==================== seven_seg_scanner_flat
### Routing congestion map, seven_seg_scanner_flat

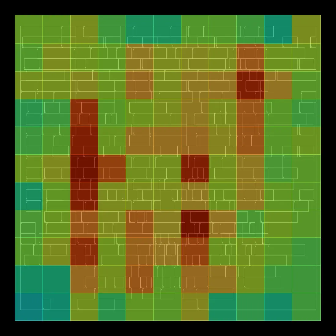

<file path="src/rtl/seven_seg_scanner_if.sv">
// Display-code and panel-pin bundle between display selection, the scanner and the pins.
// The blink bus exists only when SEG_BLINK_EN is defined.
interface seven_seg_scanner_if;
  logic [7:0] disp0;
  logic [7:0] disp1;
  logic [7:0] disp2;
  logic [7:0] disp3;
`ifdef SEG_BLINK_EN
  logic [3:0] blink;
`endif
  logic [3:0] an;
  logic [6:0] seg;
  logic       dp;

`ifdef SEG_BLINK_EN
  modport master (output disp0, disp1, disp2, disp3, blink, input an, seg, dp);
  modport slave  (input disp0, disp1, disp2, disp3, blink, output an, seg, dp);
`else
  modport master (output disp0, disp1, disp2, disp3, input an, seg, dp);
  modport slave  (input disp0, disp1, disp2, disp3, output an, seg, dp);
`endif
endinterface

</file>
<file path="src/rtl/seven_seg_scanner.sv">
// 4-digit common-anode 7-segment scanner: per-frame snapshot, anti-ghost blanking, hex/dash decode.
// Optional per-digit blink enabled by defining SEG_BLINK_EN.
module seven_seg_scanner #(
  parameter int unsigned REFRESH_DIV  = 25000,
  parameter int unsigned BLANK_CYC    = 500,
  parameter int unsigned BLINK_FRAMES = 64
) (
  input  logic                clk,
  input  logic                reset_n,
  seven_seg_scanner_if.slave  bus
);

  localparam int unsigned CNT_W = (REFRESH_DIV > 1) ? $clog2(REFRESH_DIV) : 1;
  localparam logic [CNT_W-1:0] CNT_MAX = CNT_W'(REFRESH_DIV - 1);
  localparam logic [7:0] CODE_OFF  = 8'h10;
  localparam logic [7:0] CODE_DASH = 8'h11;

  logic [CNT_W-1:0] cnt_q;
  logic [1:0]       idx_q;
  logic [3:0][7:0]  frame_q;
  logic [3:0]       an_q;
  logic [6:0]       seg_q;
  logic             dp_q;

  logic       slot_wrap;
  logic       frame_start;
  logic [7:0] code_c;
  logic       blanked_c;
  logic [3:0] an_d;
  logic [6:0] seg_d;

  function automatic logic [6:0] decode(input logic [7:0] code);
    logic [6:0] s;
    s = 7'h7F;
    if (code[7:4] == 4'h0) begin
      case (code[3:0])
        4'h0: s = 7'b1000000;
        4'h1: s = 7'b1111001;
        4'h2: s = 7'b0100100;
        4'h3: s = 7'b0110000;
        4'h4: s = 7'b0011001;
        4'h5: s = 7'b0010010;
        4'h6: s = 7'b0000010;
        4'h7: s = 7'b1111000;
        4'h8: s = 7'b0000000;
        4'h9: s = 7'b0010000;
        4'hA: s = 7'b0001000;
        4'hB: s = 7'b0000011;
        4'hC: s = 7'b1000110;
        4'hD: s = 7'b0100001;
        4'hE: s = 7'b0000110;
        default: s = 7'b0001110;
      endcase
    end else if (code == CODE_DASH) begin
      s = 7'b0111111;
    end
    return s;
  endfunction

  assign slot_wrap   = (cnt_q == CNT_MAX);
  // First cycle of digit 0: the frame is captured here, and decode looks through to the live input.
  assign frame_start = (cnt_q == '0) && (idx_q == 2'd0);

  // Slot counter and digit index.
  always_ff @(posedge clk or negedge reset_n) begin
    if (!reset_n) begin
      cnt_q <= '0;
      idx_q <= '0;
    end else if (slot_wrap) begin
      cnt_q <= '0;
      idx_q <= idx_q + 2'd1;
    end else begin
      cnt_q <= cnt_q + CNT_W'(1);
    end
  end

  // Frame snapshot; holds for the whole frame so mid-frame input changes never tear.
  always_ff @(posedge clk or negedge reset_n) begin
    if (!reset_n) begin
      frame_q <= {4{CODE_OFF}};
    end else if (frame_start) begin
      frame_q <= {bus.disp3, bus.disp2, bus.disp1, bus.disp0};
    end
  end

`ifdef SEG_BLINK_EN
  localparam int unsigned FCNT_W = (BLINK_FRAMES > 1) ? $clog2(BLINK_FRAMES) : 1;
  localparam logic [FCNT_W-1:0] FCNT_MAX = FCNT_W'(BLINK_FRAMES - 1);

  logic [FCNT_W-1:0] fcnt_q;
  logic              phase_q;
  logic [3:0]        blink_q;
  logic              frame_wrap;
  logic              blink_c;

  assign frame_wrap = slot_wrap && (idx_q == 2'd3);

  // Frame counter and blink phase; phase flips every BLINK_FRAMES frames.
  always_ff @(posedge clk or negedge reset_n) begin
    if (!reset_n) begin
      fcnt_q  <= '0;
      phase_q <= 1'b0;
    end else if (frame_wrap) begin
      if (fcnt_q == FCNT_MAX) begin
        fcnt_q  <= '0;
        phase_q <= ~phase_q;
      end else begin
        fcnt_q <= fcnt_q + FCNT_W'(1);
      end
    end
  end

  always_ff @(posedge clk or negedge reset_n) begin
    if (!reset_n) begin
      blink_q <= '0;
    end else if (frame_start) begin
      blink_q <= bus.blink;
    end
  end

  assign blink_c = frame_start ? bus.blink[0] : blink_q[idx_q];
`endif

  // Next pin values from the current slot state.
  always_comb begin
    code_c    = frame_start ? bus.disp0 : frame_q[idx_q];
    blanked_c = (32'(cnt_q) < BLANK_CYC);
`ifdef SEG_BLINK_EN
    if (phase_q && blink_c) begin
      blanked_c = 1'b1;
    end
`endif
    an_d  = blanked_c ? 4'b1111 : ~(4'b0001 << idx_q);
    seg_d = decode(code_c);
  end

  always_ff @(posedge clk or negedge reset_n) begin
    if (!reset_n) begin
      an_q  <= 4'b1111;
      seg_q <= 7'h7F;
      dp_q  <= 1'b1;
    end else begin
      an_q  <= an_d;
      seg_q <= seg_d;
      dp_q  <= 1'b1;
    end
  end

  assign bus.an  = an_q;
  assign bus.seg = seg_q;
  assign bus.dp  = dp_q;

endmodule
</file>
<file path="src/flat_wrapper.sv">
// flat-port wrapper written by rule: the top's interface ports become plain ports
module seven_seg_scanner_flat 
#(
  parameter int unsigned REFRESH_DIV  = 25000,
  parameter int unsigned BLANK_CYC    = 500,
  parameter int unsigned BLINK_FRAMES = 64
)
  (clk, reset_n, bus_disp0, bus_disp1, bus_disp2, bus_disp3, bus_an, bus_seg, bus_dp);
  seven_seg_scanner_if bus_i ();
  input  logic clk;
  input  logic reset_n;
  input wire logic [$bits(bus_i.disp0)-1:0] bus_disp0;
  input wire logic [$bits(bus_i.disp1)-1:0] bus_disp1;
  input wire logic [$bits(bus_i.disp2)-1:0] bus_disp2;
  input wire logic [$bits(bus_i.disp3)-1:0] bus_disp3;
  output wire logic [$bits(bus_i.an)-1:0] bus_an;
  output wire logic [$bits(bus_i.seg)-1:0] bus_seg;
  output wire logic [$bits(bus_i.dp)-1:0] bus_dp;
  assign bus_i.disp0 = bus_disp0;
  assign bus_i.disp1 = bus_disp1;
  assign bus_i.disp2 = bus_disp2;
  assign bus_i.disp3 = bus_disp3;
  assign bus_an = bus_i.an;
  assign bus_seg = bus_i.seg;
  assign bus_dp = bus_i.dp;
  seven_seg_scanner #(.REFRESH_DIV(REFRESH_DIV), .BLANK_CYC(BLANK_CYC), .BLINK_FRAMES(BLINK_FRAMES)) u_core (.clk(clk), .reset_n(reset_n), .bus(bus_i));
endmodule
</file>
<file path="config.mk">
export PLATFORM = sky130hd
export DESIGN_NAME = seven_seg_scanner_flat
export DESIGN_NICKNAME = d
export VERILOG_FILES = /design/src/rtl/seven_seg_scanner_if.sv /design/src/rtl/seven_seg_scanner.sv /design/src/flat_wrapper.sv
export SDC_FILE = /design/constraint.sdc
export NUM_CORES = 1
export LEC_CHECK = 0
export ABC_CLOCK_PERIOD_IN_PS = 3800
export CORE_UTILIZATION = 54
export CTS_CLUSTER_SIZE = 28
export DETAILED_ROUTE_END_ITERATION = 7
export MAX_ROUTING_LAYER = met4
export PLACE_DENSITY = 0.8
export SETUP_SLACK_MARGIN = 0.5
export SLEW_MARGIN = 20
export SYNTH_ARGS = -nofsm -noshare
export SYNTH_HDL_FRONTEND = slang
export SYNTH_SLANG_ARGS = --single-unit
export TNS_END_PERCENT = 20
</file>
<file path="constraint.sdc">
create_clock -name clk -period 3.8 [get_ports clk]
set_input_delay 0.76 -clock clk [delete_from_list [all_inputs] [get_ports clk]]
set_output_delay 0.76 -clock clk [all_outputs]
set_load 0.03 [all_outputs]
</file>
==================== button_debounce_bank_flat
$ cat src/rtl/simon_pkg.sv
// Shared constants for the Simon game board front end.
package simon_pkg;

   localparam int DEBOUNCE_CYCLES_HW  = 500000;  // 10 ms at 50 MHz
   localparam int DEBOUNCE_CYCLES_SIM = 16;
   localparam int BTN_COUNT           = 4;

endpackage

$ cat src/rtl/button_debounce_bank_if.sv
// Button bank signal bundle: raw pins in, debounced levels and press events out.
interface button_debounce_bank_if
   import simon_pkg::*;
#(
   parameter int NUM_BTN = BTN_COUNT,
   parameter int IDX_W   = (NUM_BTN > 1) ? $clog2(NUM_BTN) : 1
);

   logic [NUM_BTN-1:0] btn_raw;
   logic [NUM_BTN-1:0] btn_level;
   logic [NUM_BTN-1:0] btn_press;
   logic [NUM_BTN-1:0] btn_release;
   logic               press_valid;
   logic [IDX_W-1:0]   press_idx;
   logic               multi_press;

   // master: the debounce bank; slave: board pins plus the game FSM consuming events
   modport master (
      input  btn_raw,
      output btn_level, btn_press, btn_release, press_valid, press_idx, multi_press
   );

   modport slave (
      output btn_raw,
      input  btn_level, btn_press, btn_release, press_valid, press_idx, multi_press
   );

endinterface

$ cat src/rtl/debounce_chan.sv
// One button channel: synchroniser, stability counter, debounced level and edge pulses.
module debounce_chan #(
   parameter int SYNC_STAGES   = 2,
   parameter int STABLE_CYCLES = 16
) (
   input  logic clk,
   input  logic rst,
   input  logic raw,
   output logic level,
   output logic press,
   output logic rls,
   output logic press_nxt
);

   localparam int CNT_W = $clog2(STABLE_CYCLES);
   localparam logic [CNT_W-1:0] CNT_TC = CNT_W'(STABLE_CYCLES - 1);

   logic [SYNC_STAGES-1:0] sync;
   logic [CNT_W-1:0]       cnt;
   logic                   s;
   logic                   accept;

   assign s         = sync[SYNC_STAGES-1];
   assign accept    = (s != level) && (cnt == CNT_TC);
   assign press_nxt = accept & s;

   always_ff @(posedge clk) begin
      if (rst) begin
         sync  <= '0;
         cnt   <= '0;
         level <= 1'b0;
         press <= 1'b0;
         rls   <= 1'b0;
      end else begin
         sync  <= {sync[SYNC_STAGES-2:0], raw};
         press <= press_nxt;
         rls   <= accept & ~s;
         // any agreement with the current level discards the partial count
         if (s == level || accept)
            cnt <= '0;
         else
            cnt <= cnt + 1'b1;
         if (accept)
            level <= s;
      end
   end

endmodule

$ cat src/rtl/button_debounce_bank.sv
// N-channel push-button debouncer with registered press/release pulses and a
// lowest-index-wins press encoder.
module button_debounce_bank
   import simon_pkg::*;
#(
   parameter int NUM_BTN       = BTN_COUNT,
   parameter int SYNC_STAGES   = 2,
   parameter int STABLE_CYCLES = DEBOUNCE_CYCLES_SIM
) (
   input  logic                          clk,
   input  logic                          rst,
   button_debounce_bank_if.master        bus
);

   localparam int IDX_W = (NUM_BTN > 1) ? $clog2(NUM_BTN) : 1;

   logic [NUM_BTN-1:0] level;
   logic [NUM_BTN-1:0] press;
   logic [NUM_BTN-1:0] rls;
   logic [NUM_BTN-1:0] press_nxt;
   logic [IDX_W-1:0]   idx_nxt;
   logic               multi_nxt;
   logic               valid_q;
   logic [IDX_W-1:0]   idx_q;
   logic               multi_q;

   for (genvar i = 0; i < NUM_BTN; i++) begin : g_chan
      debounce_chan #(
         .SYNC_STAGES  (SYNC_STAGES),
         .STABLE_CYCLES(STABLE_CYCLES)
      ) u_chan (
         .clk      (clk),
         .rst      (rst),
         .raw      (bus.btn_raw[i]),
         .level    (level[i]),
         .press    (press[i]),
         .rls      (rls[i]),
         .press_nxt(press_nxt[i])
      );
   end

   // flags follow the next-state press vector so they land on the same edge as btn_press
   always_comb begin
      idx_nxt   = '0;
      multi_nxt = (press_nxt & (press_nxt - 1'b1)) != '0;
      for (int i = NUM_BTN - 1; i >= 0; i--) begin
         if (press_nxt[i])
            idx_nxt = IDX_W'(i);
      end
   end

   always_ff @(posedge clk) begin
      if (rst) begin
         valid_q <= 1'b0;
         idx_q   <= '0;
         multi_q <= 1'b0;
      end else begin
         valid_q <= |press_nxt;
         idx_q   <= idx_nxt;
         multi_q <= multi_nxt;
      end
   end

   assign bus.btn_level   = level;
   assign bus.btn_press   = press;
   assign bus.btn_release = rls;
   assign bus.press_valid = valid_q;
   assign bus.press_idx   = idx_q;
   assign bus.multi_press = multi_q;

endmodule

$ cat src/flat_wrapper.sv
// flat-port wrapper written by rule: the top's interface ports become plain ports
module button_debounce_bank_flat import simon_pkg::*;
#(
   parameter int NUM_BTN       = BTN_COUNT,
   parameter int SYNC_STAGES   = 2,
   parameter int STABLE_CYCLES = DEBOUNCE_CYCLES_SIM
)
  (clk, rst, bus_btn_raw, bus_btn_level, bus_btn_press, bus_btn_release, bus_press_valid, bus_press_idx, bus_multi_press);
  button_debounce_bank_if #(.NUM_BTN(NUM_BTN)) bus_i ();
  input  logic clk;
  input  logic rst;
  input wire logic [$bits(bus_i.btn_raw)-1:0] bus_btn_raw;
  output wire logic [$bits(bus_i.btn_level)-1:0] bus_btn_level;
  output wire logic [$bits(bus_i.btn_press)-1:0] bus_btn_press;
  output wire logic [$bits(bus_i.btn_release)-1:0] bus_btn_release;
  output wire logic [$bits(bus_i.press_valid)-1:0] bus_press_valid;
  output wire logic [$bits(bus_i.press_idx)-1:0] bus_press_idx;
  output wire logic [$bits(bus_i.multi_press)-1:0] bus_multi_press;
  assign bus_i.btn_raw = bus_btn_raw;
  assign bus_btn_level = bus_i.btn_level;
  assign bus_btn_press = bus_i.btn_press;
  assign bus_btn_release = bus_i.btn_release;
  assign bus_press_valid = bus_i.press_valid;
  assign bus_press_idx = bus_i.press_idx;
  assign bus_multi_press = bus_i.multi_press;
  button_debounce_bank #(.NUM_BTN(NUM_BTN), .SYNC_STAGES(SYNC_STAGES), .STABLE_CYCLES(STABLE_CYCLES)) u_core (.clk(clk), .rst(rst), .bus(bus_i));
endmodule
$ cat config.mk
export PLATFORM = sky130hd
export DESIGN_NAME = button_debounce_bank_flat
export DESIGN_NICKNAME = d
export VERILOG_FILES = /design/src/rtl/simon_pkg.sv /design/src/rtl/button_debounce_bank_if.sv /design/src/rtl/debounce_chan.sv /design/src/rtl/button_debounce_bank.sv /design/src/flat_wrapper.sv
export SDC_FILE = /design/constraint.sdc
export NUM_CORES = 1
export LEC_CHECK = 0
export ABC_CLOCK_PERIOD_IN_PS = 3100
export CORE_MARGIN = 8
export CORE_UTILIZATION = 40
export CTS_CLUSTER_DIAMETER = 60
export DETAILED_ROUTE_END_ITERATION = 10
export GPL_TIMING_DRIVEN = 1
export HOLD_SLACK_MARGIN = 0.06
export RECOVER_POWER = 50
export SLEW_MARGIN = 20
export SYNTH_ARGS = -nofsm -noshare
export SYNTH_HDL_FRONTEND = slang
export SYNTH_SLANG_ARGS = --single-unit
export TNS_END_PERCENT = 20
$ cat constraint.sdc
create_clock -name clk -period 3.1 [get_ports clk]
set_input_delay 0.62 -clock clk [delete_from_list [all_inputs] [get_ports clk]]
set_output_delay 0.62 -clock clk [all_outputs]
set_load 0.01 [all_outputs]
### Metal 2, button_debounce_bank_flat

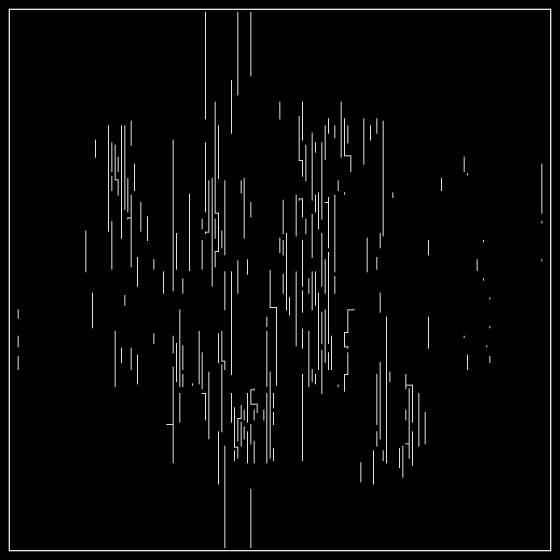
wire length on this layer: 1000 µm
share of all routed wire: 44%
nets with wire on the layer: 142
longest straight run: 21.4 µm

### Routing congestion map, button_debounce_bank_flat

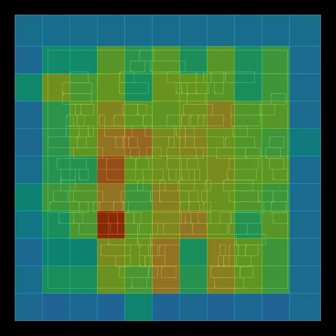
wire length per cell: 10.8 µm
global-route met2 utilization: 0.121
global route hottest layer: met2

==> results.yml, button_debounce_bank_flat <==
# synthesis and place-and-route metrics
clock_tree:
  insertion_delay_ps: 280
  holdBufCountCts: 0
final_layout:
  lay_top_count: "dfxtp_1"
  buffers_excl_clock: 23
  seq_share: 0.464
  mi_logic_area_um2: 569
  buffer_area_frac: 0.126
  antenna_cells: 0
  sh_comb_area: 0.330
  top_register: "u_core.g_chan.u_chan.cnt"
  layout.area.seq_um2: 801
  layout_top_cells: "dfxtp_1 (40), clkdlybuf4s50_1 (20), nor2_1 (19)"
yosys:
  ys_sh_simple: 0.240
  ys_seq_frac: 0.541
  fp_nets: 155
  ys_chip_area_um2: 1480
  ys_types: 23
  yosys-top-cells-area: "dfxtp_1 (54%), buf_4 (6.1%), nor2_1 (4.8%), xor2_1 (4.7%), ha_1 (3.4%)"
  logic_family: "simple AND/OR/NAND/NOR gates"
routing:
  firstDrtPassIters: 2
  top_layer: "met4"
  vias: 950
  first_iter_violations: 29
  routed_via_density: 4.57
pwr:
  p_int_mw: 0.683
  powerDensity_nw_per_um2: 495
  power_mw: 0.854
  ir_drop_mv: 0.274
  p_seq_mw: 0.523
global_routing:
  grt_pass1_vias: 953
  overflow: 0
  grt_pass1_wl_mm: 4.00
  grt_max_degree: 14
placed_design:
  dp.cells: 201
  dpl_worst_slack_ps: 1050
  dp_hpwl_mm: 1.79
timing:
  slew_headroom: 0.693
  finalSetupViolations: 0
  fin_crit_sh: 0.655
status:
  status: "finished clean"
worst_setup_path:
  crit_path_end_kind: "register"
floorplan:
  dieArea_um2: 5910
min_path:
  min_path_type: "reg2reg"
[button_debounce_bank_flat: how the worst max path moves through the flow]
stage / start / to / slack (ps) / cells past startpoint
detailed placement: rst / u_core.g_chan[2].u_chan.cnt[1] / 1050 / 4
global placement: rst / u_core.g_chan[2].u_chan.cnt[1] / 1090 / 4
floorplan: u_core.g_chan[2].u_chan.cnt[0] / u_core.bus.multi_press / 1620 / 5
finish: rst / u_core.g_chan[2].u_chan.cnt[1] / 1070 / 4
CTS: u_core.g_chan[0].u_chan.level / bus_btn_level[0] / 1240 / 1
global route: rst / u_core.g_chan[3].u_chan.rls / 970 / 4
### Metal 3, seven_seg_scanner_flat

Scale bar: 20 µm.
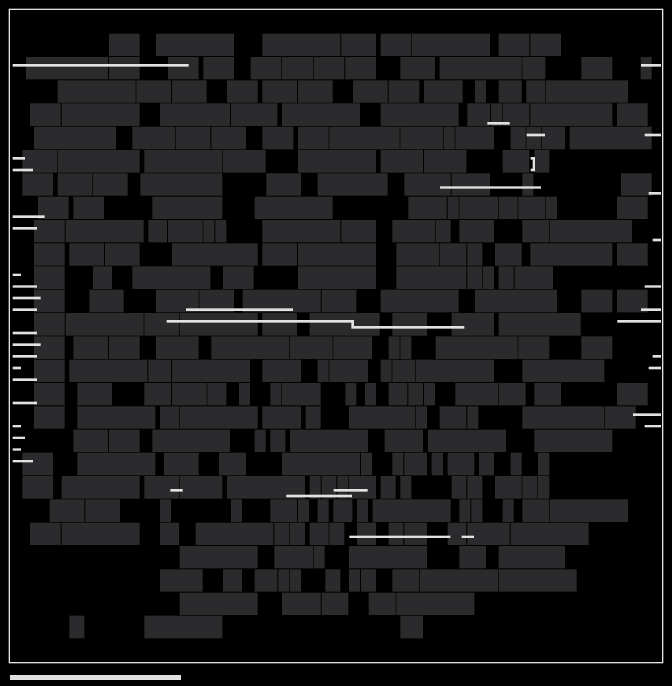
main direction: horizontal
nets with wire on the layer: 38
share of all routed wire: 3.1%
wire length on this layer: 166 µm

About 'Routing congestion map' of seven_seg_scanner_flat:
met1 Usage GRT: 0.273
global-route met2 utilization: 0.314
M3 GR Usage: 0.0335
Total GRT Usage: 0.207
final core occ: 0.702

==> results.yml, seven_seg_scanner_flat <==
# synthesis and place-and-route metrics
status:
  status: "finished clean"
pwr:
  leakage_nw: 1.50
  power.share.clock: 0.409
  p_seq_mw: 0.671
yosys:
  ys_sh_simple: 0.115
  synth_top_area_share: 0.379
  synthAoiAreaFrac: 0.0556
  synth.largest_area_cell: "dfrtp_1"
  ys_types: 44
  common_cells: "dfrtp_1 (45), mux2_2 (32), nand2_1 (21), dfstp_2 (15), ha_1 (12)"
  ys_sh_adder: 0.0506
  synth.mux.area_fraction: 0.197
global_routing:
  grt_pass1_wl_mm: 8.89
  grt_pass1_vias: 1863
timing:
  fin_tns_setup_ps: 0
  min_period_ps: 2930
  fin_ws_ps: 870
routing:
  top_layer: "met4"
  drc: 0
  routed-wl-met3_um: 166
  wl_met2_mm: 2.57
  wl_mm: 5.31
final_layout:
  layout.area.seq_um2: 1520
  layout_top_cells: "dfrtp_1 (45), clkdlybuf4s50_1 (43), mux2_2 (32)"
  seq_share: 0.416
  comb_cells: 155
  ff_count: 60
worst_setup_path:
  worstPathRequired_ps: 4040
  crit_start: "u_core.idx_q[1]"
  r2r_cells: 10
  crit_chain: "inv_1 > ha_1 > and4bb_1 > nand4_4 > mux2i_2 > inv_1 > ha_1 > or3_1 > o221ai_1 > nand2_1"
clock_tree:
  path_clk_slew_ps: 60
  cts-root-buf: "clkbuf_8"
  insertion_delay_ps: 330
  cts_sinks: 60
floorplan:
  dieArea_um2: 5800
  die_w_um: 76.2
placed_design:
  dpl_worst_slack_ps: 899
min_path:
  min_path_type: "reg2reg"
## seven_seg_scanner_flat: how the worst min path moves through the flow
stage | slack, ps | cells after the start | to | start
3_5_place_dp | 490 | 1 | u_core.frame_q[27] | u_core.frame_q[27]
5_1_grt | 520 | 1 | u_core.frame_q[16] | u_core.frame_q[16]
3_3_place_gp | 480 | 1 | u_core.cnt_q[6] | u_core.cnt_q[6]
4_1_cts | 500 | 1 | u_core.frame_q[27] | u_core.frame_q[27]
2_1_floorplan | 460 | 0 | u_core.cnt_q[0] | reset_n
6_report | 500 | 1 | u_core.frame_q[26] | u_core.frame_q[26]

==> screenshots <==
Metal 1.
image #1
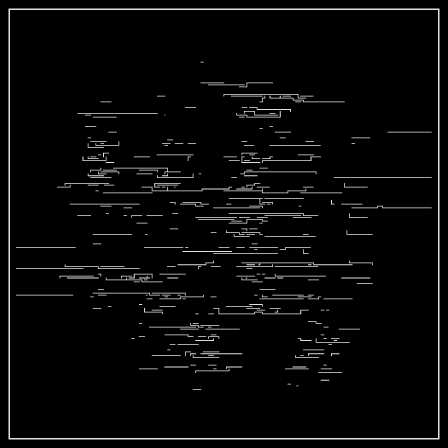
image #2
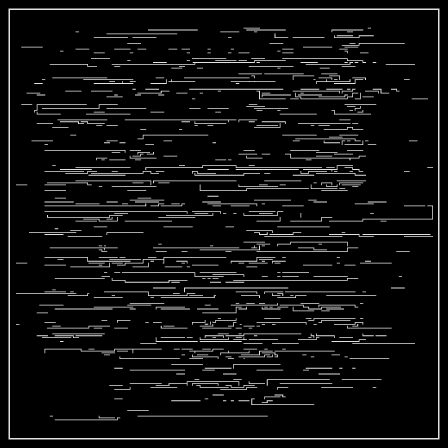
- image #2 = seven_seg_scanner_flat
- image #1 = button_debounce_bank_flat


==================== booth_multiplier_r4
==> config.mk <==
export PLATFORM = sky130hd
export DESIGN_NAME = booth_multiplier_r4
export DESIGN_NICKNAME = d
export VERILOG_FILES = /design/src/rtl/booth_pkg.sv /design/src/rtl/booth_r4_recoder.sv /design/src/rtl/booth_multiplier_r4.sv
export SDC_FILE = /design/constraint.sdc
export NUM_CORES = 1
export LEC_CHECK = 0
export ABC_AREA = 1
export CAP_MARGIN = 20
export CORE_ASPECT_RATIO = 2
export CORE_MARGIN = 1.5
export CORE_UTILIZATION = 45
export DETAILED_ROUTE_END_ITERATION = 8
export PLACE_DENSITY = 0.74
export SETUP_SLACK_MARGIN = 0.05
export SYNTH_ARGS = -nofsm -noshare
export SYNTH_HDL_FRONTEND = slang
export SYNTH_SLANG_ARGS = --single-unit
==> constraint.sdc <==
create_clock -name clock -period 2.73 [get_ports clock]
set_input_delay 0.4095 -clock clock [delete_from_list [all_inputs] [get_ports clock]]
set_output_delay 0.4095 -clock clock [all_outputs]
set_load 0.01 [all_outputs]
==> src/rtl/booth_pkg.sv <==
// Shared types and helpers for the radix-4 Booth multiplier.
//  - state_e     : controller states (IDLE, CALC, DONE)
//  - booth_sel_e : partial-product selection produced by the recoder
//  - ext_width() : internal operand width, W+1 rounded up to even
package booth_pkg;

  typedef enum logic [1:0] {
    IDLE,
    CALC,
    DONE
  } state_e;

  typedef enum logic [2:0] {
    ZERO,
    POS1,
    POS2,
    NEG1,
    NEG2
  } booth_sel_e;

  // One spare bit above W lets an unsigned operand be carried as a
  // non-negative two's complement value; rounding to even gives a whole
  // number of two-bit Booth digits.
  function automatic int ext_width(input int w);
    return (w % 2 == 0) ? w + 2 : w + 1;
  endfunction

endpackage

==> src/rtl/booth_r4_recoder.sv <==
// Modified Booth radix-4 digit recoder.
//  triplet in  3  {b[2i+1], b[2i], b[2i-1]}
//  sel     out    selected partial product: 0, +A, +2A, -A, -2A
module booth_r4_recoder
  import booth_pkg::*;
(
  input  logic [2:0] triplet,
  output booth_sel_e sel
);

  // NOTE: every variable written in always_comb gets a value before any
  // branch, so no path can leave it holding its old value (no latch).
  always_comb begin
    sel = ZERO;
    unique case (triplet)
      3'b001, 3'b010: sel = POS1;
      3'b011:         sel = POS2;
      3'b100:         sel = NEG2;
      3'b101, 3'b110: sel = NEG1;
      default:        sel = ZERO;
    endcase
  end

endmodule

==> src/rtl/booth_multiplier_r4.sv <==
// Sequential radix-4 (modified Booth) multiplier, two product bits per cycle.
//  clock        in   1    rising-edge clock
//  reset        in   1    asynchronous active-low reset
//  start        in   1    request, accepted only while ready=1
//  signed_mode  in   1    1: operands/product two's complement, 0: unsigned
//  A            in   W    multiplicand, sampled on the accept edge
//  B            in   W    multiplier, sampled on the accept edge
//  P            out  2W   product, held until the next completion
//  ready        out  1    high in IDLE only
//  done         out  1    one-cycle pulse when P is new
// Latency: accept on edge 0, P/done on edge ITER, ready again after ITER+1.
module booth_multiplier_r4
  import booth_pkg::*;
#(
  parameter int W = 8
) (
  input  logic           clock,
  input  logic           reset,
  input  logic           start,
  input  logic           signed_mode,
  input  logic [W-1:0]   A,
  input  logic [W-1:0]   B,
  output logic [2*W-1:0] P,
  output logic           ready,
  output logic           done
);

  localparam int EXT   = ext_width(W);
  localparam int ITER  = EXT / 2;
  localparam int CW    = $clog2(ITER);
  localparam int ACC_W = 2 * EXT + 1;
  localparam int PW    = 2 * W;
  localparam logic [EXT:0] ONE = 1;

  state_e           state, state_next;
  logic [CW-1:0]    cnt;
  logic [ACC_W-1:0] acc, acc_next, summed;
  logic             b_m1;
  logic [EXT-1:0]   mcand;
  logic [EXT-1:0]   a_ext, b_ext;
  logic [EXT:0]     pos1, pos2, pp, upper_sum;
  booth_sel_e       sel;
  logic             accept, last_step;

  assign ready     = (state == IDLE);
  assign accept    = (state == IDLE) && start;
  assign last_step = (state == CALC) && (cnt == CW'(ITER - 1));

  // Sign- or zero-extend according to the mode seen on the accept edge;
  // after that the extended copies carry the mode, so it is not stored.
  assign a_ext = {{(EXT - W){signed_mode & A[W-1]}}, A};
  assign b_ext = {{(EXT - W){signed_mode & B[W-1]}}, B};

  // The multiplier occupies the low EXT bits of the accumulator and is
  // consumed two bits per step as the accumulator shifts right.
  booth_r4_recoder u_recoder (
    .triplet ({acc[1], acc[0], b_m1}),
    .sel     (sel)
  );

  assign pos1 = {mcand[EXT-1], mcand};
  assign pos2 = {mcand, 1'b0};

  always_comb begin
    pp = '0;
    unique case (sel)
      POS1:    pp = pos1;
      POS2:    pp = pos2;
      NEG1:    pp = ~pos1 + ONE;
      NEG2:    pp = ~pos2 + ONE;
      default: pp = '0;
    endcase
  end

  // EXT+1 upper bits are enough: the running partial sum never exceeds
  // twice the multiplicand in magnitude before the shift.
  assign upper_sum = acc[ACC_W-1:EXT] + pp;
  assign summed    = {upper_sum, acc[EXT-1:0]};
  assign acc_next  = $signed(summed) >>> 2;

  // NOTE: sequential state is assigned with <= so every register samples
  // the pre-edge values of the others, independent of statement order.
  always_ff @(posedge clock or negedge reset) begin
    if (!reset) begin
      state <= IDLE;
    end else begin
      state <= state_next;
    end
  end

  always_comb begin
    state_next = state;
    unique case (state)
      IDLE:    if (start) state_next = CALC;
      CALC:    if (last_step) state_next = DONE;
      DONE:    state_next = IDLE;
      default: state_next = IDLE;
    endcase
  end

  // NOTE: datapath registers are reset too, so an aborted operation leaves
  // no residue and P reads zero straight out of reset.
  always_ff @(posedge clock or negedge reset) begin
    if (!reset) begin
      cnt   <= '0;
      acc   <= '0;
      b_m1  <= 1'b0;
      mcand <= '0;
      P     <= '0;
      done  <= 1'b0;
    end else begin
      done <= 1'b0;
      if (accept) begin
        mcand <= a_ext;
        acc   <= {{(EXT + 1){1'b0}}, b_ext};
        b_m1  <= 1'b0;
        cnt   <= '0;
      end else if (state == CALC) begin
        acc  <= acc_next;
        b_m1 <= acc[1];
        cnt  <= cnt + 1'b1;
        if (last_step) begin
          P    <= acc_next[PW-1:0];
          done <= 1'b1;
        end
      end
    end
  end

endmodule
==================== operand_stage
[config.mk]
export PLATFORM = sky130hd
export DESIGN_NAME = operand_stage
export DESIGN_NICKNAME = d
export VERILOG_FILES = /design/src/rtl/orion_types.sv /design/src/rtl/operand_stage_bypass.sv /design/src/rtl/operand_stage.sv
export SDC_FILE = /design/constraint.sdc
export NUM_CORES = 1
export LEC_CHECK = 0
export ABC_AREA = 1
export CAP_MARGIN = 5
export CORE_UTILIZATION = 40
export DETAILED_ROUTE_END_ITERATION = 7
export GPL_TIMING_DRIVEN = 0
export PLACE_DENSITY_LB_ADDON = 0.05
export REMOVE_ABC_BUFFERS = 1
export SYNTH_ARGS = -nofsm -noshare
export SYNTH_HDL_FRONTEND = slang
export SYNTH_SLANG_ARGS = --single-unit
[constraint.sdc]
create_clock -name clk_i -period 3.7 [get_ports clk_i]
set_input_delay 0.74 -clock clk_i [delete_from_list [all_inputs] [get_ports clk_i]]
set_output_delay 0.74 -clock clk_i [all_outputs]
set_load 0.02 [all_outputs]
[src/rtl/orion_types.sv]
// Shared Orion core widths and the bypass source encoding used by the operand stage.
package orion_types;

    localparam int XLEN        = 32;
    localparam int RF_IDX_BITS = 5;
    localparam int NUM_REGS    = 1 << RF_IDX_BITS;

    typedef enum logic [1:0] {
        FWD_ZERO = 2'd0,
        FWD_EX   = 2'd1,
        FWD_WB   = 2'd2,
        FWD_RF   = 2'd3
    } fwd_src_e;

endpackage

[src/rtl/operand_stage_bypass.sv]
// Combinational operand select for one source: x0, EX bypass, WB bypass, then regfile.
// Zero latency; no flow control of its own.
module operand_bypass
    import orion_types::*;
(
    input  logic [RF_IDX_BITS-1:0] idx,
    input  logic [XLEN-1:0]        rf_v,
    input  logic                   ex_valid,
    input  logic                   ex_is_load,
    input  logic [RF_IDX_BITS-1:0] ex_rd,
    input  logic [XLEN-1:0]        ex_v,
    input  logic                   wb_valid,
    input  logic [RF_IDX_BITS-1:0] wb_rd,
    input  logic [XLEN-1:0]        wb_v,
    output logic [XLEN-1:0]        val
);

    fwd_src_e src;
    logic     idx_nz;

    assign idx_nz = (idx != '0);

    // A load in EX has no result yet, so it never bypasses; the hazard logic stalls instead.
    // WB must win over the regfile because the write only lands at the clock edge.
    always_comb begin
        src = FWD_RF;
        if (!idx_nz) begin
            src = FWD_ZERO;
        end else if (ex_valid && !ex_is_load && (ex_rd == idx)) begin
            src = FWD_EX;
        end else if (wb_valid && (wb_rd == idx)) begin
            src = FWD_WB;
        end
    end

    always_comb begin
        val = rf_v;
        case (src)
            FWD_ZERO: val = '0;
            FWD_EX:   val = ex_v;
            FWD_WB:   val = wb_v;
            default:  val = rf_v;
        endcase
    end

endmodule

[src/rtl/operand_stage.sv]
// Operand-read stage: bypass, load-use stall and a 1-cycle valid/ready register to EX; stalls hold the payload.
// Optional ORION_OPSTAGE_PERF_EN adds load-use and backpressure stall counters.
module operand_stage
    import orion_types::*;
#(
    parameter int CTRL_W = 32
) (
    input  logic                   clk_i,
    input  logic                   rst_i,

    input  logic                   in_valid_i,
    output logic                   in_ready_o,
    input  logic [RF_IDX_BITS-1:0] in_rs1_s_i,
    input  logic [RF_IDX_BITS-1:0] in_rs2_s_i,
    input  logic                   in_uses_rs1_i,
    input  logic                   in_uses_rs2_i,
    input  logic [RF_IDX_BITS-1:0] in_rd_s_i,
    input  logic [CTRL_W-1:0]      in_ctrl_i,

    output logic [RF_IDX_BITS-1:0] rf_rs1_s_o,
    output logic [RF_IDX_BITS-1:0] rf_rs2_s_o,
    input  logic [XLEN-1:0]        rf_rs1_v_i,
    input  logic [XLEN-1:0]        rf_rs2_v_i,

    input  logic                   ex_fwd_valid_i,
    input  logic                   ex_fwd_is_load_i,
    input  logic [RF_IDX_BITS-1:0] ex_fwd_rd_i,
    input  logic [XLEN-1:0]        ex_fwd_v_i,

    input  logic                   wb_fwd_valid_i,
    input  logic [RF_IDX_BITS-1:0] wb_fwd_rd_i,
    input  logic [XLEN-1:0]        wb_fwd_v_i,

    input  logic                   flush_i,

    output logic                   out_valid_o,
    input  logic                   out_ready_i,
    output logic [XLEN-1:0]        out_rs1_v_o,
    output logic [XLEN-1:0]        out_rs2_v_o,
    output logic [RF_IDX_BITS-1:0] out_rd_s_o
`ifdef ORION_OPSTAGE_PERF_EN
    ,
    output logic [CTRL_W-1:0]      out_ctrl_o,
    output logic [31:0]            perf_lu_stall_o,
    output logic [31:0]            perf_bp_stall_o
`else
    ,
    output logic [CTRL_W-1:0]      out_ctrl_o
`endif
);

    logic [XLEN-1:0] rs1_v;
    logic [XLEN-1:0] rs2_v;
    logic            hazard;
    logic            out_free;
    logic            accept;

    assign rf_rs1_s_o = in_rs1_s_i;
    assign rf_rs2_s_o = in_rs2_s_i;

    operand_bypass u_bypass_rs1 (
        .idx        (in_rs1_s_i),
        .rf_v       (rf_rs1_v_i),
        .ex_valid   (ex_fwd_valid_i),
        .ex_is_load (ex_fwd_is_load_i),
        .ex_rd      (ex_fwd_rd_i),
        .ex_v       (ex_fwd_v_i),
        .wb_valid   (wb_fwd_valid_i),
        .wb_rd      (wb_fwd_rd_i),
        .wb_v       (wb_fwd_v_i),
        .val        (rs1_v)
    );

    operand_bypass u_bypass_rs2 (
        .idx        (in_rs2_s_i),
        .rf_v       (rf_rs2_v_i),
        .ex_valid   (ex_fwd_valid_i),
        .ex_is_load (ex_fwd_is_load_i),
        .ex_rd      (ex_fwd_rd_i),
        .ex_v       (ex_fwd_v_i),
        .wb_valid   (wb_fwd_valid_i),
        .wb_rd      (wb_fwd_rd_i),
        .wb_v       (wb_fwd_v_i),
        .val        (rs2_v)
    );

    // Only sources the instruction actually reads can create a load-use stall.
    always_comb begin
        hazard = in_valid_i && ex_fwd_valid_i && ex_fwd_is_load_i && (ex_fwd_rd_i != '0) &&
                 ((in_uses_rs1_i && (in_rs1_s_i == ex_fwd_rd_i)) ||
                  (in_uses_rs2_i && (in_rs2_s_i == ex_fwd_rd_i)));
    end

    assign out_free   = !out_valid_o || out_ready_i;
    assign accept     = in_valid_i && !hazard;
    assign in_ready_o = flush_i || (!hazard && out_free);

    always_ff @(posedge clk_i or posedge rst_i) begin
        if (rst_i) begin
            out_valid_o <= 1'b0;
            out_rs1_v_o <= '0;
            out_rs2_v_o <= '0;
            out_rd_s_o  <= '0;
            out_ctrl_o  <= '0;
        end else if (flush_i) begin
            out_valid_o <= 1'b0;
        end else if (out_free) begin
            out_valid_o <= accept;
            if (accept) begin
                out_rs1_v_o <= rs1_v;
                out_rs2_v_o <= rs2_v;
                out_rd_s_o  <= in_rd_s_i;
                out_ctrl_o  <= in_ctrl_i;
            end
        end
    end

`ifdef ORION_OPSTAGE_PERF_EN
    always_ff @(posedge clk_i or posedge rst_i) begin
        if (rst_i) begin
            perf_lu_stall_o <= '0;
            perf_bp_stall_o <= '0;
        end else begin
            if (hazard && !flush_i) begin
                perf_lu_stall_o <= perf_lu_stall_o + 32'd1;
            end
            if (out_valid_o && !out_ready_i) begin
                perf_bp_stall_o <= perf_bp_stall_o + 32'd1;
            end
        end
    end
`endif

endmodule

==================== alu_op_sequencer
$ cat src/rtl/alu_pkg.sv
// Shared definitions for the ALU command sequencer.
//   - ALU_DATA_W / ALU_OP_W : operand and opcode widths
//   - ALU_* opcode constants (6 and 7 are illegal)
//   - alu_cmd_t : packed {a, b, op} command payload
//   - slot_state_t : result-slot state encoding
package alu_pkg;

    localparam int unsigned ALU_DATA_W = 8;
    localparam int unsigned ALU_OP_W   = 3;

    localparam logic [ALU_OP_W-1:0] ALU_ADD = 3'd0;
    localparam logic [ALU_OP_W-1:0] ALU_SUB = 3'd1;
    localparam logic [ALU_OP_W-1:0] ALU_MAX = 3'd2;
    localparam logic [ALU_OP_W-1:0] ALU_MIN = 3'd3;
    localparam logic [ALU_OP_W-1:0] ALU_SHR = 3'd4;
    localparam logic [ALU_OP_W-1:0] ALU_SHL = 3'd5;

    typedef struct packed {
        logic [ALU_DATA_W-1:0] a;
        logic [ALU_DATA_W-1:0] b;
        logic [ALU_OP_W-1:0]   op;
    } alu_cmd_t;

    typedef enum logic {
        SLOT_EMPTY = 1'b0,
        SLOT_FULL  = 1'b1
    } slot_state_t;

    // Opcodes above ALU_SHL have no ALU function.
    function automatic logic op_illegal(input logic [ALU_OP_W-1:0] op);
        return op > ALU_SHL;
    endfunction

endpackage

$ cat src/rtl/alu_cmd_fifo.sv
// Synchronous DEPTH-entry FIFO holding alu_cmd_t commands.
// Ports:
//   clk, rst_n        : clock, async active-low reset
//   push, push_cmd    : write request (ignored when full) and payload
//   pop               : read request (ignored when empty)
//   head              : entry at the read pointer (undefined when empty)
//   full, empty, count: occupancy status, count in 0..DEPTH
module alu_cmd_fifo
    import alu_pkg::*;
#(
    parameter int unsigned DEPTH = 4
) (
    input  logic                     clk,
    input  logic                     rst_n,
    input  logic                     push,
    input  alu_cmd_t                 push_cmd,
    input  logic                     pop,
    output alu_cmd_t                 head,
    output logic                     full,
    output logic                     empty,
    output logic [$clog2(DEPTH):0]   count
);

    localparam int unsigned PTR_W = $clog2(DEPTH);
    localparam int unsigned CNT_W = PTR_W + 1;

    alu_cmd_t          mem [DEPTH];
    logic [PTR_W-1:0]  wr_ptr;
    logic [PTR_W-1:0]  rd_ptr;
    logic [CNT_W-1:0]  cnt_q;
    logic              do_push;
    logic              do_pop;

    assign do_push = push & ~full;
    assign do_pop  = pop & ~empty;

    assign full  = (cnt_q == CNT_W'(DEPTH));
    assign empty = (cnt_q == '0);
    assign count = cnt_q;
    assign head  = mem[rd_ptr];

    // Storage needs no reset; only the pointers define validity.
    always_ff @(posedge clk) begin
        if (do_push) begin
            mem[wr_ptr] <= push_cmd;
        end
    end

    // Pointers wrap naturally because DEPTH is a power of two.
    always_ff @(posedge clk or negedge rst_n) begin
        if (!rst_n) begin
            wr_ptr <= '0;
            rd_ptr <= '0;
            cnt_q  <= '0;
        end else begin
            if (do_push) begin
                wr_ptr <= wr_ptr + PTR_W'(1);
            end
            if (do_pop) begin
                rd_ptr <= rd_ptr + PTR_W'(1);
            end
            case ({do_push, do_pop})
                2'b10:   cnt_q <= cnt_q + CNT_W'(1);
                2'b01:   cnt_q <= cnt_q - CNT_W'(1);
                default: cnt_q <= cnt_q;
            endcase
        end
    end

endmodule

$ cat src/rtl/alu_op_sequencer.sv
// Command-issue / result-capture stage around an external combinational ALU.
// Commands are queued in alu_cmd_fifo, the head drives the ALU, and the ALU
// output is captured into a single result slot drained over valid/ready.
// Optional feature: define ALU_SEQ_OVF_CNT_EN to build the saturating
// overflow counter; otherwise ovf_cnt is tied to zero and ovf_clr is unused.
// Ports:
//   clk, rst_n                         : clock, async active-low reset
//   cmd_valid/cmd_ready, cmd_a/b/op    : command input handshake
//   alu_a/b/op (out), alu_z/of (in)    : external ALU connection
//   res_valid/res_ready, res_z/of/op/err : result output handshake
//   busy                               : commands queued or result held
//   ovf_clr, ovf_cnt                   : overflow counter clear / value
module alu_op_sequencer
    import alu_pkg::*;
#(
    parameter int unsigned DATA_W = ALU_DATA_W,
    parameter int unsigned OP_W   = ALU_OP_W,
    parameter int unsigned DEPTH  = 4
) (
    input  logic              clk,
    input  logic              rst_n,
    input  logic              cmd_valid,
    output logic              cmd_ready,
    input  logic [DATA_W-1:0] cmd_a,
    input  logic [DATA_W-1:0] cmd_b,
    input  logic [OP_W-1:0]   cmd_op,
    output logic [DATA_W-1:0] alu_a,
    output logic [DATA_W-1:0] alu_b,
    output logic [OP_W-1:0]   alu_op,
    input  logic [DATA_W-1:0] alu_z,
    input  logic              alu_of,
    output logic              res_valid,
    input  logic              res_ready,
    output logic [DATA_W-1:0] res_z,
    output logic              res_of,
    output logic [OP_W-1:0]   res_op,
    output logic              res_err,
    output logic              busy,
    input  logic              ovf_clr,
    output logic [7:0]        ovf_cnt
);

    localparam int unsigned CNT_W = $clog2(DEPTH) + 1;

    alu_cmd_t          push_cmd;
    alu_cmd_t          head;
    logic              fifo_full;
    logic              fifo_empty;
    logic [CNT_W-1:0]  fifo_count;
    logic              issue;
    logic              head_bad;

    slot_state_t       state_q;
    slot_state_t       state_d;
    logic [DATA_W-1:0] res_z_d;
    logic              res_of_d;
    logic [OP_W-1:0]   res_op_d;
    logic              res_err_d;

    assign push_cmd = '{a: cmd_a, b: cmd_b, op: cmd_op};

    alu_cmd_fifo #(
        .DEPTH (DEPTH)
    ) u_fifo (
        .clk      (clk),
        .rst_n    (rst_n),
        .push     (cmd_valid),
        .push_cmd (push_cmd),
        .pop      (issue),
        .head     (head),
        .full     (fifo_full),
        .empty    (fifo_empty),
        .count    (fifo_count)
    );

    // No bypass: every command passes through the FIFO.
    assign cmd_ready = ~fifo_full;

    // ALU sees the FIFO head, or zeros when nothing is queued.
    assign alu_a  = fifo_empty ? '0 : head.a;
    assign alu_b  = fifo_empty ? '0 : head.b;
    assign alu_op = fifo_empty ? '0 : head.op;

    assign head_bad  = op_illegal(head.op);
    assign res_valid = (state_q == SLOT_FULL);
    assign busy      = (fifo_count != '0) | res_valid;

    // Result-slot state register.
    always_ff @(posedge clk or negedge rst_n) begin
        if (!rst_n) begin
            state_q <= SLOT_EMPTY;
        end else begin
            state_q <= state_d;
        end
    end

    // Issue decision, slot next-state and next result fields.
    always_comb begin
        state_d   = state_q;
        res_z_d   = res_z;
        res_of_d  = res_of;
        res_op_d  = res_op;
        res_err_d = res_err;
        issue     = ~fifo_empty & ((state_q == SLOT_EMPTY) | res_ready);

        case (state_q)
            SLOT_EMPTY: if (issue) state_d = SLOT_FULL;
            SLOT_FULL:  if (!issue && res_ready) state_d = SLOT_EMPTY;
            default:    state_d = SLOT_EMPTY;
        endcase

        if (issue) begin
            res_op_d = head.op;
            if (head_bad) begin
                res_z_d   = '0;
                res_of_d  = 1'b0;
                res_err_d = 1'b1;
            end else begin
                res_z_d   = alu_z;
                res_of_d  = alu_of;
                res_err_d = 1'b0;
            end
        end
    end

    // Result data registers; hold their value after a plain drain.
    always_ff @(posedge clk or negedge rst_n) begin
        if (!rst_n) begin
            res_z   <= '0;
            res_of  <= 1'b0;
            res_op  <= '0;
            res_err <= 1'b0;
        end else begin
            res_z   <= res_z_d;
            res_of  <= res_of_d;
            res_op  <= res_op_d;
            res_err <= res_err_d;
        end
    end

`ifdef ALU_SEQ_OVF_CNT_EN
    logic [7:0] ovf_cnt_q;

    // Saturating count of legal issues that overflowed; clear wins.
    always_ff @(posedge clk or negedge rst_n) begin
        if (!rst_n) begin
            ovf_cnt_q <= 8'd0;
        end else if (ovf_clr) begin
            ovf_cnt_q <= 8'd0;
        end else if (issue && !head_bad && alu_of && (ovf_cnt_q != 8'hFF)) begin
            ovf_cnt_q <= ovf_cnt_q + 8'd1;
        end
    end

    assign ovf_cnt = ovf_cnt_q;
`else
    logic unused_ovf_clr;

    assign unused_ovf_clr = ovf_clr;
    assign ovf_cnt        = 8'd0;
`endif

endmodule

$ cat config.mk
export PLATFORM = sky130hd
export DESIGN_NAME = alu_op_sequencer
export DESIGN_NICKNAME = d
export VERILOG_FILES = /design/src/rtl/alu_pkg.sv /design/src/rtl/alu_cmd_fifo.sv /design/src/rtl/alu_op_sequencer.sv
export SDC_FILE = /design/constraint.sdc
export NUM_CORES = 1
export LEC_CHECK = 0
export CAP_MARGIN = 20
export CORE_MARGIN = 2
export CORE_UTILIZATION = 25
export CTS_CLUSTER_DIAMETER = 120
export DETAILED_ROUTE_END_ITERATION = 10
export PLACE_DENSITY = 0.47
export SETUP_SLACK_MARGIN = 0.3
export SLEW_MARGIN = 10
export SYNTH_ARGS = -nofsm -noshare
export SYNTH_HDL_FRONTEND = slang
export SYNTH_HIERARCHICAL = 1
export SYNTH_SLANG_ARGS = --single-unit
$ cat constraint.sdc
create_clock -name clk -period 2.45 [get_ports clk]
set_input_delay 0.49 -clock clk [delete_from_list [all_inputs] [get_ports clk]]
set_output_delay 0.49 -clock clk [all_outputs]
set_load 0.02 [all_outputs]
### Metal 2, operand_stage

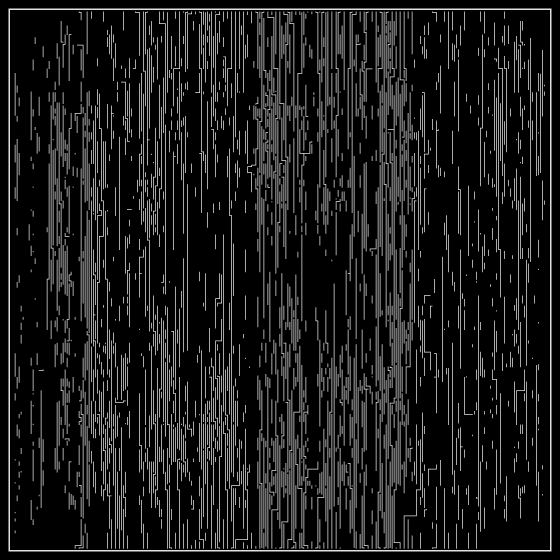
longest straight run: 64.6 µm
share of all routed wire: 48%
nets with wire on the layer: 1021
main direction: vertical
wire length on this layer: 10600 µm

==> results.yml, operand_stage <==
# synthesis and place-and-route metrics
floorplan:
  io_pins: 308
clock_tree:
  insertion_delay_ps: 360
  htree_levels: 3
  cts-root-buf: "clkbuf_16"
min_path:
  hold_depth: 2
pwr:
  power_mw: 3.68
  p_int_mw: 2.49
  power_frac_comb: 0.347
  leakage_nw: 4.45
worst_setup_path:
  crit_chain: "clkdlybuf4s50_1 > inv_1 > nand2_1 > nand2_1 > nor2_1 > nand2_1 > nor2_4 > nand2_4 > nand3_1 > nand3_1 > nand2_1 > nand2_1"
  critical_path.reg2reg.startpoint: "out_valid_o"
  crit_path_top_delay_cell: "nor2_4"
  worstPathArrival_ps: 3670
  path_class: "in2reg"
  crit_start: "in_rs1_s_i[0]"
yosys:
  yosysWarnings: 0
  ys_seq_frac: 0.430
  ys.flops: 102
  ys_chip_area_um2: 5940
status:
  status: "finished clean"
global_routing:
  grt_pass1_wl_mm: 33.4
  grtUsageMet1: 0.356
  overflow: 0
  grt_pass1_vias: 6412
placed_design:
  dp.cells: 1283
  gp_congestion: 0.909
routing:
  wl_mm: 22.3
timing:
  holdWs_ps: 479
  drv_slew: 0
==> operand_stage: worst reg2reg max path, cell delays in order, from the launching register on <==
cell and delay, ps:
dfrtp_1 380, nand2_1 110, nand3b_1 600, buf_8 410
buf_16 170, buf_8 160, nand2_1 70, nand2_1 60
==> operand_stage: area by class of cell <==
class	count	area, µm²
Fill cell	1306	4990
Timing Repair Buffer	323	3310
Multi-Input combinational cell	651	2960
Sequential cell	102	2550
Clock buffer	12	256
Tap cell	184	230
Inverter	29	123
Clock inverter	4	55.1
Timing Repair inverter	1	5.00
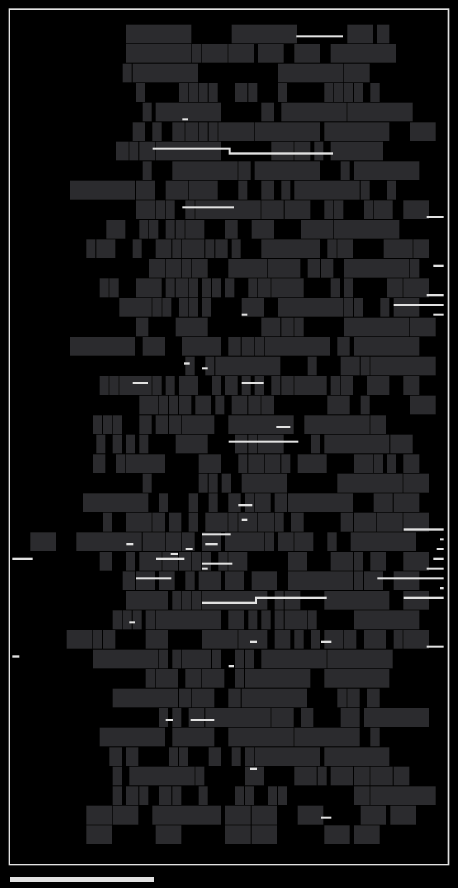
*Metal 3, booth_multiplier_r4*
Scale bar: 20 µm.
nets with wire on the layer: 33
longest straight run: 14.3 µm
wire length on this layer: 144 µm
share of all routed wire: 2.0%

==> results.yml, booth_multiplier_r4 <==
# synthesis and place-and-route metrics
placed_design:
  portBuffers: 37
  dp.cells: 487
timing:
  worst_pin_slew_ps: 468
  slew_headroom: 0.688
worst_setup_path:
  path_max_fanout: 5
  crit_path_max_incr_delay_ps: 440
  r2r_cells: 17
  critical_path.reg2reg.startpoint: "mcand[2]"
  r2r_slack_ps: 150
  cp-start-kind: "register"
clock_tree:
  postCtsSetupRepairBufs: 1
  htree_levels: 2
  cts-root-buf: "clkbuf_16"
  post_cts_resize_count: 0
  cts_sinks: 51
floorplan:
  dieArea_um2: 7250
  die_w_um: 61.0
  initCoreUtil: 0.460
  num_rows: 42
final_layout:
  sh_comb_area: 0.421
  clk_share: 0.0417
  final_core_util: 0.571
  largest_reg_flops: 19
pwr:
  pg_comb_mw: 3.80
  p_seq_mw: 1.41
  swShare: 0.472
  leakage_nw: 1.78
  ir_drop_mv: 0.555
  powerClk_mw: 0.657
  seqPwrFrac: 0.241
routing:
  vias: 2622
  m1WireLength_mm: 2.70
  firstDrtPassIters: 4
status:
  status: "finished clean"
yosys:
  edf_count: 0
  ys_chip_area_um2: 3020
  ys_cells: 366
  ys_seq_frac: 0.422
  logic_family: "simple AND/OR/NAND/NOR gates"
  ff_type: "dfrtp_1"
  ys.flops: 51
global_routing:
  antenna_found_initial: 0
## booth_multiplier_r4: how the worst max path moves through the flow
stage                         from  depth (start not counted)       to  slack (ps)
after global routing      mcand[4]                         16  acc[19]         -10
final                     mcand[2]                         17  acc[19]         150
after floorplan           mcand[0]                         15    P[14]         350
after global placement    mcand[0]                         15    P[14]         120
after detailed placement  mcand[0]                         15    P[14]          30
after CTS                 mcand[0]                         15    P[14]         100
## booth_multiplier_r4: routing by layer
layer	track usage	up-vias
li1	-	1294
met1	0.228	1248
met2	0.380	56
met3	0.0304	24
met4	0.114	0
met5	0	-
### Metal 1, alu_op_sequencer

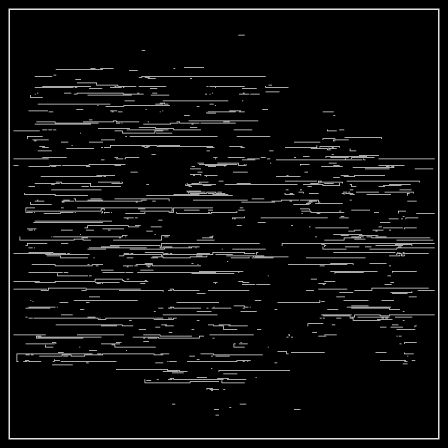
main direction: horizontal
wire length on this layer: 3710 µm

==> results.yml, alu_op_sequencer <==
# synthesis and place-and-route metrics
placed_design:
  dp_hpwl_mm: 5.17
final_layout:
  inverters: 19
  layout_top_cells: "edfxtp_1 (76), clkdlybuf4s50_1 (44), mux4_2 (19)"
  buffer_area_frac: 0.173
  largestRegisters: "u_fifo/mem: 76 flops, res_z: 8 flops"
routing:
  wl_met2_mm: 3.78
yosys:
  ff_type: "edfxtp_1"
  yosys-top-cells-area: "edfxtp_1 (57%), dfrtp_1 (13%), mux4_2 (11%), mux2i_1 (2.8%), nor2b_1 (1.9%)"
  ys_async_sr_fraction: 0.216
timing:
  min_period_ps: 2280
  fin_tns_setup_ps: 0
clock_tree:
  numCtsBuffers: 9
  cts_sinks: 97
  insertion_delay_ps: 340
status:
  status: "finished clean"
global_routing:
  grtUsageMet1: 0.130
pwr:
  seqPwrFrac: 0.337
run:
  warning_count: 32
-- alu_op_sequencer: how the worst max path moves through the flow --
stage | cells after the start | slack (ps) | endpoint | from
2_1_floorplan | 9 | 340 | u_fifo/count[2] | res_valid
5_1_grt | 5 | 110 | alu_b[6] | u_fifo/rd_ptr[0]
4_1_cts | 5 | 120 | alu_a[0] | u_fifo/rd_ptr[0]
3_3_place_gp | 10 | 40 | u_fifo/count[2] | res_ready
3_5_place_dp | 10 | 20 | u_fifo/count[2] | res_ready
6_report | 5 | 170 | alu_a[0] | u_fifo/rd_ptr[0]

==================== mat_addr_gen_flat
### Metal 2, mat_addr_gen_flat

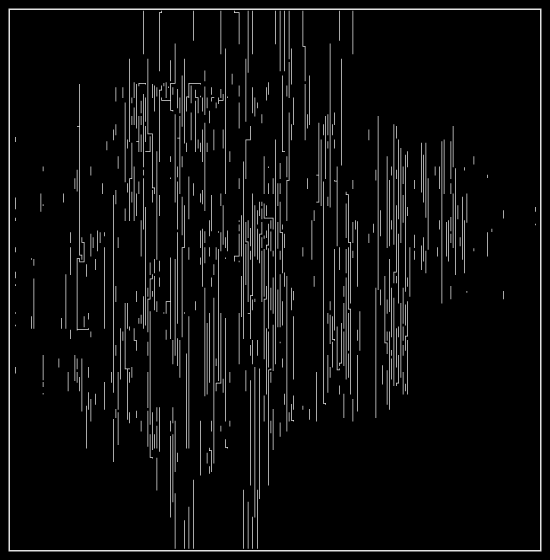

--- src/rtl/mat_pkg.sv ---
// Shared types and default widths for the matrix address generator.
package mat_pkg;

  localparam int ADDR_W = 8;
  localparam int DIM_W  = 4;

  typedef enum logic [1:0] {
    UNCFG = 2'd0,
    READY = 2'd1,
    DONE  = 2'd2
  } state_t;

endpackage

--- src/rtl/mat_addr_gen_if.sv ---
// Control-unit side bundle: configuration, strobes and address outputs.
interface mat_addr_gen_if
  import mat_pkg::*;
#(
  parameter int AW = ADDR_W,
  parameter int DW = DIM_W
);

  logic          cfg_load;
  logic [DW-1:0] cfg_rows;
  logic [DW-1:0] cfg_cols;
  logic [AW-1:0] cfg_base;
  logic          mar_inc;
  logic          col_inc;
  logic          row_inc;
  logic          col_zero;
  logic          dmem_read;
  logic          dmem_write;
  logic [AW-1:0] mar;
  logic [DW-1:0] row;
  logic [DW-1:0] col;
  logic [AW-1:0] elem_addr;
  logic          col_wrap;
  logic          ready;
  logic          done;
  logic          err;

  modport master (
    output cfg_load, cfg_rows, cfg_cols, cfg_base,
    output mar_inc, col_inc, row_inc, col_zero,
    output dmem_read, dmem_write,
    input  mar, row, col, elem_addr,
    input  col_wrap, ready, done, err
  );

  modport slave (
    input  cfg_load, cfg_rows, cfg_cols, cfg_base,
    input  mar_inc, col_inc, row_inc, col_zero,
    input  dmem_read, dmem_write,
    output mar, row, col, elem_addr,
    output col_wrap, ready, done, err
  );

endinterface

--- src/rtl/edge_det.sv ---
// Rising-edge detector against a registered previous value.
module edge_det (
  input  logic clk,
  input  logic reset,
  input  logic d,
  output logic rise
);

  logic prev;

  always_ff @(posedge clk) begin
    if (reset) prev <= 1'b0;
    else       prev <= d;
  end

  assign rise = d & ~prev;

endmodule

--- src/rtl/mat_addr_gen.sv ---
// Matrix address generator: turns control strobes into mar/row/col
// and a linear element address, with done and sticky error status.
module mat_addr_gen
  import mat_pkg::*;
#(
  parameter int ADDR_W = mat_pkg::ADDR_W,
  parameter int DIM_W  = mat_pkg::DIM_W
) (
  input logic           clk,
  input logic           reset,
  mat_addr_gen_if.slave bus
);

  state_t             state;
  logic [DIM_W-1:0]   rows;
  logic [DIM_W-1:0]   cols;
  logic [ADDR_W-1:0]  base;
  logic [ADDR_W-1:0]  row_base;
  logic [ADDR_W-1:0]  mar;
  logic [DIM_W-1:0]   row;
  logic [DIM_W-1:0]   col;
  logic               col_wrap;
  logic               err;
  logic               mar_e;
  logic               col_e;
  logic               row_e;
  logic               zero_e;
  logic               conflict;

  edge_det u_mar  (.clk(clk), .reset(reset),
                   .d(bus.mar_inc),  .rise(mar_e));
  edge_det u_col  (.clk(clk), .reset(reset),
                   .d(bus.col_inc),  .rise(col_e));
  edge_det u_row  (.clk(clk), .reset(reset),
                   .d(bus.row_inc),  .rise(row_e));
  edge_det u_zero (.clk(clk), .reset(reset),
                   .d(bus.col_zero), .rise(zero_e));

  assign conflict = bus.dmem_read & bus.dmem_write;

  always_ff @(posedge clk) begin
    if (reset) begin
      state    <= UNCFG;
      rows     <= '0;
      cols     <= '0;
      base     <= '0;
      row_base <= '0;
      mar      <= '0;
      row      <= '0;
      col      <= '0;
      col_wrap <= 1'b0;
      err      <= 1'b0;
    end else begin
      col_wrap <= 1'b0;
      if (conflict) err <= 1'b1;
      if (bus.cfg_load) begin
        // cfg_load swallows any strobe edge of this cycle
        if (bus.cfg_rows != '0 && bus.cfg_cols != '0) begin
          rows     <= bus.cfg_rows;
          cols     <= bus.cfg_cols;
          base     <= bus.cfg_base;
          mar      <= bus.cfg_base;
          row      <= '0;
          col      <= '0;
          row_base <= '0;
          state    <= READY;
          err      <= conflict;
        end else begin
          err   <= 1'b1;
          state <= UNCFG;
        end
      end else if (state == READY) begin
        if (mar_e) mar <= mar + 1'b1;
        if (zero_e) begin
          col <= '0;
        end else if (col_e) begin
          if (col == cols - 1'b1) begin
            col      <= '0;
            col_wrap <= 1'b1;
          end else begin
            col <= col + 1'b1;
          end
        end
        if (row_e) begin
          if (row == rows - 1'b1) begin
            row      <= '0;
            row_base <= '0;
            state    <= DONE;
          end else begin
            row      <= row + 1'b1;
            row_base <= row_base + ADDR_W'(cols);
          end
        end
      end
    end
  end

  assign bus.mar       = mar;
  assign bus.row       = row;
  assign bus.col       = col;
  assign bus.elem_addr = base + row_base + ADDR_W'(col);
  assign bus.col_wrap  = col_wrap;
  assign bus.ready     = (state == READY);
  assign bus.done      = (state == DONE);
  assign bus.err       = err;

endmodule

--- src/flat_wrapper.sv ---
// flat-port wrapper written by rule: the top's interface ports become plain ports
module mat_addr_gen_flat import mat_pkg::*;
#(
  parameter int ADDR_W = mat_pkg::ADDR_W,
  parameter int DIM_W  = mat_pkg::DIM_W
)
  (clk, reset, bus_cfg_load, bus_cfg_rows, bus_cfg_cols, bus_cfg_base, bus_mar_inc, bus_col_inc, bus_row_inc, bus_col_zero, bus_dmem_read, bus_dmem_write, bus_mar, bus_row, bus_col, bus_elem_addr, bus_col_wrap, bus_ready, bus_done, bus_err);
  mat_addr_gen_if bus_i ();
  input logic clk;
  input logic reset;
  input wire logic [$bits(bus_i.cfg_load)-1:0] bus_cfg_load;
  input wire logic [$bits(bus_i.cfg_rows)-1:0] bus_cfg_rows;
  input wire logic [$bits(bus_i.cfg_cols)-1:0] bus_cfg_cols;
  input wire logic [$bits(bus_i.cfg_base)-1:0] bus_cfg_base;
  input wire logic [$bits(bus_i.mar_inc)-1:0] bus_mar_inc;
  input wire logic [$bits(bus_i.col_inc)-1:0] bus_col_inc;
  input wire logic [$bits(bus_i.row_inc)-1:0] bus_row_inc;
  input wire logic [$bits(bus_i.col_zero)-1:0] bus_col_zero;
  input wire logic [$bits(bus_i.dmem_read)-1:0] bus_dmem_read;
  input wire logic [$bits(bus_i.dmem_write)-1:0] bus_dmem_write;
  output wire logic [$bits(bus_i.mar)-1:0] bus_mar;
  output wire logic [$bits(bus_i.row)-1:0] bus_row;
  output wire logic [$bits(bus_i.col)-1:0] bus_col;
  output wire logic [$bits(bus_i.elem_addr)-1:0] bus_elem_addr;
  output wire logic [$bits(bus_i.col_wrap)-1:0] bus_col_wrap;
  output wire logic [$bits(bus_i.ready)-1:0] bus_ready;
  output wire logic [$bits(bus_i.done)-1:0] bus_done;
  output wire logic [$bits(bus_i.err)-1:0] bus_err;
  assign bus_i.cfg_load = bus_cfg_load;
  assign bus_i.cfg_rows = bus_cfg_rows;
  assign bus_i.cfg_cols = bus_cfg_cols;
  assign bus_i.cfg_base = bus_cfg_base;
  assign bus_i.mar_inc = bus_mar_inc;
  assign bus_i.col_inc = bus_col_inc;
  assign bus_i.row_inc = bus_row_inc;
  assign bus_i.col_zero = bus_col_zero;
  assign bus_i.dmem_read = bus_dmem_read;
  assign bus_i.dmem_write = bus_dmem_write;
  assign bus_mar = bus_i.mar;
  assign bus_row = bus_i.row;
  assign bus_col = bus_i.col;
  assign bus_elem_addr = bus_i.elem_addr;
  assign bus_col_wrap = bus_i.col_wrap;
  assign bus_ready = bus_i.ready;
  assign bus_done = bus_i.done;
  assign bus_err = bus_i.err;
  mat_addr_gen #(.ADDR_W(ADDR_W), .DIM_W(DIM_W)) u_core (.clk(clk), .reset(reset), .bus(bus_i));
endmodule
--- config.mk ---
export PLATFORM = sky130hd
export DESIGN_NAME = mat_addr_gen_flat
export DESIGN_NICKNAME = d
export VERILOG_FILES = /design/src/rtl/mat_pkg.sv /design/src/rtl/mat_addr_gen_if.sv /design/src/rtl/edge_det.sv /design/src/rtl/mat_addr_gen.sv /design/src/flat_wrapper.sv
export SDC_FILE = /design/constraint.sdc
export NUM_CORES = 1
export LEC_CHECK = 0
export ABC_AREA = 0
export CAP_MARGIN = 20
export CORE_AREA = 4 4 103 105
export CTS_CLUSTER_DIAMETER = 30
export DETAILED_ROUTE_END_ITERATION = 12
export DIE_AREA = 0 0 107 109
export GPL_TIMING_DRIVEN = 0
export PLACE_DENSITY = 0.56
export SLEW_MARGIN = 25
export SYNTH_ARGS = -nofsm -noshare
export SYNTH_HDL_FRONTEND = slang
export SYNTH_SLANG_ARGS = --single-unit
--- constraint.sdc ---
create_clock -name clk -period 2.8 [get_ports clk]
set_input_delay 0.84 -clock clk [delete_from_list [all_inputs] [get_ports clk]]
set_output_delay 0.84 -clock clk [all_outputs]
set_load 0.005 [all_outputs]
==================== stream_mux_arb
[src/rtl/stream_mux_arb.sv]
// stream_mux_arb: NCH-way valid/ready stream mux, fixed-select or round-robin, with a registered output stage
`timescale 1ns/1ps
module stream_mux_arb #(
  parameter int WIDTH = 8,
  parameter int NCH = 32,
  parameter int SELW = $clog2(NCH)
) (
  input  logic                 clk,
  input  logic                 rst_n,
  input  logic                 mode,
  input  logic [SELW-1:0]      sel,
  input  logic [NCH*WIDTH-1:0] in_data,
  input  logic [NCH-1:0]       in_valid,
  output logic [NCH-1:0]       in_ready,
  output logic [WIDTH-1:0]     out_data,
  output logic [SELW-1:0]      out_ch,
  output logic                 out_valid,
  input  logic                 out_ready
);
  logic [SELW-1:0] ptr, gnt;
  logic has, load_en;
  logic [WIDTH-1:0] words [NCH];
  for (genvar k = 0; k < NCH; k++) begin : g_words
    assign words[k] = in_data[k*WIDTH +: WIDTH];
  end
  assign load_en = !out_valid || out_ready;
  // Reverse scan so the channel closest to ptr (in rotated order) wins last.
  always_comb begin
    has = 1'b0;
    gnt = '0;
    if (!mode) begin
      has = (int'(sel) < NCH) && in_valid[sel];
      gnt = sel;
    end else begin
      for (int i = NCH - 1; i >= 0; i--) begin
        if (in_valid[(int'(ptr) + i) % NCH]) begin
          has = 1'b1;
          gnt = SELW'((int'(ptr) + i) % NCH);
        end
      end
    end
  end
  assign in_ready = (rst_n && load_en && has) ? (NCH'(1) << gnt) : '0;
  always_ff @(posedge clk or negedge rst_n) begin
    if (!rst_n) begin
      out_valid <= 1'b0;
      out_data  <= '0;
      out_ch    <= '0;
      ptr       <= '0;
    end else if (load_en) begin
      out_valid <= has;
      if (has) begin
        out_data <= words[gnt];
        out_ch   <= gnt;
        if (mode) ptr <= (int'(gnt) == NCH - 1) ? '0 : gnt + 1'b1;
      end
    end
  end
endmodule

[config.mk]
export PLATFORM = sky130hd
export DESIGN_NAME = stream_mux_arb
export DESIGN_NICKNAME = d
export VERILOG_FILES = /design/src/rtl/stream_mux_arb.sv
export SDC_FILE = /design/constraint.sdc
export NUM_CORES = 1
export LEC_CHECK = 0
export ABC_AREA = 1
export ABC_CLOCK_PERIOD_IN_PS = 18800
export CORE_MARGIN = 4
export CORE_UTILIZATION = 28
export DETAILED_ROUTE_END_ITERATION = 16
export HOLD_SLACK_MARGIN = 0.15
export PLACE_DENSITY_LB_ADDON = 0.25
export SYNTH_ARGS = -nofsm -noshare
export SYNTH_HDL_FRONTEND = slang
export SYNTH_SLANG_ARGS = --single-unit
export TNS_END_PERCENT = 5
[constraint.sdc]
create_clock -name clk -period 18.8 [get_ports clk]
set_input_delay 5.64 -clock clk [delete_from_list [all_inputs] [get_ports clk]]
set_output_delay 5.64 -clock clk [all_outputs]
set_load 0.02 [all_outputs]
==================== reset_sequencer_flat
### src/rtl/reset_sequencer_pkg.sv
// Shared types and default constants for the reset sequencer slice.
`timescale 1ns/1ps
package reset_sequencer_pkg;

   typedef enum logic [1:0] {
      SYNC  = 2'd0,
      HOLD  = 2'd1,
      STAGE = 2'd2,
      RUN   = 2'd3
   } reset_state_t;

   localparam int unsigned RST_SYNC_STAGES = 2;
   localparam int unsigned RST_HOLD_CYCLES = 16;
   localparam int unsigned RST_STAGE_GAP   = 4;
   localparam int unsigned RST_NUM_OUTS    = 3;

   function automatic int unsigned max_u(input int unsigned a, input int unsigned b);
      return (a > b) ? a : b;
   endfunction

endpackage

### src/rtl/reset_sequencer_if.sv
// Staged-reset bundle: soft request in, staged resets/status out.
`timescale 1ns/1ps
interface reset_sequencer_if
   import reset_sequencer_pkg::*;
#(
   parameter int unsigned NUM_OUTS = RST_NUM_OUTS
);

   logic                soft_req_i;
   logic [NUM_OUTS-1:0] rst_no;
   logic                ready_o;
   reset_state_t        state_o;

   // Consumer side: requests soft reset, observes the staged resets.
   modport master (
      output soft_req_i,
      input  rst_no,
      input  ready_o,
      input  state_o
   );

   // Sequencer side.
   modport slave (
      input  soft_req_i,
      output rst_no,
      output ready_o,
      output state_o
   );

endinterface

### src/rtl/reset_sequencer_sync_bit.sv
// Generic N-flop bit synchronizer with async clear to 0.
`timescale 1ns/1ps
module sync_bit #(
   parameter int unsigned STAGES = 2
) (
   input  logic clk_i,
   input  logic rst_ni,
   input  logic d_i,
   output logic q_o
);

   if (STAGES < 2) begin : g_bad_stages
      $error("sync_bit: STAGES must be >= 2");
   end

   logic [STAGES-1:0] sync_q;

   // Shift chain; asynchronously cleared, synchronously filled.
   always_ff @(posedge clk_i or negedge rst_ni) begin
      if (!rst_ni) begin
         sync_q <= '0;
      end else begin
         sync_q <= {sync_q[STAGES-2:0], d_i};
      end
   end

   assign q_o = sync_q[STAGES-1];

endmodule

### src/rtl/reset_sequencer.sv
// Staged reset release: async assert, synchronised, stretched and staggered release.
`timescale 1ns/1ps
module reset_sequencer
   import reset_sequencer_pkg::*;
#(
   parameter int unsigned SYNC_STAGES = RST_SYNC_STAGES,
   parameter int unsigned HOLD_CYCLES = RST_HOLD_CYCLES,
   parameter int unsigned STAGE_GAP   = RST_STAGE_GAP,
   parameter int unsigned NUM_OUTS    = RST_NUM_OUTS
) (
   input  logic              clk_i,
   input  logic              rst_ni,
   reset_sequencer_if.slave  bus
);

   if (SYNC_STAGES < 2) begin : g_bad_sync
      $error("reset_sequencer: SYNC_STAGES must be >= 2");
   end
   if (HOLD_CYCLES < 1) begin : g_bad_hold
      $error("reset_sequencer: HOLD_CYCLES must be >= 1");
   end
   if (STAGE_GAP < 1) begin : g_bad_gap
      $error("reset_sequencer: STAGE_GAP must be >= 1");
   end
   if (NUM_OUTS < 1) begin : g_bad_outs
      $error("reset_sequencer: NUM_OUTS must be >= 1");
   end

   localparam int unsigned CNT_W = $clog2(max_u(HOLD_CYCLES, STAGE_GAP) + 1);
   localparam int unsigned IDX_W = $clog2(NUM_OUTS + 1);

   localparam logic [CNT_W-1:0] HOLD_LAST  = CNT_W'(HOLD_CYCLES - 1);
   localparam logic [CNT_W-1:0] STAGE_LAST = CNT_W'(STAGE_GAP - 1);
   localparam logic [IDX_W-1:0] IDX_FIRST  = IDX_W'(1);
   localparam logic [IDX_W-1:0] IDX_LAST   = IDX_W'(NUM_OUTS - 1);

   reset_state_t        state_q, state_d;
   logic [CNT_W-1:0]    cnt_q,   cnt_d;
   logic [IDX_W-1:0]    idx_q,   idx_d;
   logic [NUM_OUTS-1:0] rst_q,   rst_d;
   logic                ready_q, ready_d;
   logic                sync_done;

   sync_bit #(
      .STAGES (SYNC_STAGES)
   ) u_sync (
      .clk_i  (clk_i),
      .rst_ni (rst_ni),
      .d_i    (1'b1),
      .q_o    (sync_done)
   );

   // State and output registers; rst_ni low clears everything at once.
   always_ff @(posedge clk_i or negedge rst_ni) begin
      if (!rst_ni) begin
         state_q <= SYNC;
         cnt_q   <= '0;
         idx_q   <= '0;
         rst_q   <= '0;
         ready_q <= 1'b0;
      end else begin
         state_q <= state_d;
         cnt_q   <= cnt_d;
         idx_q   <= idx_d;
         rst_q   <= rst_d;
         ready_q <= ready_d;
      end
   end

   // Next-state logic: release bits one at a time, soft request restarts HOLD.
   always_comb begin
      state_d = state_q;
      cnt_d   = cnt_q;
      idx_d   = idx_q;
      rst_d   = rst_q;
      ready_d = ready_q;

      if (state_q != SYNC && bus.soft_req_i) begin
         state_d = HOLD;
         cnt_d   = '0;
         idx_d   = '0;
         rst_d   = '0;
         ready_d = 1'b0;
      end else begin
         unique case (state_q)
            SYNC: begin
               if (sync_done) begin
                  state_d = HOLD;
                  cnt_d   = '0;
               end
            end
            HOLD: begin
               if (cnt_q == HOLD_LAST) begin
                  rst_d[0] = 1'b1;
                  cnt_d    = '0;
                  if (NUM_OUTS == 1) begin
                     state_d = RUN;
                     idx_d   = '0;
                     ready_d = 1'b1;
                  end else begin
                     state_d = STAGE;
                     idx_d   = IDX_FIRST;
                  end
               end else begin
                  cnt_d = cnt_q + CNT_W'(1);
               end
            end
            STAGE: begin
               if (cnt_q == STAGE_LAST) begin
                  // Index decode by loop keeps the select width-clean for any NUM_OUTS.
                  for (int unsigned k = 0; k < NUM_OUTS; k++) begin
                     if (idx_q == IDX_W'(k)) begin
                        rst_d[k] = 1'b1;
                     end
                  end
                  cnt_d = '0;
                  if (idx_q == IDX_LAST) begin
                     state_d = RUN;
                     idx_d   = '0;
                     ready_d = 1'b1;
                  end else begin
                     idx_d = idx_q + IDX_W'(1);
                  end
               end else begin
                  cnt_d = cnt_q + CNT_W'(1);
               end
            end
            RUN: begin
               state_d = RUN;
            end
            default: begin
               state_d = SYNC;
               cnt_d   = '0;
               idx_d   = '0;
               rst_d   = '0;
               ready_d = 1'b0;
            end
         endcase
      end
   end

   assign bus.rst_no  = rst_q;
   assign bus.ready_o = ready_q;
   assign bus.state_o = state_q;

endmodule

### src/flat_wrapper.sv
// flat-port wrapper written by rule: the top's interface ports become plain ports
module reset_sequencer_flat import reset_sequencer_pkg::*;
#(
   parameter int unsigned SYNC_STAGES = RST_SYNC_STAGES,
   parameter int unsigned HOLD_CYCLES = RST_HOLD_CYCLES,
   parameter int unsigned STAGE_GAP   = RST_STAGE_GAP,
   parameter int unsigned NUM_OUTS    = RST_NUM_OUTS
)
  (clk_i, rst_ni, bus_soft_req_i, bus_rst_no, bus_ready_o, bus_state_o);
  reset_sequencer_if #(.NUM_OUTS(NUM_OUTS)) bus_i ();
  input  logic clk_i;
  input  logic rst_ni;
  input wire logic [$bits(bus_i.soft_req_i)-1:0] bus_soft_req_i;
  output wire logic [$bits(bus_i.rst_no)-1:0] bus_rst_no;
  output wire logic [$bits(bus_i.ready_o)-1:0] bus_ready_o;
  output wire logic [$bits(bus_i.state_o)-1:0] bus_state_o;
  assign bus_i.soft_req_i = bus_soft_req_i;
  assign bus_rst_no = bus_i.rst_no;
  assign bus_ready_o = bus_i.ready_o;
  assign bus_state_o = bus_i.state_o;
  reset_sequencer #(.SYNC_STAGES(SYNC_STAGES), .HOLD_CYCLES(HOLD_CYCLES), .STAGE_GAP(STAGE_GAP), .NUM_OUTS(NUM_OUTS)) u_core (.clk_i(clk_i), .rst_ni(rst_ni), .bus(bus_i));
endmodule
### config.mk
export PLATFORM = sky130hd
export DESIGN_NAME = reset_sequencer_flat
export DESIGN_NICKNAME = d
export VERILOG_FILES = /design/src/rtl/reset_sequencer_pkg.sv /design/src/rtl/reset_sequencer_if.sv /design/src/rtl/reset_sequencer_sync_bit.sv /design/src/rtl/reset_sequencer.sv /design/src/flat_wrapper.sv
export SDC_FILE = /design/constraint.sdc
export NUM_CORES = 1
export LEC_CHECK = 0
export CAP_MARGIN = 0
export CORE_UTILIZATION = 45
export DETAILED_ROUTE_END_ITERATION = 7
export PLACE_DENSITY_LB_ADDON = 0.15
export SLEW_MARGIN = 20
export SYNTH_ARGS = -nofsm -noshare
export SYNTH_HDL_FRONTEND = slang
export SYNTH_SLANG_ARGS = --single-unit
### constraint.sdc
create_clock -name clk_i -period 2.1 [get_ports clk_i]
set_clock_uncertainty 0.1 [all_clocks]
set_input_delay 0.63 -clock clk_i [delete_from_list [all_inputs] [get_ports clk_i]]
set_output_delay 0.63 -clock clk_i [all_outputs]
set_load 0.01 [all_outputs]
==================== led_shift_driver
--- config.mk ---
export PLATFORM = sky130hd
export DESIGN_NAME = led_shift_driver
export DESIGN_NICKNAME = d
export VERILOG_FILES = /design/src/rtl/led_shift_driver.sv
export SDC_FILE = /design/constraint.sdc
export NUM_CORES = 1
export LEC_CHECK = 0
export ABC_CLOCK_PERIOD_IN_PS = 5700
export CAP_MARGIN = 15
export CORE_MARGIN = 5
export CORE_UTILIZATION = 25
export CTS_BUF_LIST = sky130_fd_sc_hd__clkbuf_16
export DETAILED_ROUTE_END_ITERATION = 8
export PLACE_DENSITY = 0.44
export SLEW_MARGIN = 10
export SYNTH_ARGS = -nofsm -noshare
export SYNTH_HDL_FRONTEND = slang
export SYNTH_SLANG_ARGS = --single-unit
--- constraint.sdc ---
create_clock -name clk -period 5.7 [get_ports clk]
set_clock_uncertainty 0.1 [all_clocks]
set_input_delay 1.14 -clock clk [delete_from_list [all_inputs] [get_ports clk]]
set_output_delay 1.14 -clock clk [all_outputs]
set_load 0.01 [all_outputs]
--- src/rtl/led_shift_driver.sv ---
// rtl/led_shift_driver.sv - serial back end driving a 74HC595-style LED chain
module led_shift_driver #(
    parameter int WIDTH      = 72,
    parameter int CLK_DIV    = 4,
    parameter int DWELL      = 4096,
    parameter int CLR_CYCLES = 8
) (
    input  logic             clk,
    input  logic             rst_n,
    input  logic [WIDTH-1:0] display_bits,
    output logic             sclk,
    output logic             sdata,
    output logic             sload,
    output logic             sclr_n,
    output logic             digit_done,
    output logic             busy
);

    // Two clocks let the sequencer update its state and its row register
    // after digit_done before the word is sampled.
    localparam int SETTLE_CYCLES = 2;

    function automatic int max2(input int a, input int b);
        return (a > b) ? a : b;
    endfunction

    // One shared dwell/divider counter covers every timed state.
    localparam int CNT_MAX = max2(max2(CLR_CYCLES, DWELL), max2(CLK_DIV, SETTLE_CYCLES));
    localparam int CW      = $clog2(CNT_MAX + 1);
    localparam int BW      = $clog2(WIDTH + 1);

    localparam logic [CW-1:0] CLR_LAST    = CW'(CLR_CYCLES - 1);
    localparam logic [CW-1:0] SETTLE_LAST = CW'(SETTLE_CYCLES - 1);
    localparam logic [CW-1:0] DIV_LAST    = CW'(CLK_DIV - 1);
    localparam logic [CW-1:0] DWELL_LAST  = CW'(DWELL - 1);
    localparam logic [BW-1:0] BITS_FULL   = BW'(WIDTH);
    localparam logic [BW-1:0] BITS_ONE    = BW'(1);

    typedef enum logic [2:0] {
        CLEAR    = 3'd0,
        SETTLE   = 3'd1,
        SHIFT_LO = 3'd2,
        SHIFT_HI = 3'd3,
        LOAD     = 3'd4,
        DWELL_ST = 3'd5
    } state_t;

    state_t           state, state_nxt;
    logic [CW-1:0]    cnt, cnt_nxt;
    logic [BW-1:0]    bit_cnt, bit_cnt_nxt;
    logic [WIDTH-1:0] shadow, shadow_nxt;

    // Next-state, counter and shadow-word logic; every timed state leaves on its last clk.
    always_comb begin
        state_nxt   = state;
        cnt_nxt     = cnt + CW'(1);
        bit_cnt_nxt = bit_cnt;
        shadow_nxt  = shadow;
        case (state)
            CLEAR: begin
                if (cnt == CLR_LAST) begin
                    state_nxt = SETTLE;
                    cnt_nxt   = '0;
                end
            end
            SETTLE: begin
                if (cnt == SETTLE_LAST) begin
                    state_nxt   = SHIFT_LO;
                    cnt_nxt     = '0;
                    shadow_nxt  = display_bits;
                    bit_cnt_nxt = BITS_FULL;
                end
            end
            SHIFT_LO: begin
                if (cnt == DIV_LAST) begin
                    state_nxt = SHIFT_HI;
                    cnt_nxt   = '0;
                end
            end
            SHIFT_HI: begin
                if (cnt == DIV_LAST) begin
                    cnt_nxt     = '0;
                    shadow_nxt  = shadow << 1;
                    bit_cnt_nxt = bit_cnt - BW'(1);
                    state_nxt   = (bit_cnt == BITS_ONE) ? LOAD : SHIFT_LO;
                end
            end
            LOAD: begin
                if (cnt == DIV_LAST) begin
                    state_nxt = DWELL_ST;
                    cnt_nxt   = '0;
                end
            end
            DWELL_ST: begin
                if (cnt == DWELL_LAST) begin
                    state_nxt = SETTLE;
                    cnt_nxt   = '0;
                end
            end
            default: begin
                state_nxt = CLEAR;
                cnt_nxt   = '0;
            end
        endcase
    end

    // State, counters and shadow word.
    always_ff @(posedge clk or negedge rst_n) begin
        if (!rst_n) begin
            state   <= CLEAR;
            cnt     <= '0;
            bit_cnt <= '0;
            shadow  <= '0;
        end else begin
            state   <= state_nxt;
            cnt     <= cnt_nxt;
            bit_cnt <= bit_cnt_nxt;
            shadow  <= shadow_nxt;
        end
    end

    // Outputs are registered from the next state so they line up with the state register.
    always_ff @(posedge clk or negedge rst_n) begin
        if (!rst_n) begin
            sclk       <= 1'b0;
            sdata      <= 1'b0;
            sload      <= 1'b0;
            sclr_n     <= 1'b0;
            digit_done <= 1'b0;
            busy       <= 1'b0;
        end else begin
            sclk       <= (state_nxt == SHIFT_HI);
            sdata      <= ((state_nxt == SHIFT_LO) || (state_nxt == SHIFT_HI)) ?
                          shadow_nxt[WIDTH-1] : 1'b0;
            sload      <= (state_nxt == LOAD);
            sclr_n     <= (state_nxt != CLEAR);
            digit_done <= (state_nxt == DWELL_ST) && (cnt_nxt == DWELL_LAST);
            busy       <= (state_nxt == SHIFT_LO) || (state_nxt == SHIFT_HI) ||
                          (state_nxt == LOAD);
        end
    end

endmodule

==> screenshots <==
Sequential cells colored by netlist name.
shot_01.png
Scale bar: 50 µm. Other sequential cells in the stronger gray, the rest of the logic in the fainter gray.
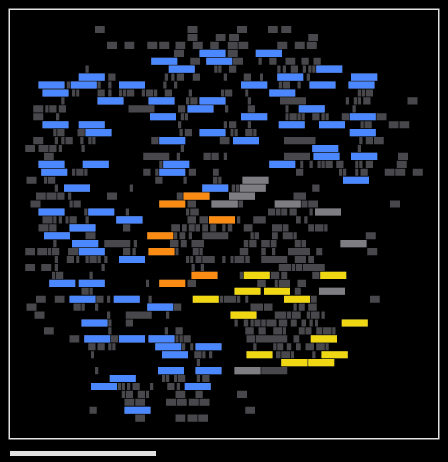
shot_02.png
Scale bar: 10 µm. Other sequential cells in the stronger gray, the rest of the logic in the fainter gray.
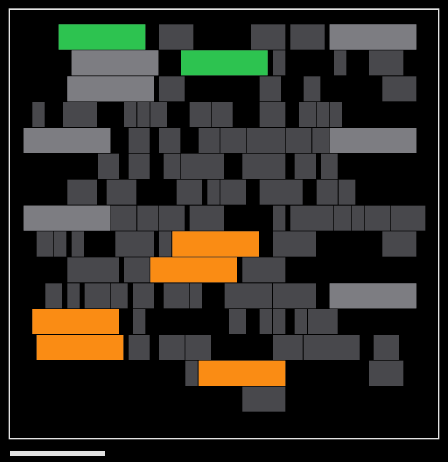
shot_03.png
Scale bar: 20 µm. Other sequential cells in the stronger gray, the rest of the logic in the fainter gray.
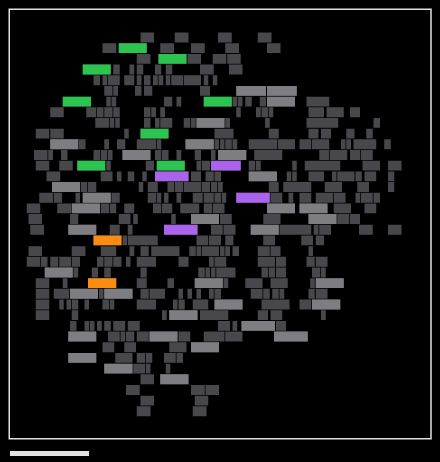
shot_02.png: reset_sequencer_flat
shot_01.png: led_shift_driver
shot_03.png: mat_addr_gen_flat
The one with the smallest die is shot_02.png.
The one with the most cells is shot_01.png.

### Metal 3, reset_sequencer_flat

Scale bar: 10 µm.
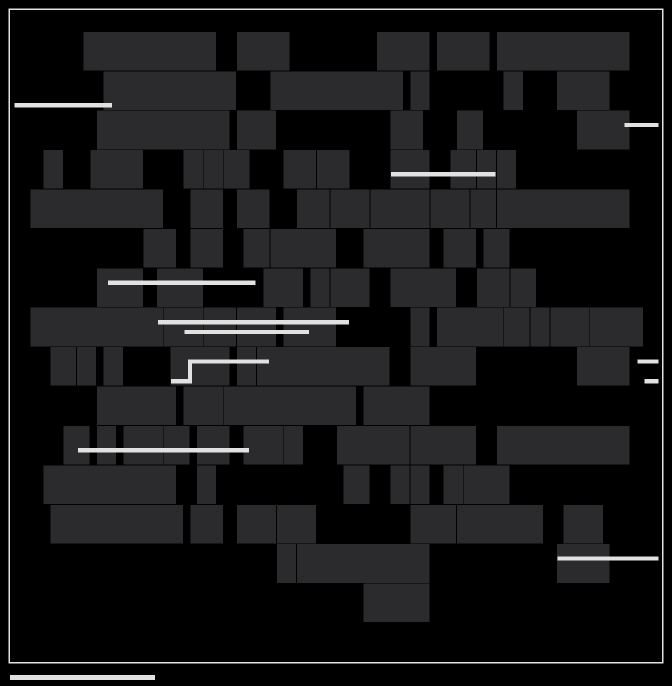
wire length on this layer: 74.3 µm
nets with wire on the layer: 10
main direction: horizontal
longest straight run: 12.9 µm
share of all routed wire: 4.8%

==> results.yml, reset_sequencer_flat <==
# synthesis and place-and-route metrics
yosys:
  ff_type: "dfrtp_1"
  synth-xor-area-share: 0
  ys_sh_adder: 0.120
  ys_seq_frac: 0.421
  ys_async_sr_fraction: 1.00
  ys_chip_area_um2: 832
final_layout:
  final.fill_count: 161
  buffers_excl_clock: 14
  sh_comb_area: 0.456
worst_setup_path:
  cp-start-kind: "register"
  r2r_cells: 8
  cp.depth: 2
  r2r_slack_ps: 130
  path_class: "reg2out"
run:
  maxCapViolCount: 0
clock_tree:
  path_clk_slew_ps: 80
  holdBufCountCts: 0
  cts_tree: "yes"
  insertion_delay_ps: 270
  htree_levels: 1
timing:
  drv_slew: 0
  fin_tns_setup_ps: 0
floorplan:
  io_pins: 9
  core_um2: 1730
global_routing:
  grt_pass1_wl_mm: 2.50
  grt_pass1_vias: 581
  grt_max_degree: 15
min_path:
  hold_depth: 0
routing:
  first_iter_violations: 15
  top_layer: "met4"
placed_design:
  dp.cells: 123
status:
  status: "finished clean"
-- reset_sequencer_flat: registers in the layout (all words and copies together) (netlist names) --
name and cells:
u_core.u_sync.sync_q 2, u_core.bus.state_o 2, u_core.bus.rst_no 2, u_core.cnt_q 5, u_core.bus.ready_o 1, u_core.idx_q 2
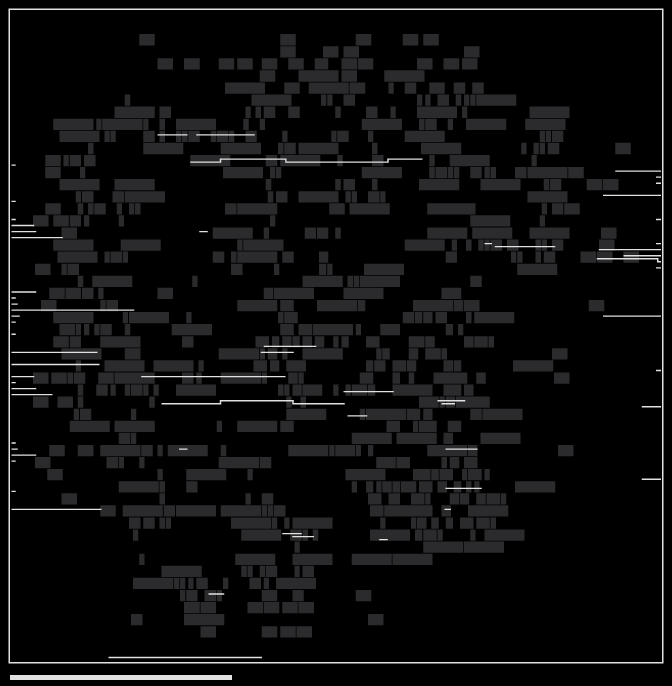
*Metal 3, led_shift_driver*
Scale bar: 50 µm.
main direction: horizontal
nets with wire on the layer: 52
share of all routed wire: 4.4%

==> results.yml, led_shift_driver <==
# synthesis and place-and-route metrics
global_routing:
  grt_use_met2: 0.158
  overflow: 0
  grtUsageMet1: 0.154
yosys:
  yosysMostFrequentCell: "nand2_1"
  ys_async_sr_fraction: 1.00
  ys_chip_area_um2: 4680
  common_cells: "nand2_1 (150), dfrtp_1 (101), a22oi_1 (70), nor2_1 (27), buf_2 (14)"
  ys.flops: 101
  ys_sh_adder: 0.0128
  synthAoiAreaFrac: 0.145
timing:
  finalSetupViolations: 0
  fmax_mhz: 303
worst_setup_path:
  path_max_fanout: 52
  crit_buf_inv: 1
  r2r-end: "shadow[39]"
  crit_path_max_incr_delay_ps: 620
final_layout:
  layout.area.seq_um2: 2530
  ff_count: 101
  area_growth_pct: 26.8
  largestRegisters: "shadow: 72 flops, cnt: 13 flops, bit_cnt: 7 flops"
  seq_share: 0.426
  sh_comb_area: 0.329
routing:
  top_layer: "met4"
  routed_via_density: 4.70
  firstDrtPassIters: 5
floorplan:
  die_y_um: 147
  core_um2: 18600
  dieArea_um2: 21500
clock_tree:
  cts_tree: "yes"
  htree_levels: 3
  clk_path_buf_depth: 2
status:
  status: "finished clean"
placed_design:
  placedInstanceArea_um2: 5620
==> led_shift_driver: layout by cell type (no fill, tap or decap), types with 3 or more instances in the layout <==
cell and n:
a22oi_1 70, xnor2_1 6, xor2_1 11, nor4_1 3, nand3_1 8, nand2b_1 9, clkbuf_16 9, nor2_1 27
clkdlybuf4s50_1 78, nand4_1 8, nand2_1 150, buf_4 5, dfrtp_1 101, a31oi_1 3, a21oi_1 3, ha_1 4
inv_1 7, nor3_1 4
### Routing congestion map, stream_mux_arb

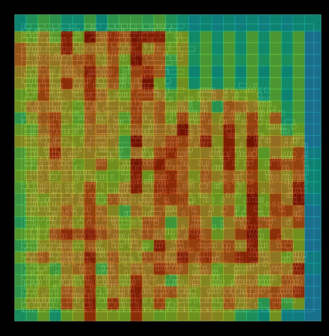
met1 Usage GRT: 0.332
global-route met2 utilization: 0.499
wire length per cell: 19.8 µm

==> results.yml, stream_mux_arb <==
# synthesis and place-and-route metrics
final_layout:
  area_growth_pct: 42.3
  dominant-cell-class: "combinational gates"
  seq_share: 0.0393
  mi_logic_area_um2: 7140
  comb_cells: 1570
  buffer_area_frac: 0.292
floorplan:
  die_y_um: 182
worst_setup_path:
  r2r_cells: 52
  cp.depth: 41
  path_max_fanout: 47
  worstPathRequired_ps: 13160
  worstPathArrival_ps: 11120
clock_tree:
  path_clk_slew_ps: 50
  cts_sinks: 19
  numCtsBuffers: 3
status:
  status: "finished clean"
yosys:
  synth.largest_area_cell: "nand2_1"
  synth.mux.area_fraction: 0
  ys_cells: 1794
  synthAoiAreaFrac: 0.132
routing:
  firstDrtPassIters: 6
min_path:
  worstHoldStart: "out_ch[2]"
[stream_mux_arb: per-layer routing]
layer	GRT usage	vias up
met5	0	-
met4	0.110	0
met3	0.0435	92
met2	0.499	492
met1	0.332	5830
li1	-	6393
[stream_mux_arb: sequential cells by signal, indices dropped and copies added, names as in the netlist]
signal	count
out_data	8
out_ch	5
ptr	5
out_valid	1
### Routing congestion map, mat_addr_gen_flat

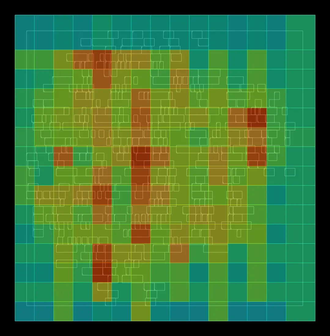
final core occ: 0.380
Total GRT Usage: 0.132
met1 Usage GRT: 0.180
global-route met2 utilization: 0.217

### Metal 1, mat_addr_gen_flat

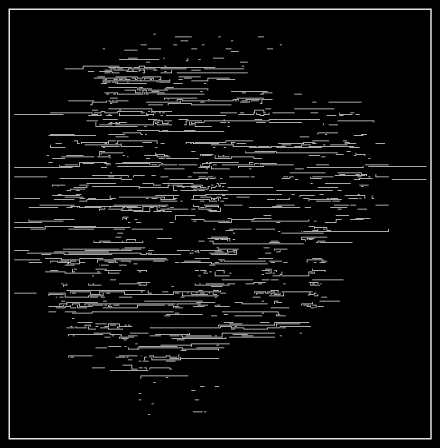
nets with wire on the layer: 404
longest straight run: 23.0 µm
share of all routed wire: 45%

Notes on 'Metal 2' of mat_addr_gen_flat above:
longest straight run: 45.2 µm
share of all routed wire: 47%
wire length on this layer: 3500 µm
nets with wire on the layer: 365

==> results.yml, mat_addr_gen_flat <==
# synthesis and place-and-route metrics
status:
  violations: "setup timing"
  status: "complete, but fails checks"
timing:
  rsz0062_at_grt: "yes"
  worst_pin_slew_ps: 508
  drv_slew: 0
  min_period_ps: 3250
  finalSetupViolations: 5
  holdWs_ps: 475
  fin_ws_ps: -454
yosys:
  yosys-top-cells-area: "dfxtp_1 (35%), ha_1 (8.2%), nand2_1 (6.7%), a21oi_1 (6.2%), xor2_1 (4.8%)"
  synth_top_area_share: 0.349
  ys_sh_simple: 0.224
  synth.mux.area_fraction: 0.0127
  syn_inst: 320
  synth_area_per_cell_um2: 8.61
  ys_cells: 320
floorplan:
  die_w_um: 107
  num_rows: 36
routing:
  routed-wl-met3_um: 503
  first_iter_violations: 223
  wl_met2_mm: 3.50
final_layout:
  final_net_count: 439
  buffer_area_frac: 0.178
  mi_logic_area_um2: 1720
  buffers_excl_clock: 75
  clk_share: 0.0246
  final_cell_area_um2: 3660
  fin_cells: 524
clock_tree:
  cts-root-buf: "clkbuf_8"
  cts_tree: "yes"
  path_clk_slew_ps: 90
  post_cts_resize_count: 42
placed_design:
  gp_congestion: 0.764
  dp.cells: 504
global_routing:
  overflow: 0
  grt_pass1_vias: 2364
  grt-busiest-layer: "met2"
worst_setup_path:
  crit_start: "u_core.row_base[2]"
run:
  maxCapViolCount: 0
[mat_addr_gen_flat: synthesized netlist by cell type, types with 2 or more instances]
cell type,instances
a211oi_1,3
a21o_1,3
a21oi_1,34
a22o_1,7
a31oi_1,3
and2_1,2
and3_1,7
buf_2,3
buf_4,2
buf_6,2
clkbuf_1,4
dfxtp_1,48
fa_1,6
ha_1,18
inv_1,13
mux2i_1,2
nand2_1,49
nand3_1,11
nand4_1,8
nand4b_1,2
nor2_1,26
nor2_8,2
nor2b_1,8
nor3_1,3
o21ai_0,8
o21bai_1,2
or4_4,2
xnor2_1,12
xor2_1,15

==================== audio_out_buffer
### Metal 2, audio_out_buffer

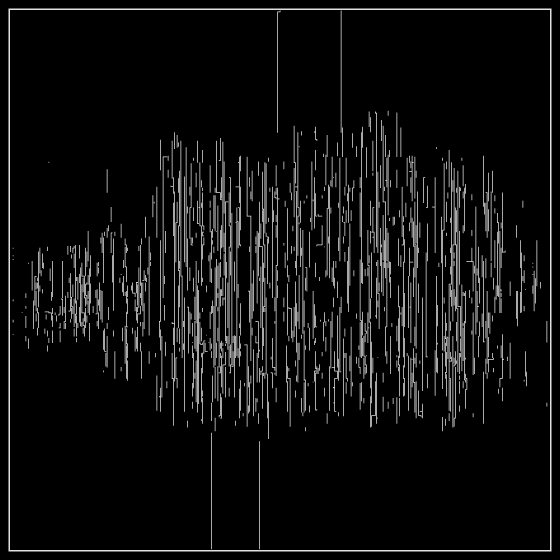

File: src/rtl/audio_out_buffer.sv
// rtl/audio_out_buffer.sv - sample FIFO between the effects chain and the AC97 output path
// Primes before playout, mutes on underrun, drops on overrun, and flushes when playback is low.
module audio_out_buffer #(
  parameter int DEPTH_LOG2  = 4,
  parameter int PRIME_LEVEL = 4
) (
  input  logic                  clock,
  input  logic                  reset,
  input  logic                  playback,
  input  logic                  sample_ready,
  input  logic [11:0]           sample_in,
  input  logic                  ac97_ready,
  output logic [11:0]           to_ac97_data,
  output logic [DEPTH_LOG2:0]   fill_level,
  output logic                  playing,
  output logic                  underrun,
  output logic                  overrun
);

  localparam int                  DEPTH     = 1 << DEPTH_LOG2;
  localparam logic [DEPTH_LOG2:0] FULL      = DEPTH[DEPTH_LOG2:0];
  localparam logic [DEPTH_LOG2:0] PRIME_THR = PRIME_LEVEL[DEPTH_LOG2:0];
  localparam logic [DEPTH_LOG2:0] FILL_ONE  = 1;
  localparam logic [DEPTH_LOG2-1:0] PTR_ONE = 1;

  typedef enum logic {PRIME, PLAY} state_t;

  state_t                  state;
  logic [11:0]             mem [DEPTH];
  logic [DEPTH_LOG2-1:0]   rd_ptr;
  logic [DEPTH_LOG2-1:0]   wr_ptr;
  logic                    pop;
  logic                    push;
  logic                    drop;

  // A pop frees a slot this cycle, so a write while full is still accepted alongside it.
  always_comb begin
    pop  = playback && (state == PLAY) && ac97_ready && (fill_level != '0);
    push = playback && sample_ready && ((fill_level != FULL) || pop);
    drop = playback && sample_ready && (fill_level == FULL) && !pop;
  end

  always_ff @(posedge clock) begin
    if (reset && push) begin
      mem[wr_ptr] <= sample_in;
    end
  end

  always_ff @(posedge clock) begin
    if (!reset) begin
      rd_ptr       <= '0;
      wr_ptr       <= '0;
      fill_level   <= '0;
      to_ac97_data <= '0;
      underrun     <= 1'b0;
      overrun      <= 1'b0;
      state        <= PRIME;
    end else if (!playback) begin
      rd_ptr       <= '0;
      wr_ptr       <= '0;
      fill_level   <= '0;
      to_ac97_data <= '0;
      underrun     <= 1'b0;
      overrun      <= 1'b0;
      state        <= PRIME;
    end else begin
      underrun <= 1'b0;
      overrun  <= drop;
      if (push) begin
        wr_ptr <= wr_ptr + PTR_ONE;
      end
      if (pop) begin
        rd_ptr       <= rd_ptr + PTR_ONE;
        to_ac97_data <= mem[rd_ptr];
      end
      case ({push, pop})
        2'b10:   fill_level <= fill_level + FILL_ONE;
        2'b01:   fill_level <= fill_level - FILL_ONE;
        default: fill_level <= fill_level;
      endcase
      case (state)
        PRIME: begin
          if (fill_level >= PRIME_THR) begin
            state <= PLAY;
          end
        end
        PLAY: begin
          // Empty on a codec request: mute and fall back to priming.
          if (ac97_ready && (fill_level == '0)) begin
            to_ac97_data <= '0;
            underrun     <= 1'b1;
            state        <= PRIME;
          end
        end
        default: state <= PRIME;
      endcase
    end
  end

  assign playing = (state == PLAY);

endmodule

File: config.mk
export PLATFORM = sky130hd
export DESIGN_NAME = audio_out_buffer
export DESIGN_NICKNAME = d
export VERILOG_FILES = /design/src/rtl/audio_out_buffer.sv
export SDC_FILE = /design/constraint.sdc
export NUM_CORES = 1
export LEC_CHECK = 0
export CORE_MARGIN = 3
export CORE_UTILIZATION = 24
export CTS_BUF_LIST = sky130_fd_sc_hd__clkbuf_8 sky130_fd_sc_hd__clkbuf_16
export CTS_CLUSTER_SIZE = 8
export DETAILED_ROUTE_END_ITERATION = 10
export GPL_TIMING_DRIVEN = 0
export REMOVE_ABC_BUFFERS = 1
export SYNTH_ARGS = -nofsm -noshare
export SYNTH_HDL_FRONTEND = slang
export SYNTH_SLANG_ARGS = --single-unit
File: constraint.sdc
create_clock -name clock -period 3.5 [get_ports clock]
set_clock_uncertainty 0.05 [all_clocks]
set_input_delay 0.7 -clock clock [delete_from_list [all_inputs] [get_ports clock]]
set_output_delay 0.7 -clock clock [all_outputs]
set_load 0.01 [all_outputs]
==================== mcp23s17_responder
==> config.mk <==
export PLATFORM = sky130hd
export DESIGN_NAME = mcp23s17_responder
export DESIGN_NICKNAME = d
export VERILOG_FILES = /design/src/rtl/mcp23s17_pkg.sv /design/src/rtl/spi_slave_shifter.sv /design/src/rtl/mcp23s17_responder.sv
export SDC_FILE = /design/constraint.sdc
export NUM_CORES = 1
export LEC_CHECK = 0
export ABC_AREA = 0
export CORE_UTILIZATION = 55
export CTS_CLUSTER_DIAMETER = 60
export DETAILED_ROUTE_END_ITERATION = 8
export PLACE_DENSITY_LB_ADDON = 0.15
export SYNTH_ARGS = -nofsm -noshare
export SYNTH_HDL_FRONTEND = slang
export SYNTH_SLANG_ARGS = --single-unit
==> constraint.sdc <==
create_clock -name CLK_50 -period 4.1 [get_ports CLK_50]
set_input_delay 1.025 -clock CLK_50 [delete_from_list [all_inputs] [get_ports CLK_50]]
set_output_delay 1.025 -clock CLK_50 [all_outputs]
set_load 0.02 [all_outputs]
==> src/rtl/mcp23s17_pkg.sv <==
// mcp23s17_pkg: register map, opcode constants and frame states for the MCP23S17 responder
package mcp23s17_pkg;
  localparam logic [7:0] IODIRA   = 8'h00;
  localparam logic [7:0] IODIRB   = 8'h01;
  localparam logic [7:0] IPOLA    = 8'h02;
  localparam logic [7:0] IPOLB    = 8'h03;
  localparam logic [7:0] GPINTENA = 8'h04;
  localparam logic [7:0] GPINTENB = 8'h05;
  localparam logic [7:0] INTFA    = 8'h0E;
  localparam logic [7:0] INTFB    = 8'h0F;
  localparam logic [7:0] INTCAPA  = 8'h10;
  localparam logic [7:0] INTCAPB  = 8'h11;
  localparam logic [7:0] GPIOA    = 8'h12;
  localparam logic [7:0] GPIOB    = 8'h13;
  localparam logic [7:0] OLATA    = 8'h14;
  localparam logic [7:0] OLATB    = 8'h15;
  localparam logic [3:0] OPCODE_BASE = 4'b0100;
  localparam logic [7:0] ADDR_LAST   = 8'h15;
  typedef enum logic [2:0] {ST_IDLE, ST_OPCODE, ST_ADDR, ST_DATA, ST_IGNORE} frame_state_e;
endpackage

==> src/rtl/spi_slave_shifter.sv <==
// spi_slave_shifter: mode-0 SPI front end with synchronisers, edge detect, byte assembly and MISO shifter
module spi_slave_shifter (
  input  logic        clk,
  input  logic        rst_n,
  input  logic        sck,
  input  logic        cs_n,
  input  logic        mosi,
  input  logic [15:0] pins,
  input  logic        load,
  input  logic [7:0]  load_data,
  output logic [15:0] pins_s,
  output logic        cs_n_s,
  output logic        cs_fall,
  output logic        sck_fall,
  output logic        bit_zero,
  output logic        byte_valid,
  output logic [7:0]  byte_data,
  output logic        miso
);
  // [1] is the synchronised level, [2] its previous value for edge detection
  logic [2:0] sck_q, sck_d, cs_q, cs_d;
  logic [1:0] mosi_q, mosi_d;
  logic [15:0] pin1_q, pin1_d, pin2_q, pin2_d;
  logic [2:0] cnt_q, cnt_d;
  logic [7:0] sr_in_q, sr_in_d, sr_out_q, sr_out_d;
  logic sck_rise;
  always_comb begin
    sck_d = {sck_q[1:0], sck};
    cs_d = {cs_q[1:0], cs_n};
    mosi_d = {mosi_q[0], mosi};
    pin1_d = pins;
    pin2_d = pin1_q;
    pins_s = pin2_q;
    cs_n_s = cs_q[1];
    cs_fall = ~cs_q[1] & cs_q[2];
    sck_rise = sck_q[1] & ~sck_q[2] & ~cs_q[1];
    sck_fall = ~sck_q[1] & sck_q[2] & ~cs_q[1];
    bit_zero = cnt_q == 3'd0;
    byte_valid = sck_rise & (cnt_q == 3'd7);
    byte_data = {sr_in_q[6:0], mosi_q[1]};
    sr_in_d = sck_rise ? byte_data : sr_in_q;
    cnt_d = (cs_q[1] | cs_fall) ? 3'd0 : cnt_q + {2'd0, sck_rise};
    sr_out_d = sck_fall ? (load ? load_data : {sr_out_q[6:0], 1'b0}) : sr_out_q;
    miso = sr_out_q[7];
  end
  always_ff @(posedge clk or negedge rst_n) begin
    if (!rst_n) begin
      sck_q <= 3'b000;
      cs_q <= 3'b111;
      mosi_q <= 2'b00;
      pin1_q <= 16'h0000;
      pin2_q <= 16'h0000;
      cnt_q <= 3'd0;
      sr_in_q <= 8'h00;
      sr_out_q <= 8'h00;
    end else begin
      sck_q <= sck_d;
      cs_q <= cs_d;
      mosi_q <= mosi_d;
      pin1_q <= pin1_d;
      pin2_q <= pin2_d;
      cnt_q <= cnt_d;
      sr_in_q <= sr_in_d;
      sr_out_q <= sr_out_d;
    end
  end
endmodule

==> src/rtl/mcp23s17_responder.sv <==
// mcp23s17_responder: MCP23S17 (BANK=0 subset) SPI port-expander emulation with interrupt-on-change
module mcp23s17_responder
  import mcp23s17_pkg::*;
#(
  parameter logic [2:0] HW_ADDR    = 3'b000,
  parameter bit         CHECK_ADDR = 1'b0
) (
  input  logic       CLK_50,
  input  logic       RESET_N,
  input  logic       SPI_SCK,
  input  logic       SPI_CS_N,
  input  logic       SPI_MOSI,
  output logic       SPI_MISO,
  output logic       SPI_MISO_OE,
  input  logic [7:0] GPA_IN,
  input  logic [7:0] GPB_IN,
  output logic [7:0] GPA_OUT,
  output logic [7:0] GPB_OUT,
  output logic [7:0] GPA_OE,
  output logic [7:0] GPB_OE,
  output logic       INTA_N
);
  frame_state_e state_q, state_d;
  logic rw_q, rw_d, oe_q, oe_d, inta_q, inta_d;
  logic [7:0] addr_q, addr_d, rd_data, byte_data;
  logic [1:0][7:0] iodir_q, iodir_d, ipol_q, ipol_d, gpinten_q, gpinten_d, olat_q, olat_d;
  logic [1:0][7:0] intf_q, intf_d, intcap_q, intcap_d, prev_q, prev_d, pin_s, gpio, chg;
  logic [1:0] clr;
  logic load, cs_n_s, cs_fall, sck_fall, bit_zero, byte_valid, bad_op, port;
  spi_slave_shifter u_shift (
    .clk(CLK_50), .rst_n(RESET_N), .sck(SPI_SCK), .cs_n(SPI_CS_N), .mosi(SPI_MOSI),
    .pins({GPB_IN, GPA_IN}), .load(load), .load_data(rd_data), .pins_s(pin_s),
    .cs_n_s(cs_n_s), .cs_fall(cs_fall), .sck_fall(sck_fall), .bit_zero(bit_zero),
    .byte_valid(byte_valid), .byte_data(byte_data), .miso(SPI_MISO)
  );
  assign port = addr_q[0];
  assign gpio = pin_s ^ (ipol_q & iodir_q);
  always_comb begin
    case (addr_q[7:1])
      IODIRA[7:1]:   rd_data = iodir_q[port];
      IPOLA[7:1]:    rd_data = ipol_q[port];
      GPINTENA[7:1]: rd_data = gpinten_q[port];
      INTFA[7:1]:    rd_data = intf_q[port];
      INTCAPA[7:1]:  rd_data = intcap_q[port];
      GPIOA[7:1]:    rd_data = gpio[port];
      OLATA[7:1]:    rd_data = olat_q[port];
      default:       rd_data = 8'h00;
    endcase
  end
  always_comb begin
    state_d = state_q;
    rw_d = rw_q;
    addr_d = addr_q;
    oe_d = oe_q;
    iodir_d = iodir_q;
    ipol_d = ipol_q;
    gpinten_d = gpinten_q;
    olat_d = olat_q;
    intf_d = intf_q;
    intcap_d = intcap_q;
    prev_d = pin_s;
    inta_d = ~|intf_q;
    load = 1'b0;
    clr = 2'b00;
    chg = gpinten_q & iodir_q & (pin_s ^ prev_q);
    bad_op = (byte_data[7:4] != OPCODE_BASE) || (CHECK_ADDR && (byte_data[3:1] != HW_ADDR));
    if (cs_n_s) begin
      state_d = ST_IDLE;
      oe_d = 1'b0;
    end else if (cs_fall) begin
      state_d = ST_OPCODE;
    end else begin
      case (state_q)
        ST_OPCODE: if (byte_valid) begin
          state_d = bad_op ? ST_IGNORE : ST_ADDR;
          rw_d = byte_data[0];
        end
        ST_ADDR: if (byte_valid) begin
          state_d = ST_DATA;
          addr_d = byte_data;
        end
        ST_DATA: begin
          load = rw_q & sck_fall & bit_zero;
          oe_d = oe_q | load;
          if (byte_valid) begin
            addr_d = (addr_q == ADDR_LAST) ? 8'h00 : addr_q + 8'd1;
            if (rw_q) clr[port] = (addr_q[7:1] == GPIOA[7:1]) || (addr_q[7:1] == INTCAPA[7:1]);
            else begin
              case (addr_q[7:1])
                IODIRA[7:1]:             iodir_d[port] = byte_data;
                IPOLA[7:1]:              ipol_d[port] = byte_data;
                GPINTENA[7:1]:           gpinten_d[port] = byte_data;
                GPIOA[7:1], OLATA[7:1]:  olat_d[port] = byte_data;
                default: ;
              endcase
            end
          end
        end
        default: ;
      endcase
    end
    // a change arriving in the same cycle as a clearing read re-arms the flag
    for (int i = 0; i < 2; i++) begin
      if (clr[i]) intf_d[i] = 8'h00;
      if (|chg[i] && (~|intf_q[i] || clr[i])) begin
        intf_d[i] = chg[i];
        intcap_d[i] = gpio[i];
      end
    end
  end
  always_ff @(posedge CLK_50 or negedge RESET_N) begin
    if (!RESET_N) begin
      state_q <= ST_IDLE;
      rw_q <= 1'b0;
      addr_q <= 8'h00;
      oe_q <= 1'b0;
      inta_q <= 1'b1;
      iodir_q <= {2{8'hFF}};
      ipol_q <= '0;
      gpinten_q <= '0;
      olat_q <= '0;
      intf_q <= '0;
      intcap_q <= '0;
      prev_q <= '0;
    end else begin
      state_q <= state_d;
      rw_q <= rw_d;
      addr_q <= addr_d;
      oe_q <= oe_d;
      inta_q <= inta_d;
      iodir_q <= iodir_d;
      ipol_q <= ipol_d;
      gpinten_q <= gpinten_d;
      olat_q <= olat_d;
      intf_q <= intf_d;
      intcap_q <= intcap_d;
      prev_q <= prev_d;
    end
  end
  assign SPI_MISO_OE = oe_q;
  assign GPA_OUT = olat_q[0];
  assign GPB_OUT = olat_q[1];
  assign GPA_OE = ~iodir_q[0];
  assign GPB_OE = ~iodir_q[1];
  assign INTA_N = inta_q;
endmodule

==> screenshots <==
Routing congestion map.
picture 1
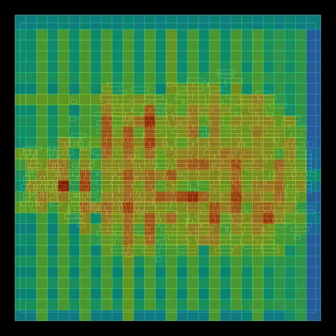
picture 2
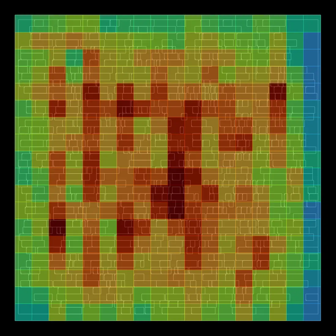
Picture 1 comes from audio_out_buffer.
Picture 2 comes from mcp23s17_responder.
The one with the most wire per cell is picture 2.
The one with the highest track usage is picture 2.

### Metal 4, audio_out_buffer

Scale bar: 50 µm.
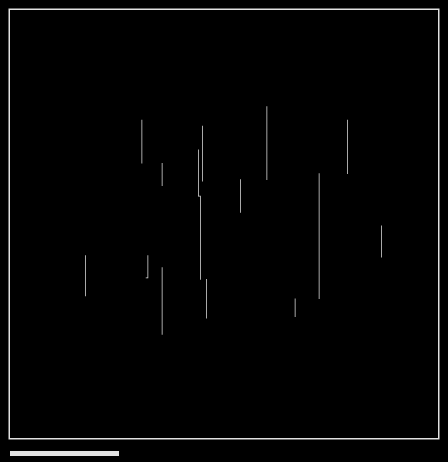
main direction: vertical
longest straight run: 57.1 µm

### Metal 3, audio_out_buffer

Scale bar: 50 µm.
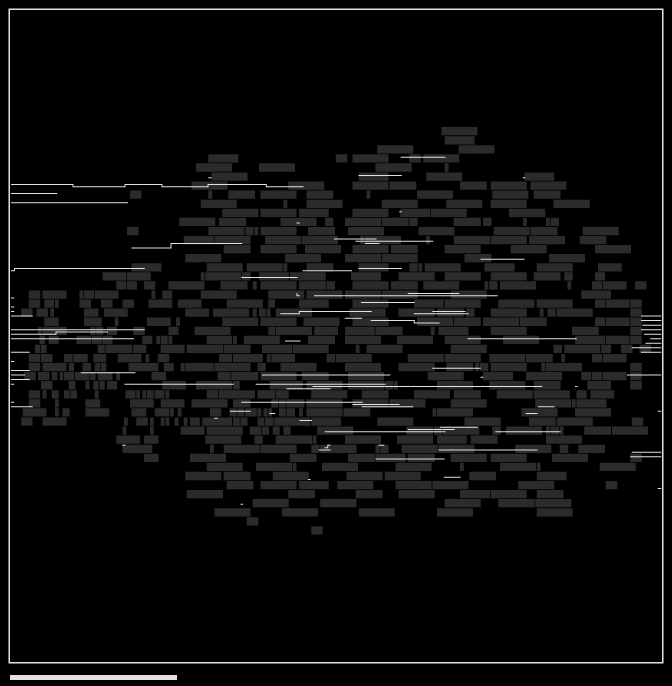
main direction: horizontal
share of all routed wire: 6.6%
nets with wire on the layer: 58
longest straight run: 68.5 µm

## Picture notes: 'Metal 2' of audio_out_buffer
nets with wire on the layer: 466
wire length on this layer: 8540 µm

==> results.yml, audio_out_buffer <==
# synthesis and place-and-route metrics
timing:
  min_period_ps: 2850
  fin_ws_ps: 651
  slew_headroom: 0.0966
  fmax_mhz: 351
  hold_viol: 0
yosys:
  ys.flops: 224
  ys_chip_area_um2: 8610
  synth.largest_area_cell: "edfxtp_1"
  ff_type: "edfxtp_1"
  logic_family: "multiplexers"
  common_cells: "edfxtp_1 (192), mux4_2 (48), dfxtp_1 (32), nor2_1 (28), a22oi_1 (24)"
  synth.mux.area_fraction: 0.132
  ys_cells: 449
  yosysMostFrequentCell: "edfxtp_1"
  syn_area_um2: 8610
clock_tree:
  numCtsBuffers: 31
  cts-root-buf: "clkbuf_16"
  postCtsSetupRepairBufs: 0
  clk_path_buf_depth: 3
placed_design:
  portBuffers: 36
  dp.cells: 929
  placedInstanceArea_um2: 9650
worst_setup_path:
  crit_path_max_incr_delay_ps: 790
  crit_chain: "clkdlybuf4s50_1 > and2_1 > nand2_1 > nor2b_1 > nand2_1 > nor2_2"
  worstPathArrival_ps: 2960
routing:
  drt-wirelength-per-cell_um: 18.5
  wl_mm: 18.3
  first_iter_violations: 236
final_layout:
  buffer_area_frac: 0.0487
  ff_count: 224
  largest_reg_flops: 192
  final_net_count: 531
  layout.area.seq_um2: 6410
  mi_logic_area_um2: 2140
  final.fill_count: 3385
pwr:
  power_frac_comb: 0.017
  power_mw: 5.67
  maxPowerGroup: "sequential cells"
status:
  status: "finished clean"
floorplan:
  die_w_um: 195
  n_tap_cell: 455
  die_y_um: 195
global_routing:
  overflow: 0
[audio_out_buffer: routing by layer]
layer	track usage	part of all wire	routed length [µm]
met4	0.0198	0.019	345
met2	0.152	0.47	8540
met1	0.130	0.45	8160
met5	0	0	0
met3	0.0252	0.066	1210
[audio_out_buffer: worst max-delay path by stage]
stage                 startpoint               end  slack [ps]  cells past startpoint
finish              sample_ready        mem[12][5]         650                      6
global route        sample_ready        mem[12][3]         450                      6
CTS                 sample_ready        mem[13][5]         280                      6
detailed placement  sample_ready        mem[13][9]        -250                      6
global placement    sample_ready         mem[0][4]        -970                      6
floorplan               register  to_ac97_data[10]         180                      4
### Metal 1, mcp23s17_responder

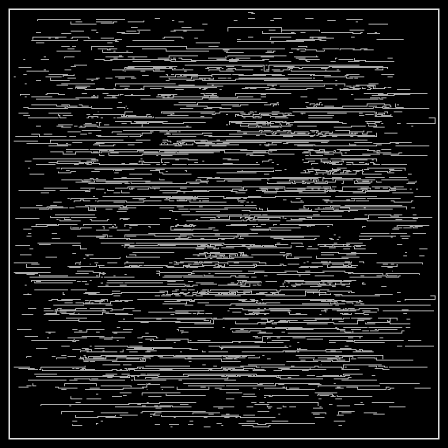
main direction: horizontal
share of all routed wire: 44%
longest straight run: 61.6 µm
wire length on this layer: 9650 µm

==> results.yml, mcp23s17_responder <==
# synthesis and place-and-route metrics
global_routing:
  grt_max_degree: 92
  grtUsageMet1: 0.425
  grt-busiest-layer: "met2"
  grt_use_met3: 0.0584
pwr:
  powerDensity_nw_per_um2: 399
  p_sw_mw: 0.968
  power_mw: 3.84
  leakage_nw: 4.18
  maxPowerGroup: "sequential cells"
  power_frac_comb: 0.048
  ir_drop_mv: 0.316
  pg_comb_mw: 0.184
  powerClk_mw: 1.70
yosys:
  yosysWarnings: 0
  ys_types: 57
  ys_chip_area_um2: 8230
  ys_seq_frac: 0.563
  syn_area_um2: 8230
clock_tree:
  clk_path_buf_depth: 2
  cts_sinks: 184
  path_clk_slew_ps: 70
floorplan:
  initCoreUtil: 0.564
  die_w_um: 124
  io_pins: 56
routing:
  routed_via_density: 6.24
  vias: 5587
worst_setup_path:
  crit_buf_inv: 1
  cp_top_family: "AND-OR/OR-AND gates"
  r2r-end: "intcap_q[9]"
  cp-start-kind: "register"
  worstPathArrival_ps: 3560
  cp-endpoint: "intcap_q[9]"
  path_class: "reg2reg"
final_layout:
  buffers_excl_clock: 68
  sh_comb_area: 0.349
  buffer_area_frac: 0.0690
  layout.area.seq_um2: 4630
  comb_cells: 395
  fin_cells: 896
status:
  status: "finished clean"
timing:
  fin_crit_sh: 0.789
  drv_slew: 0
  rsz0062_at_grt: "no"
placed_design:
  dp.cells: 864
  portBuffers: 55
==> mcp23s17_responder: cell families after synthesis <==
group / count (synthesis) / synth area share
multiplexers: 124 / 0.187
AND/OR/NAND/NOR: 155 / 0.106
XOR/XNOR: 33 / 0.0351
flip-flops: 184 / 0.563
AND-OR/OR-AND: 79 / 0.0744
adder cells (fa/ha/maj): 4 / 0.00608
buffers and inverters: 60 / 0.0293


==> gallery <==
Metal 4.
Plate I
Scale bar: 20 µm.
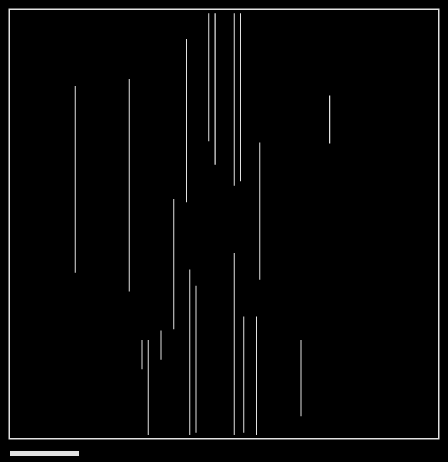
Plate II
Scale bar: 20 µm.
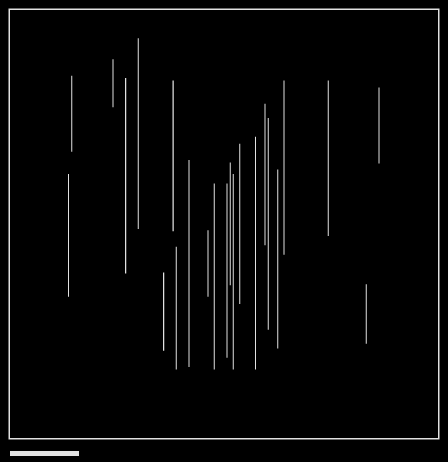
Plate III
Scale bar: 50 µm.
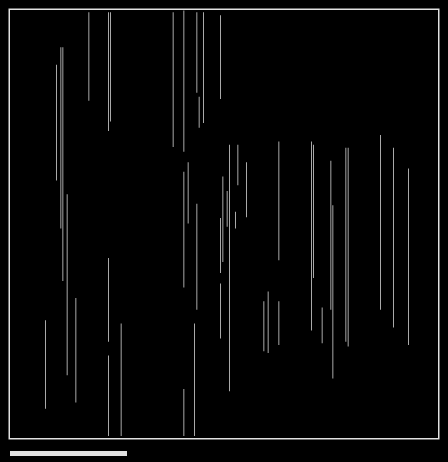
Plate IV
Scale bar: 20 µm.
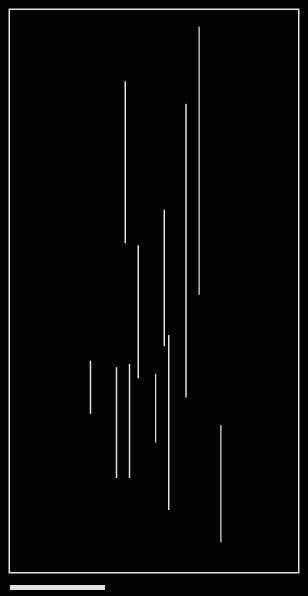
Plate I -> operand_stage
Plate III -> stream_mux_arb
Plate II -> mcp23s17_responder
Plate IV -> booth_multiplier_r4
- largest die: Plate III
- smallest die: Plate IV


==> gallery <==
Sequential cells colored by netlist name.
(a)
Scale bar: 20 µm. Other sequential cells in the stronger gray, the rest of the logic in the fainter gray.
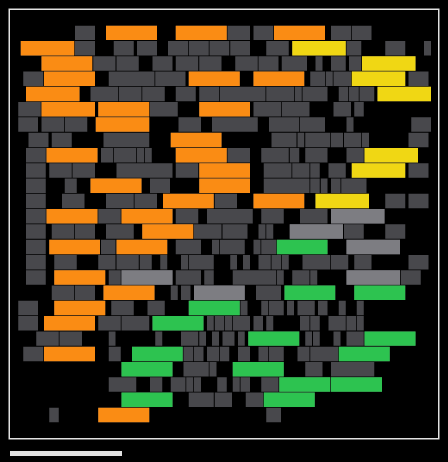
(b)
Scale bar: 20 µm. Other sequential cells in the stronger gray, the rest of the logic in the fainter gray.
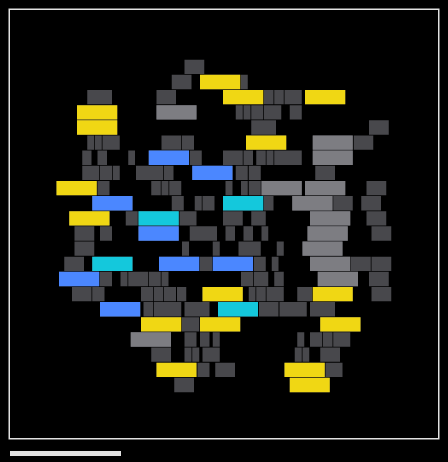
(c)
Scale bar: 50 µm. Other sequential cells in the stronger gray, the rest of the logic in the fainter gray.
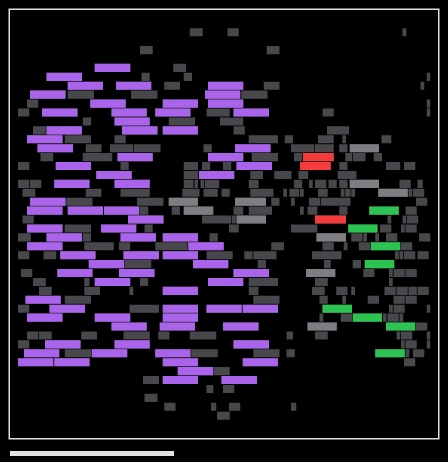
Of these, most sequential cells: (c)
| from | picture |
|---|---|
| button_debounce_bank_flat | (b) |
| seven_seg_scanner_flat | (a) |
| alu_op_sequencer | (c) |

Key to (c):
[purple] `u_fifo/mem` | placed flops: 76
[green] `res_z` | placed flops: 8
[red] `u_fifo/count` | placed flops: 3
not colored: 10

Power is estimated from default activity; no workload was simulated.
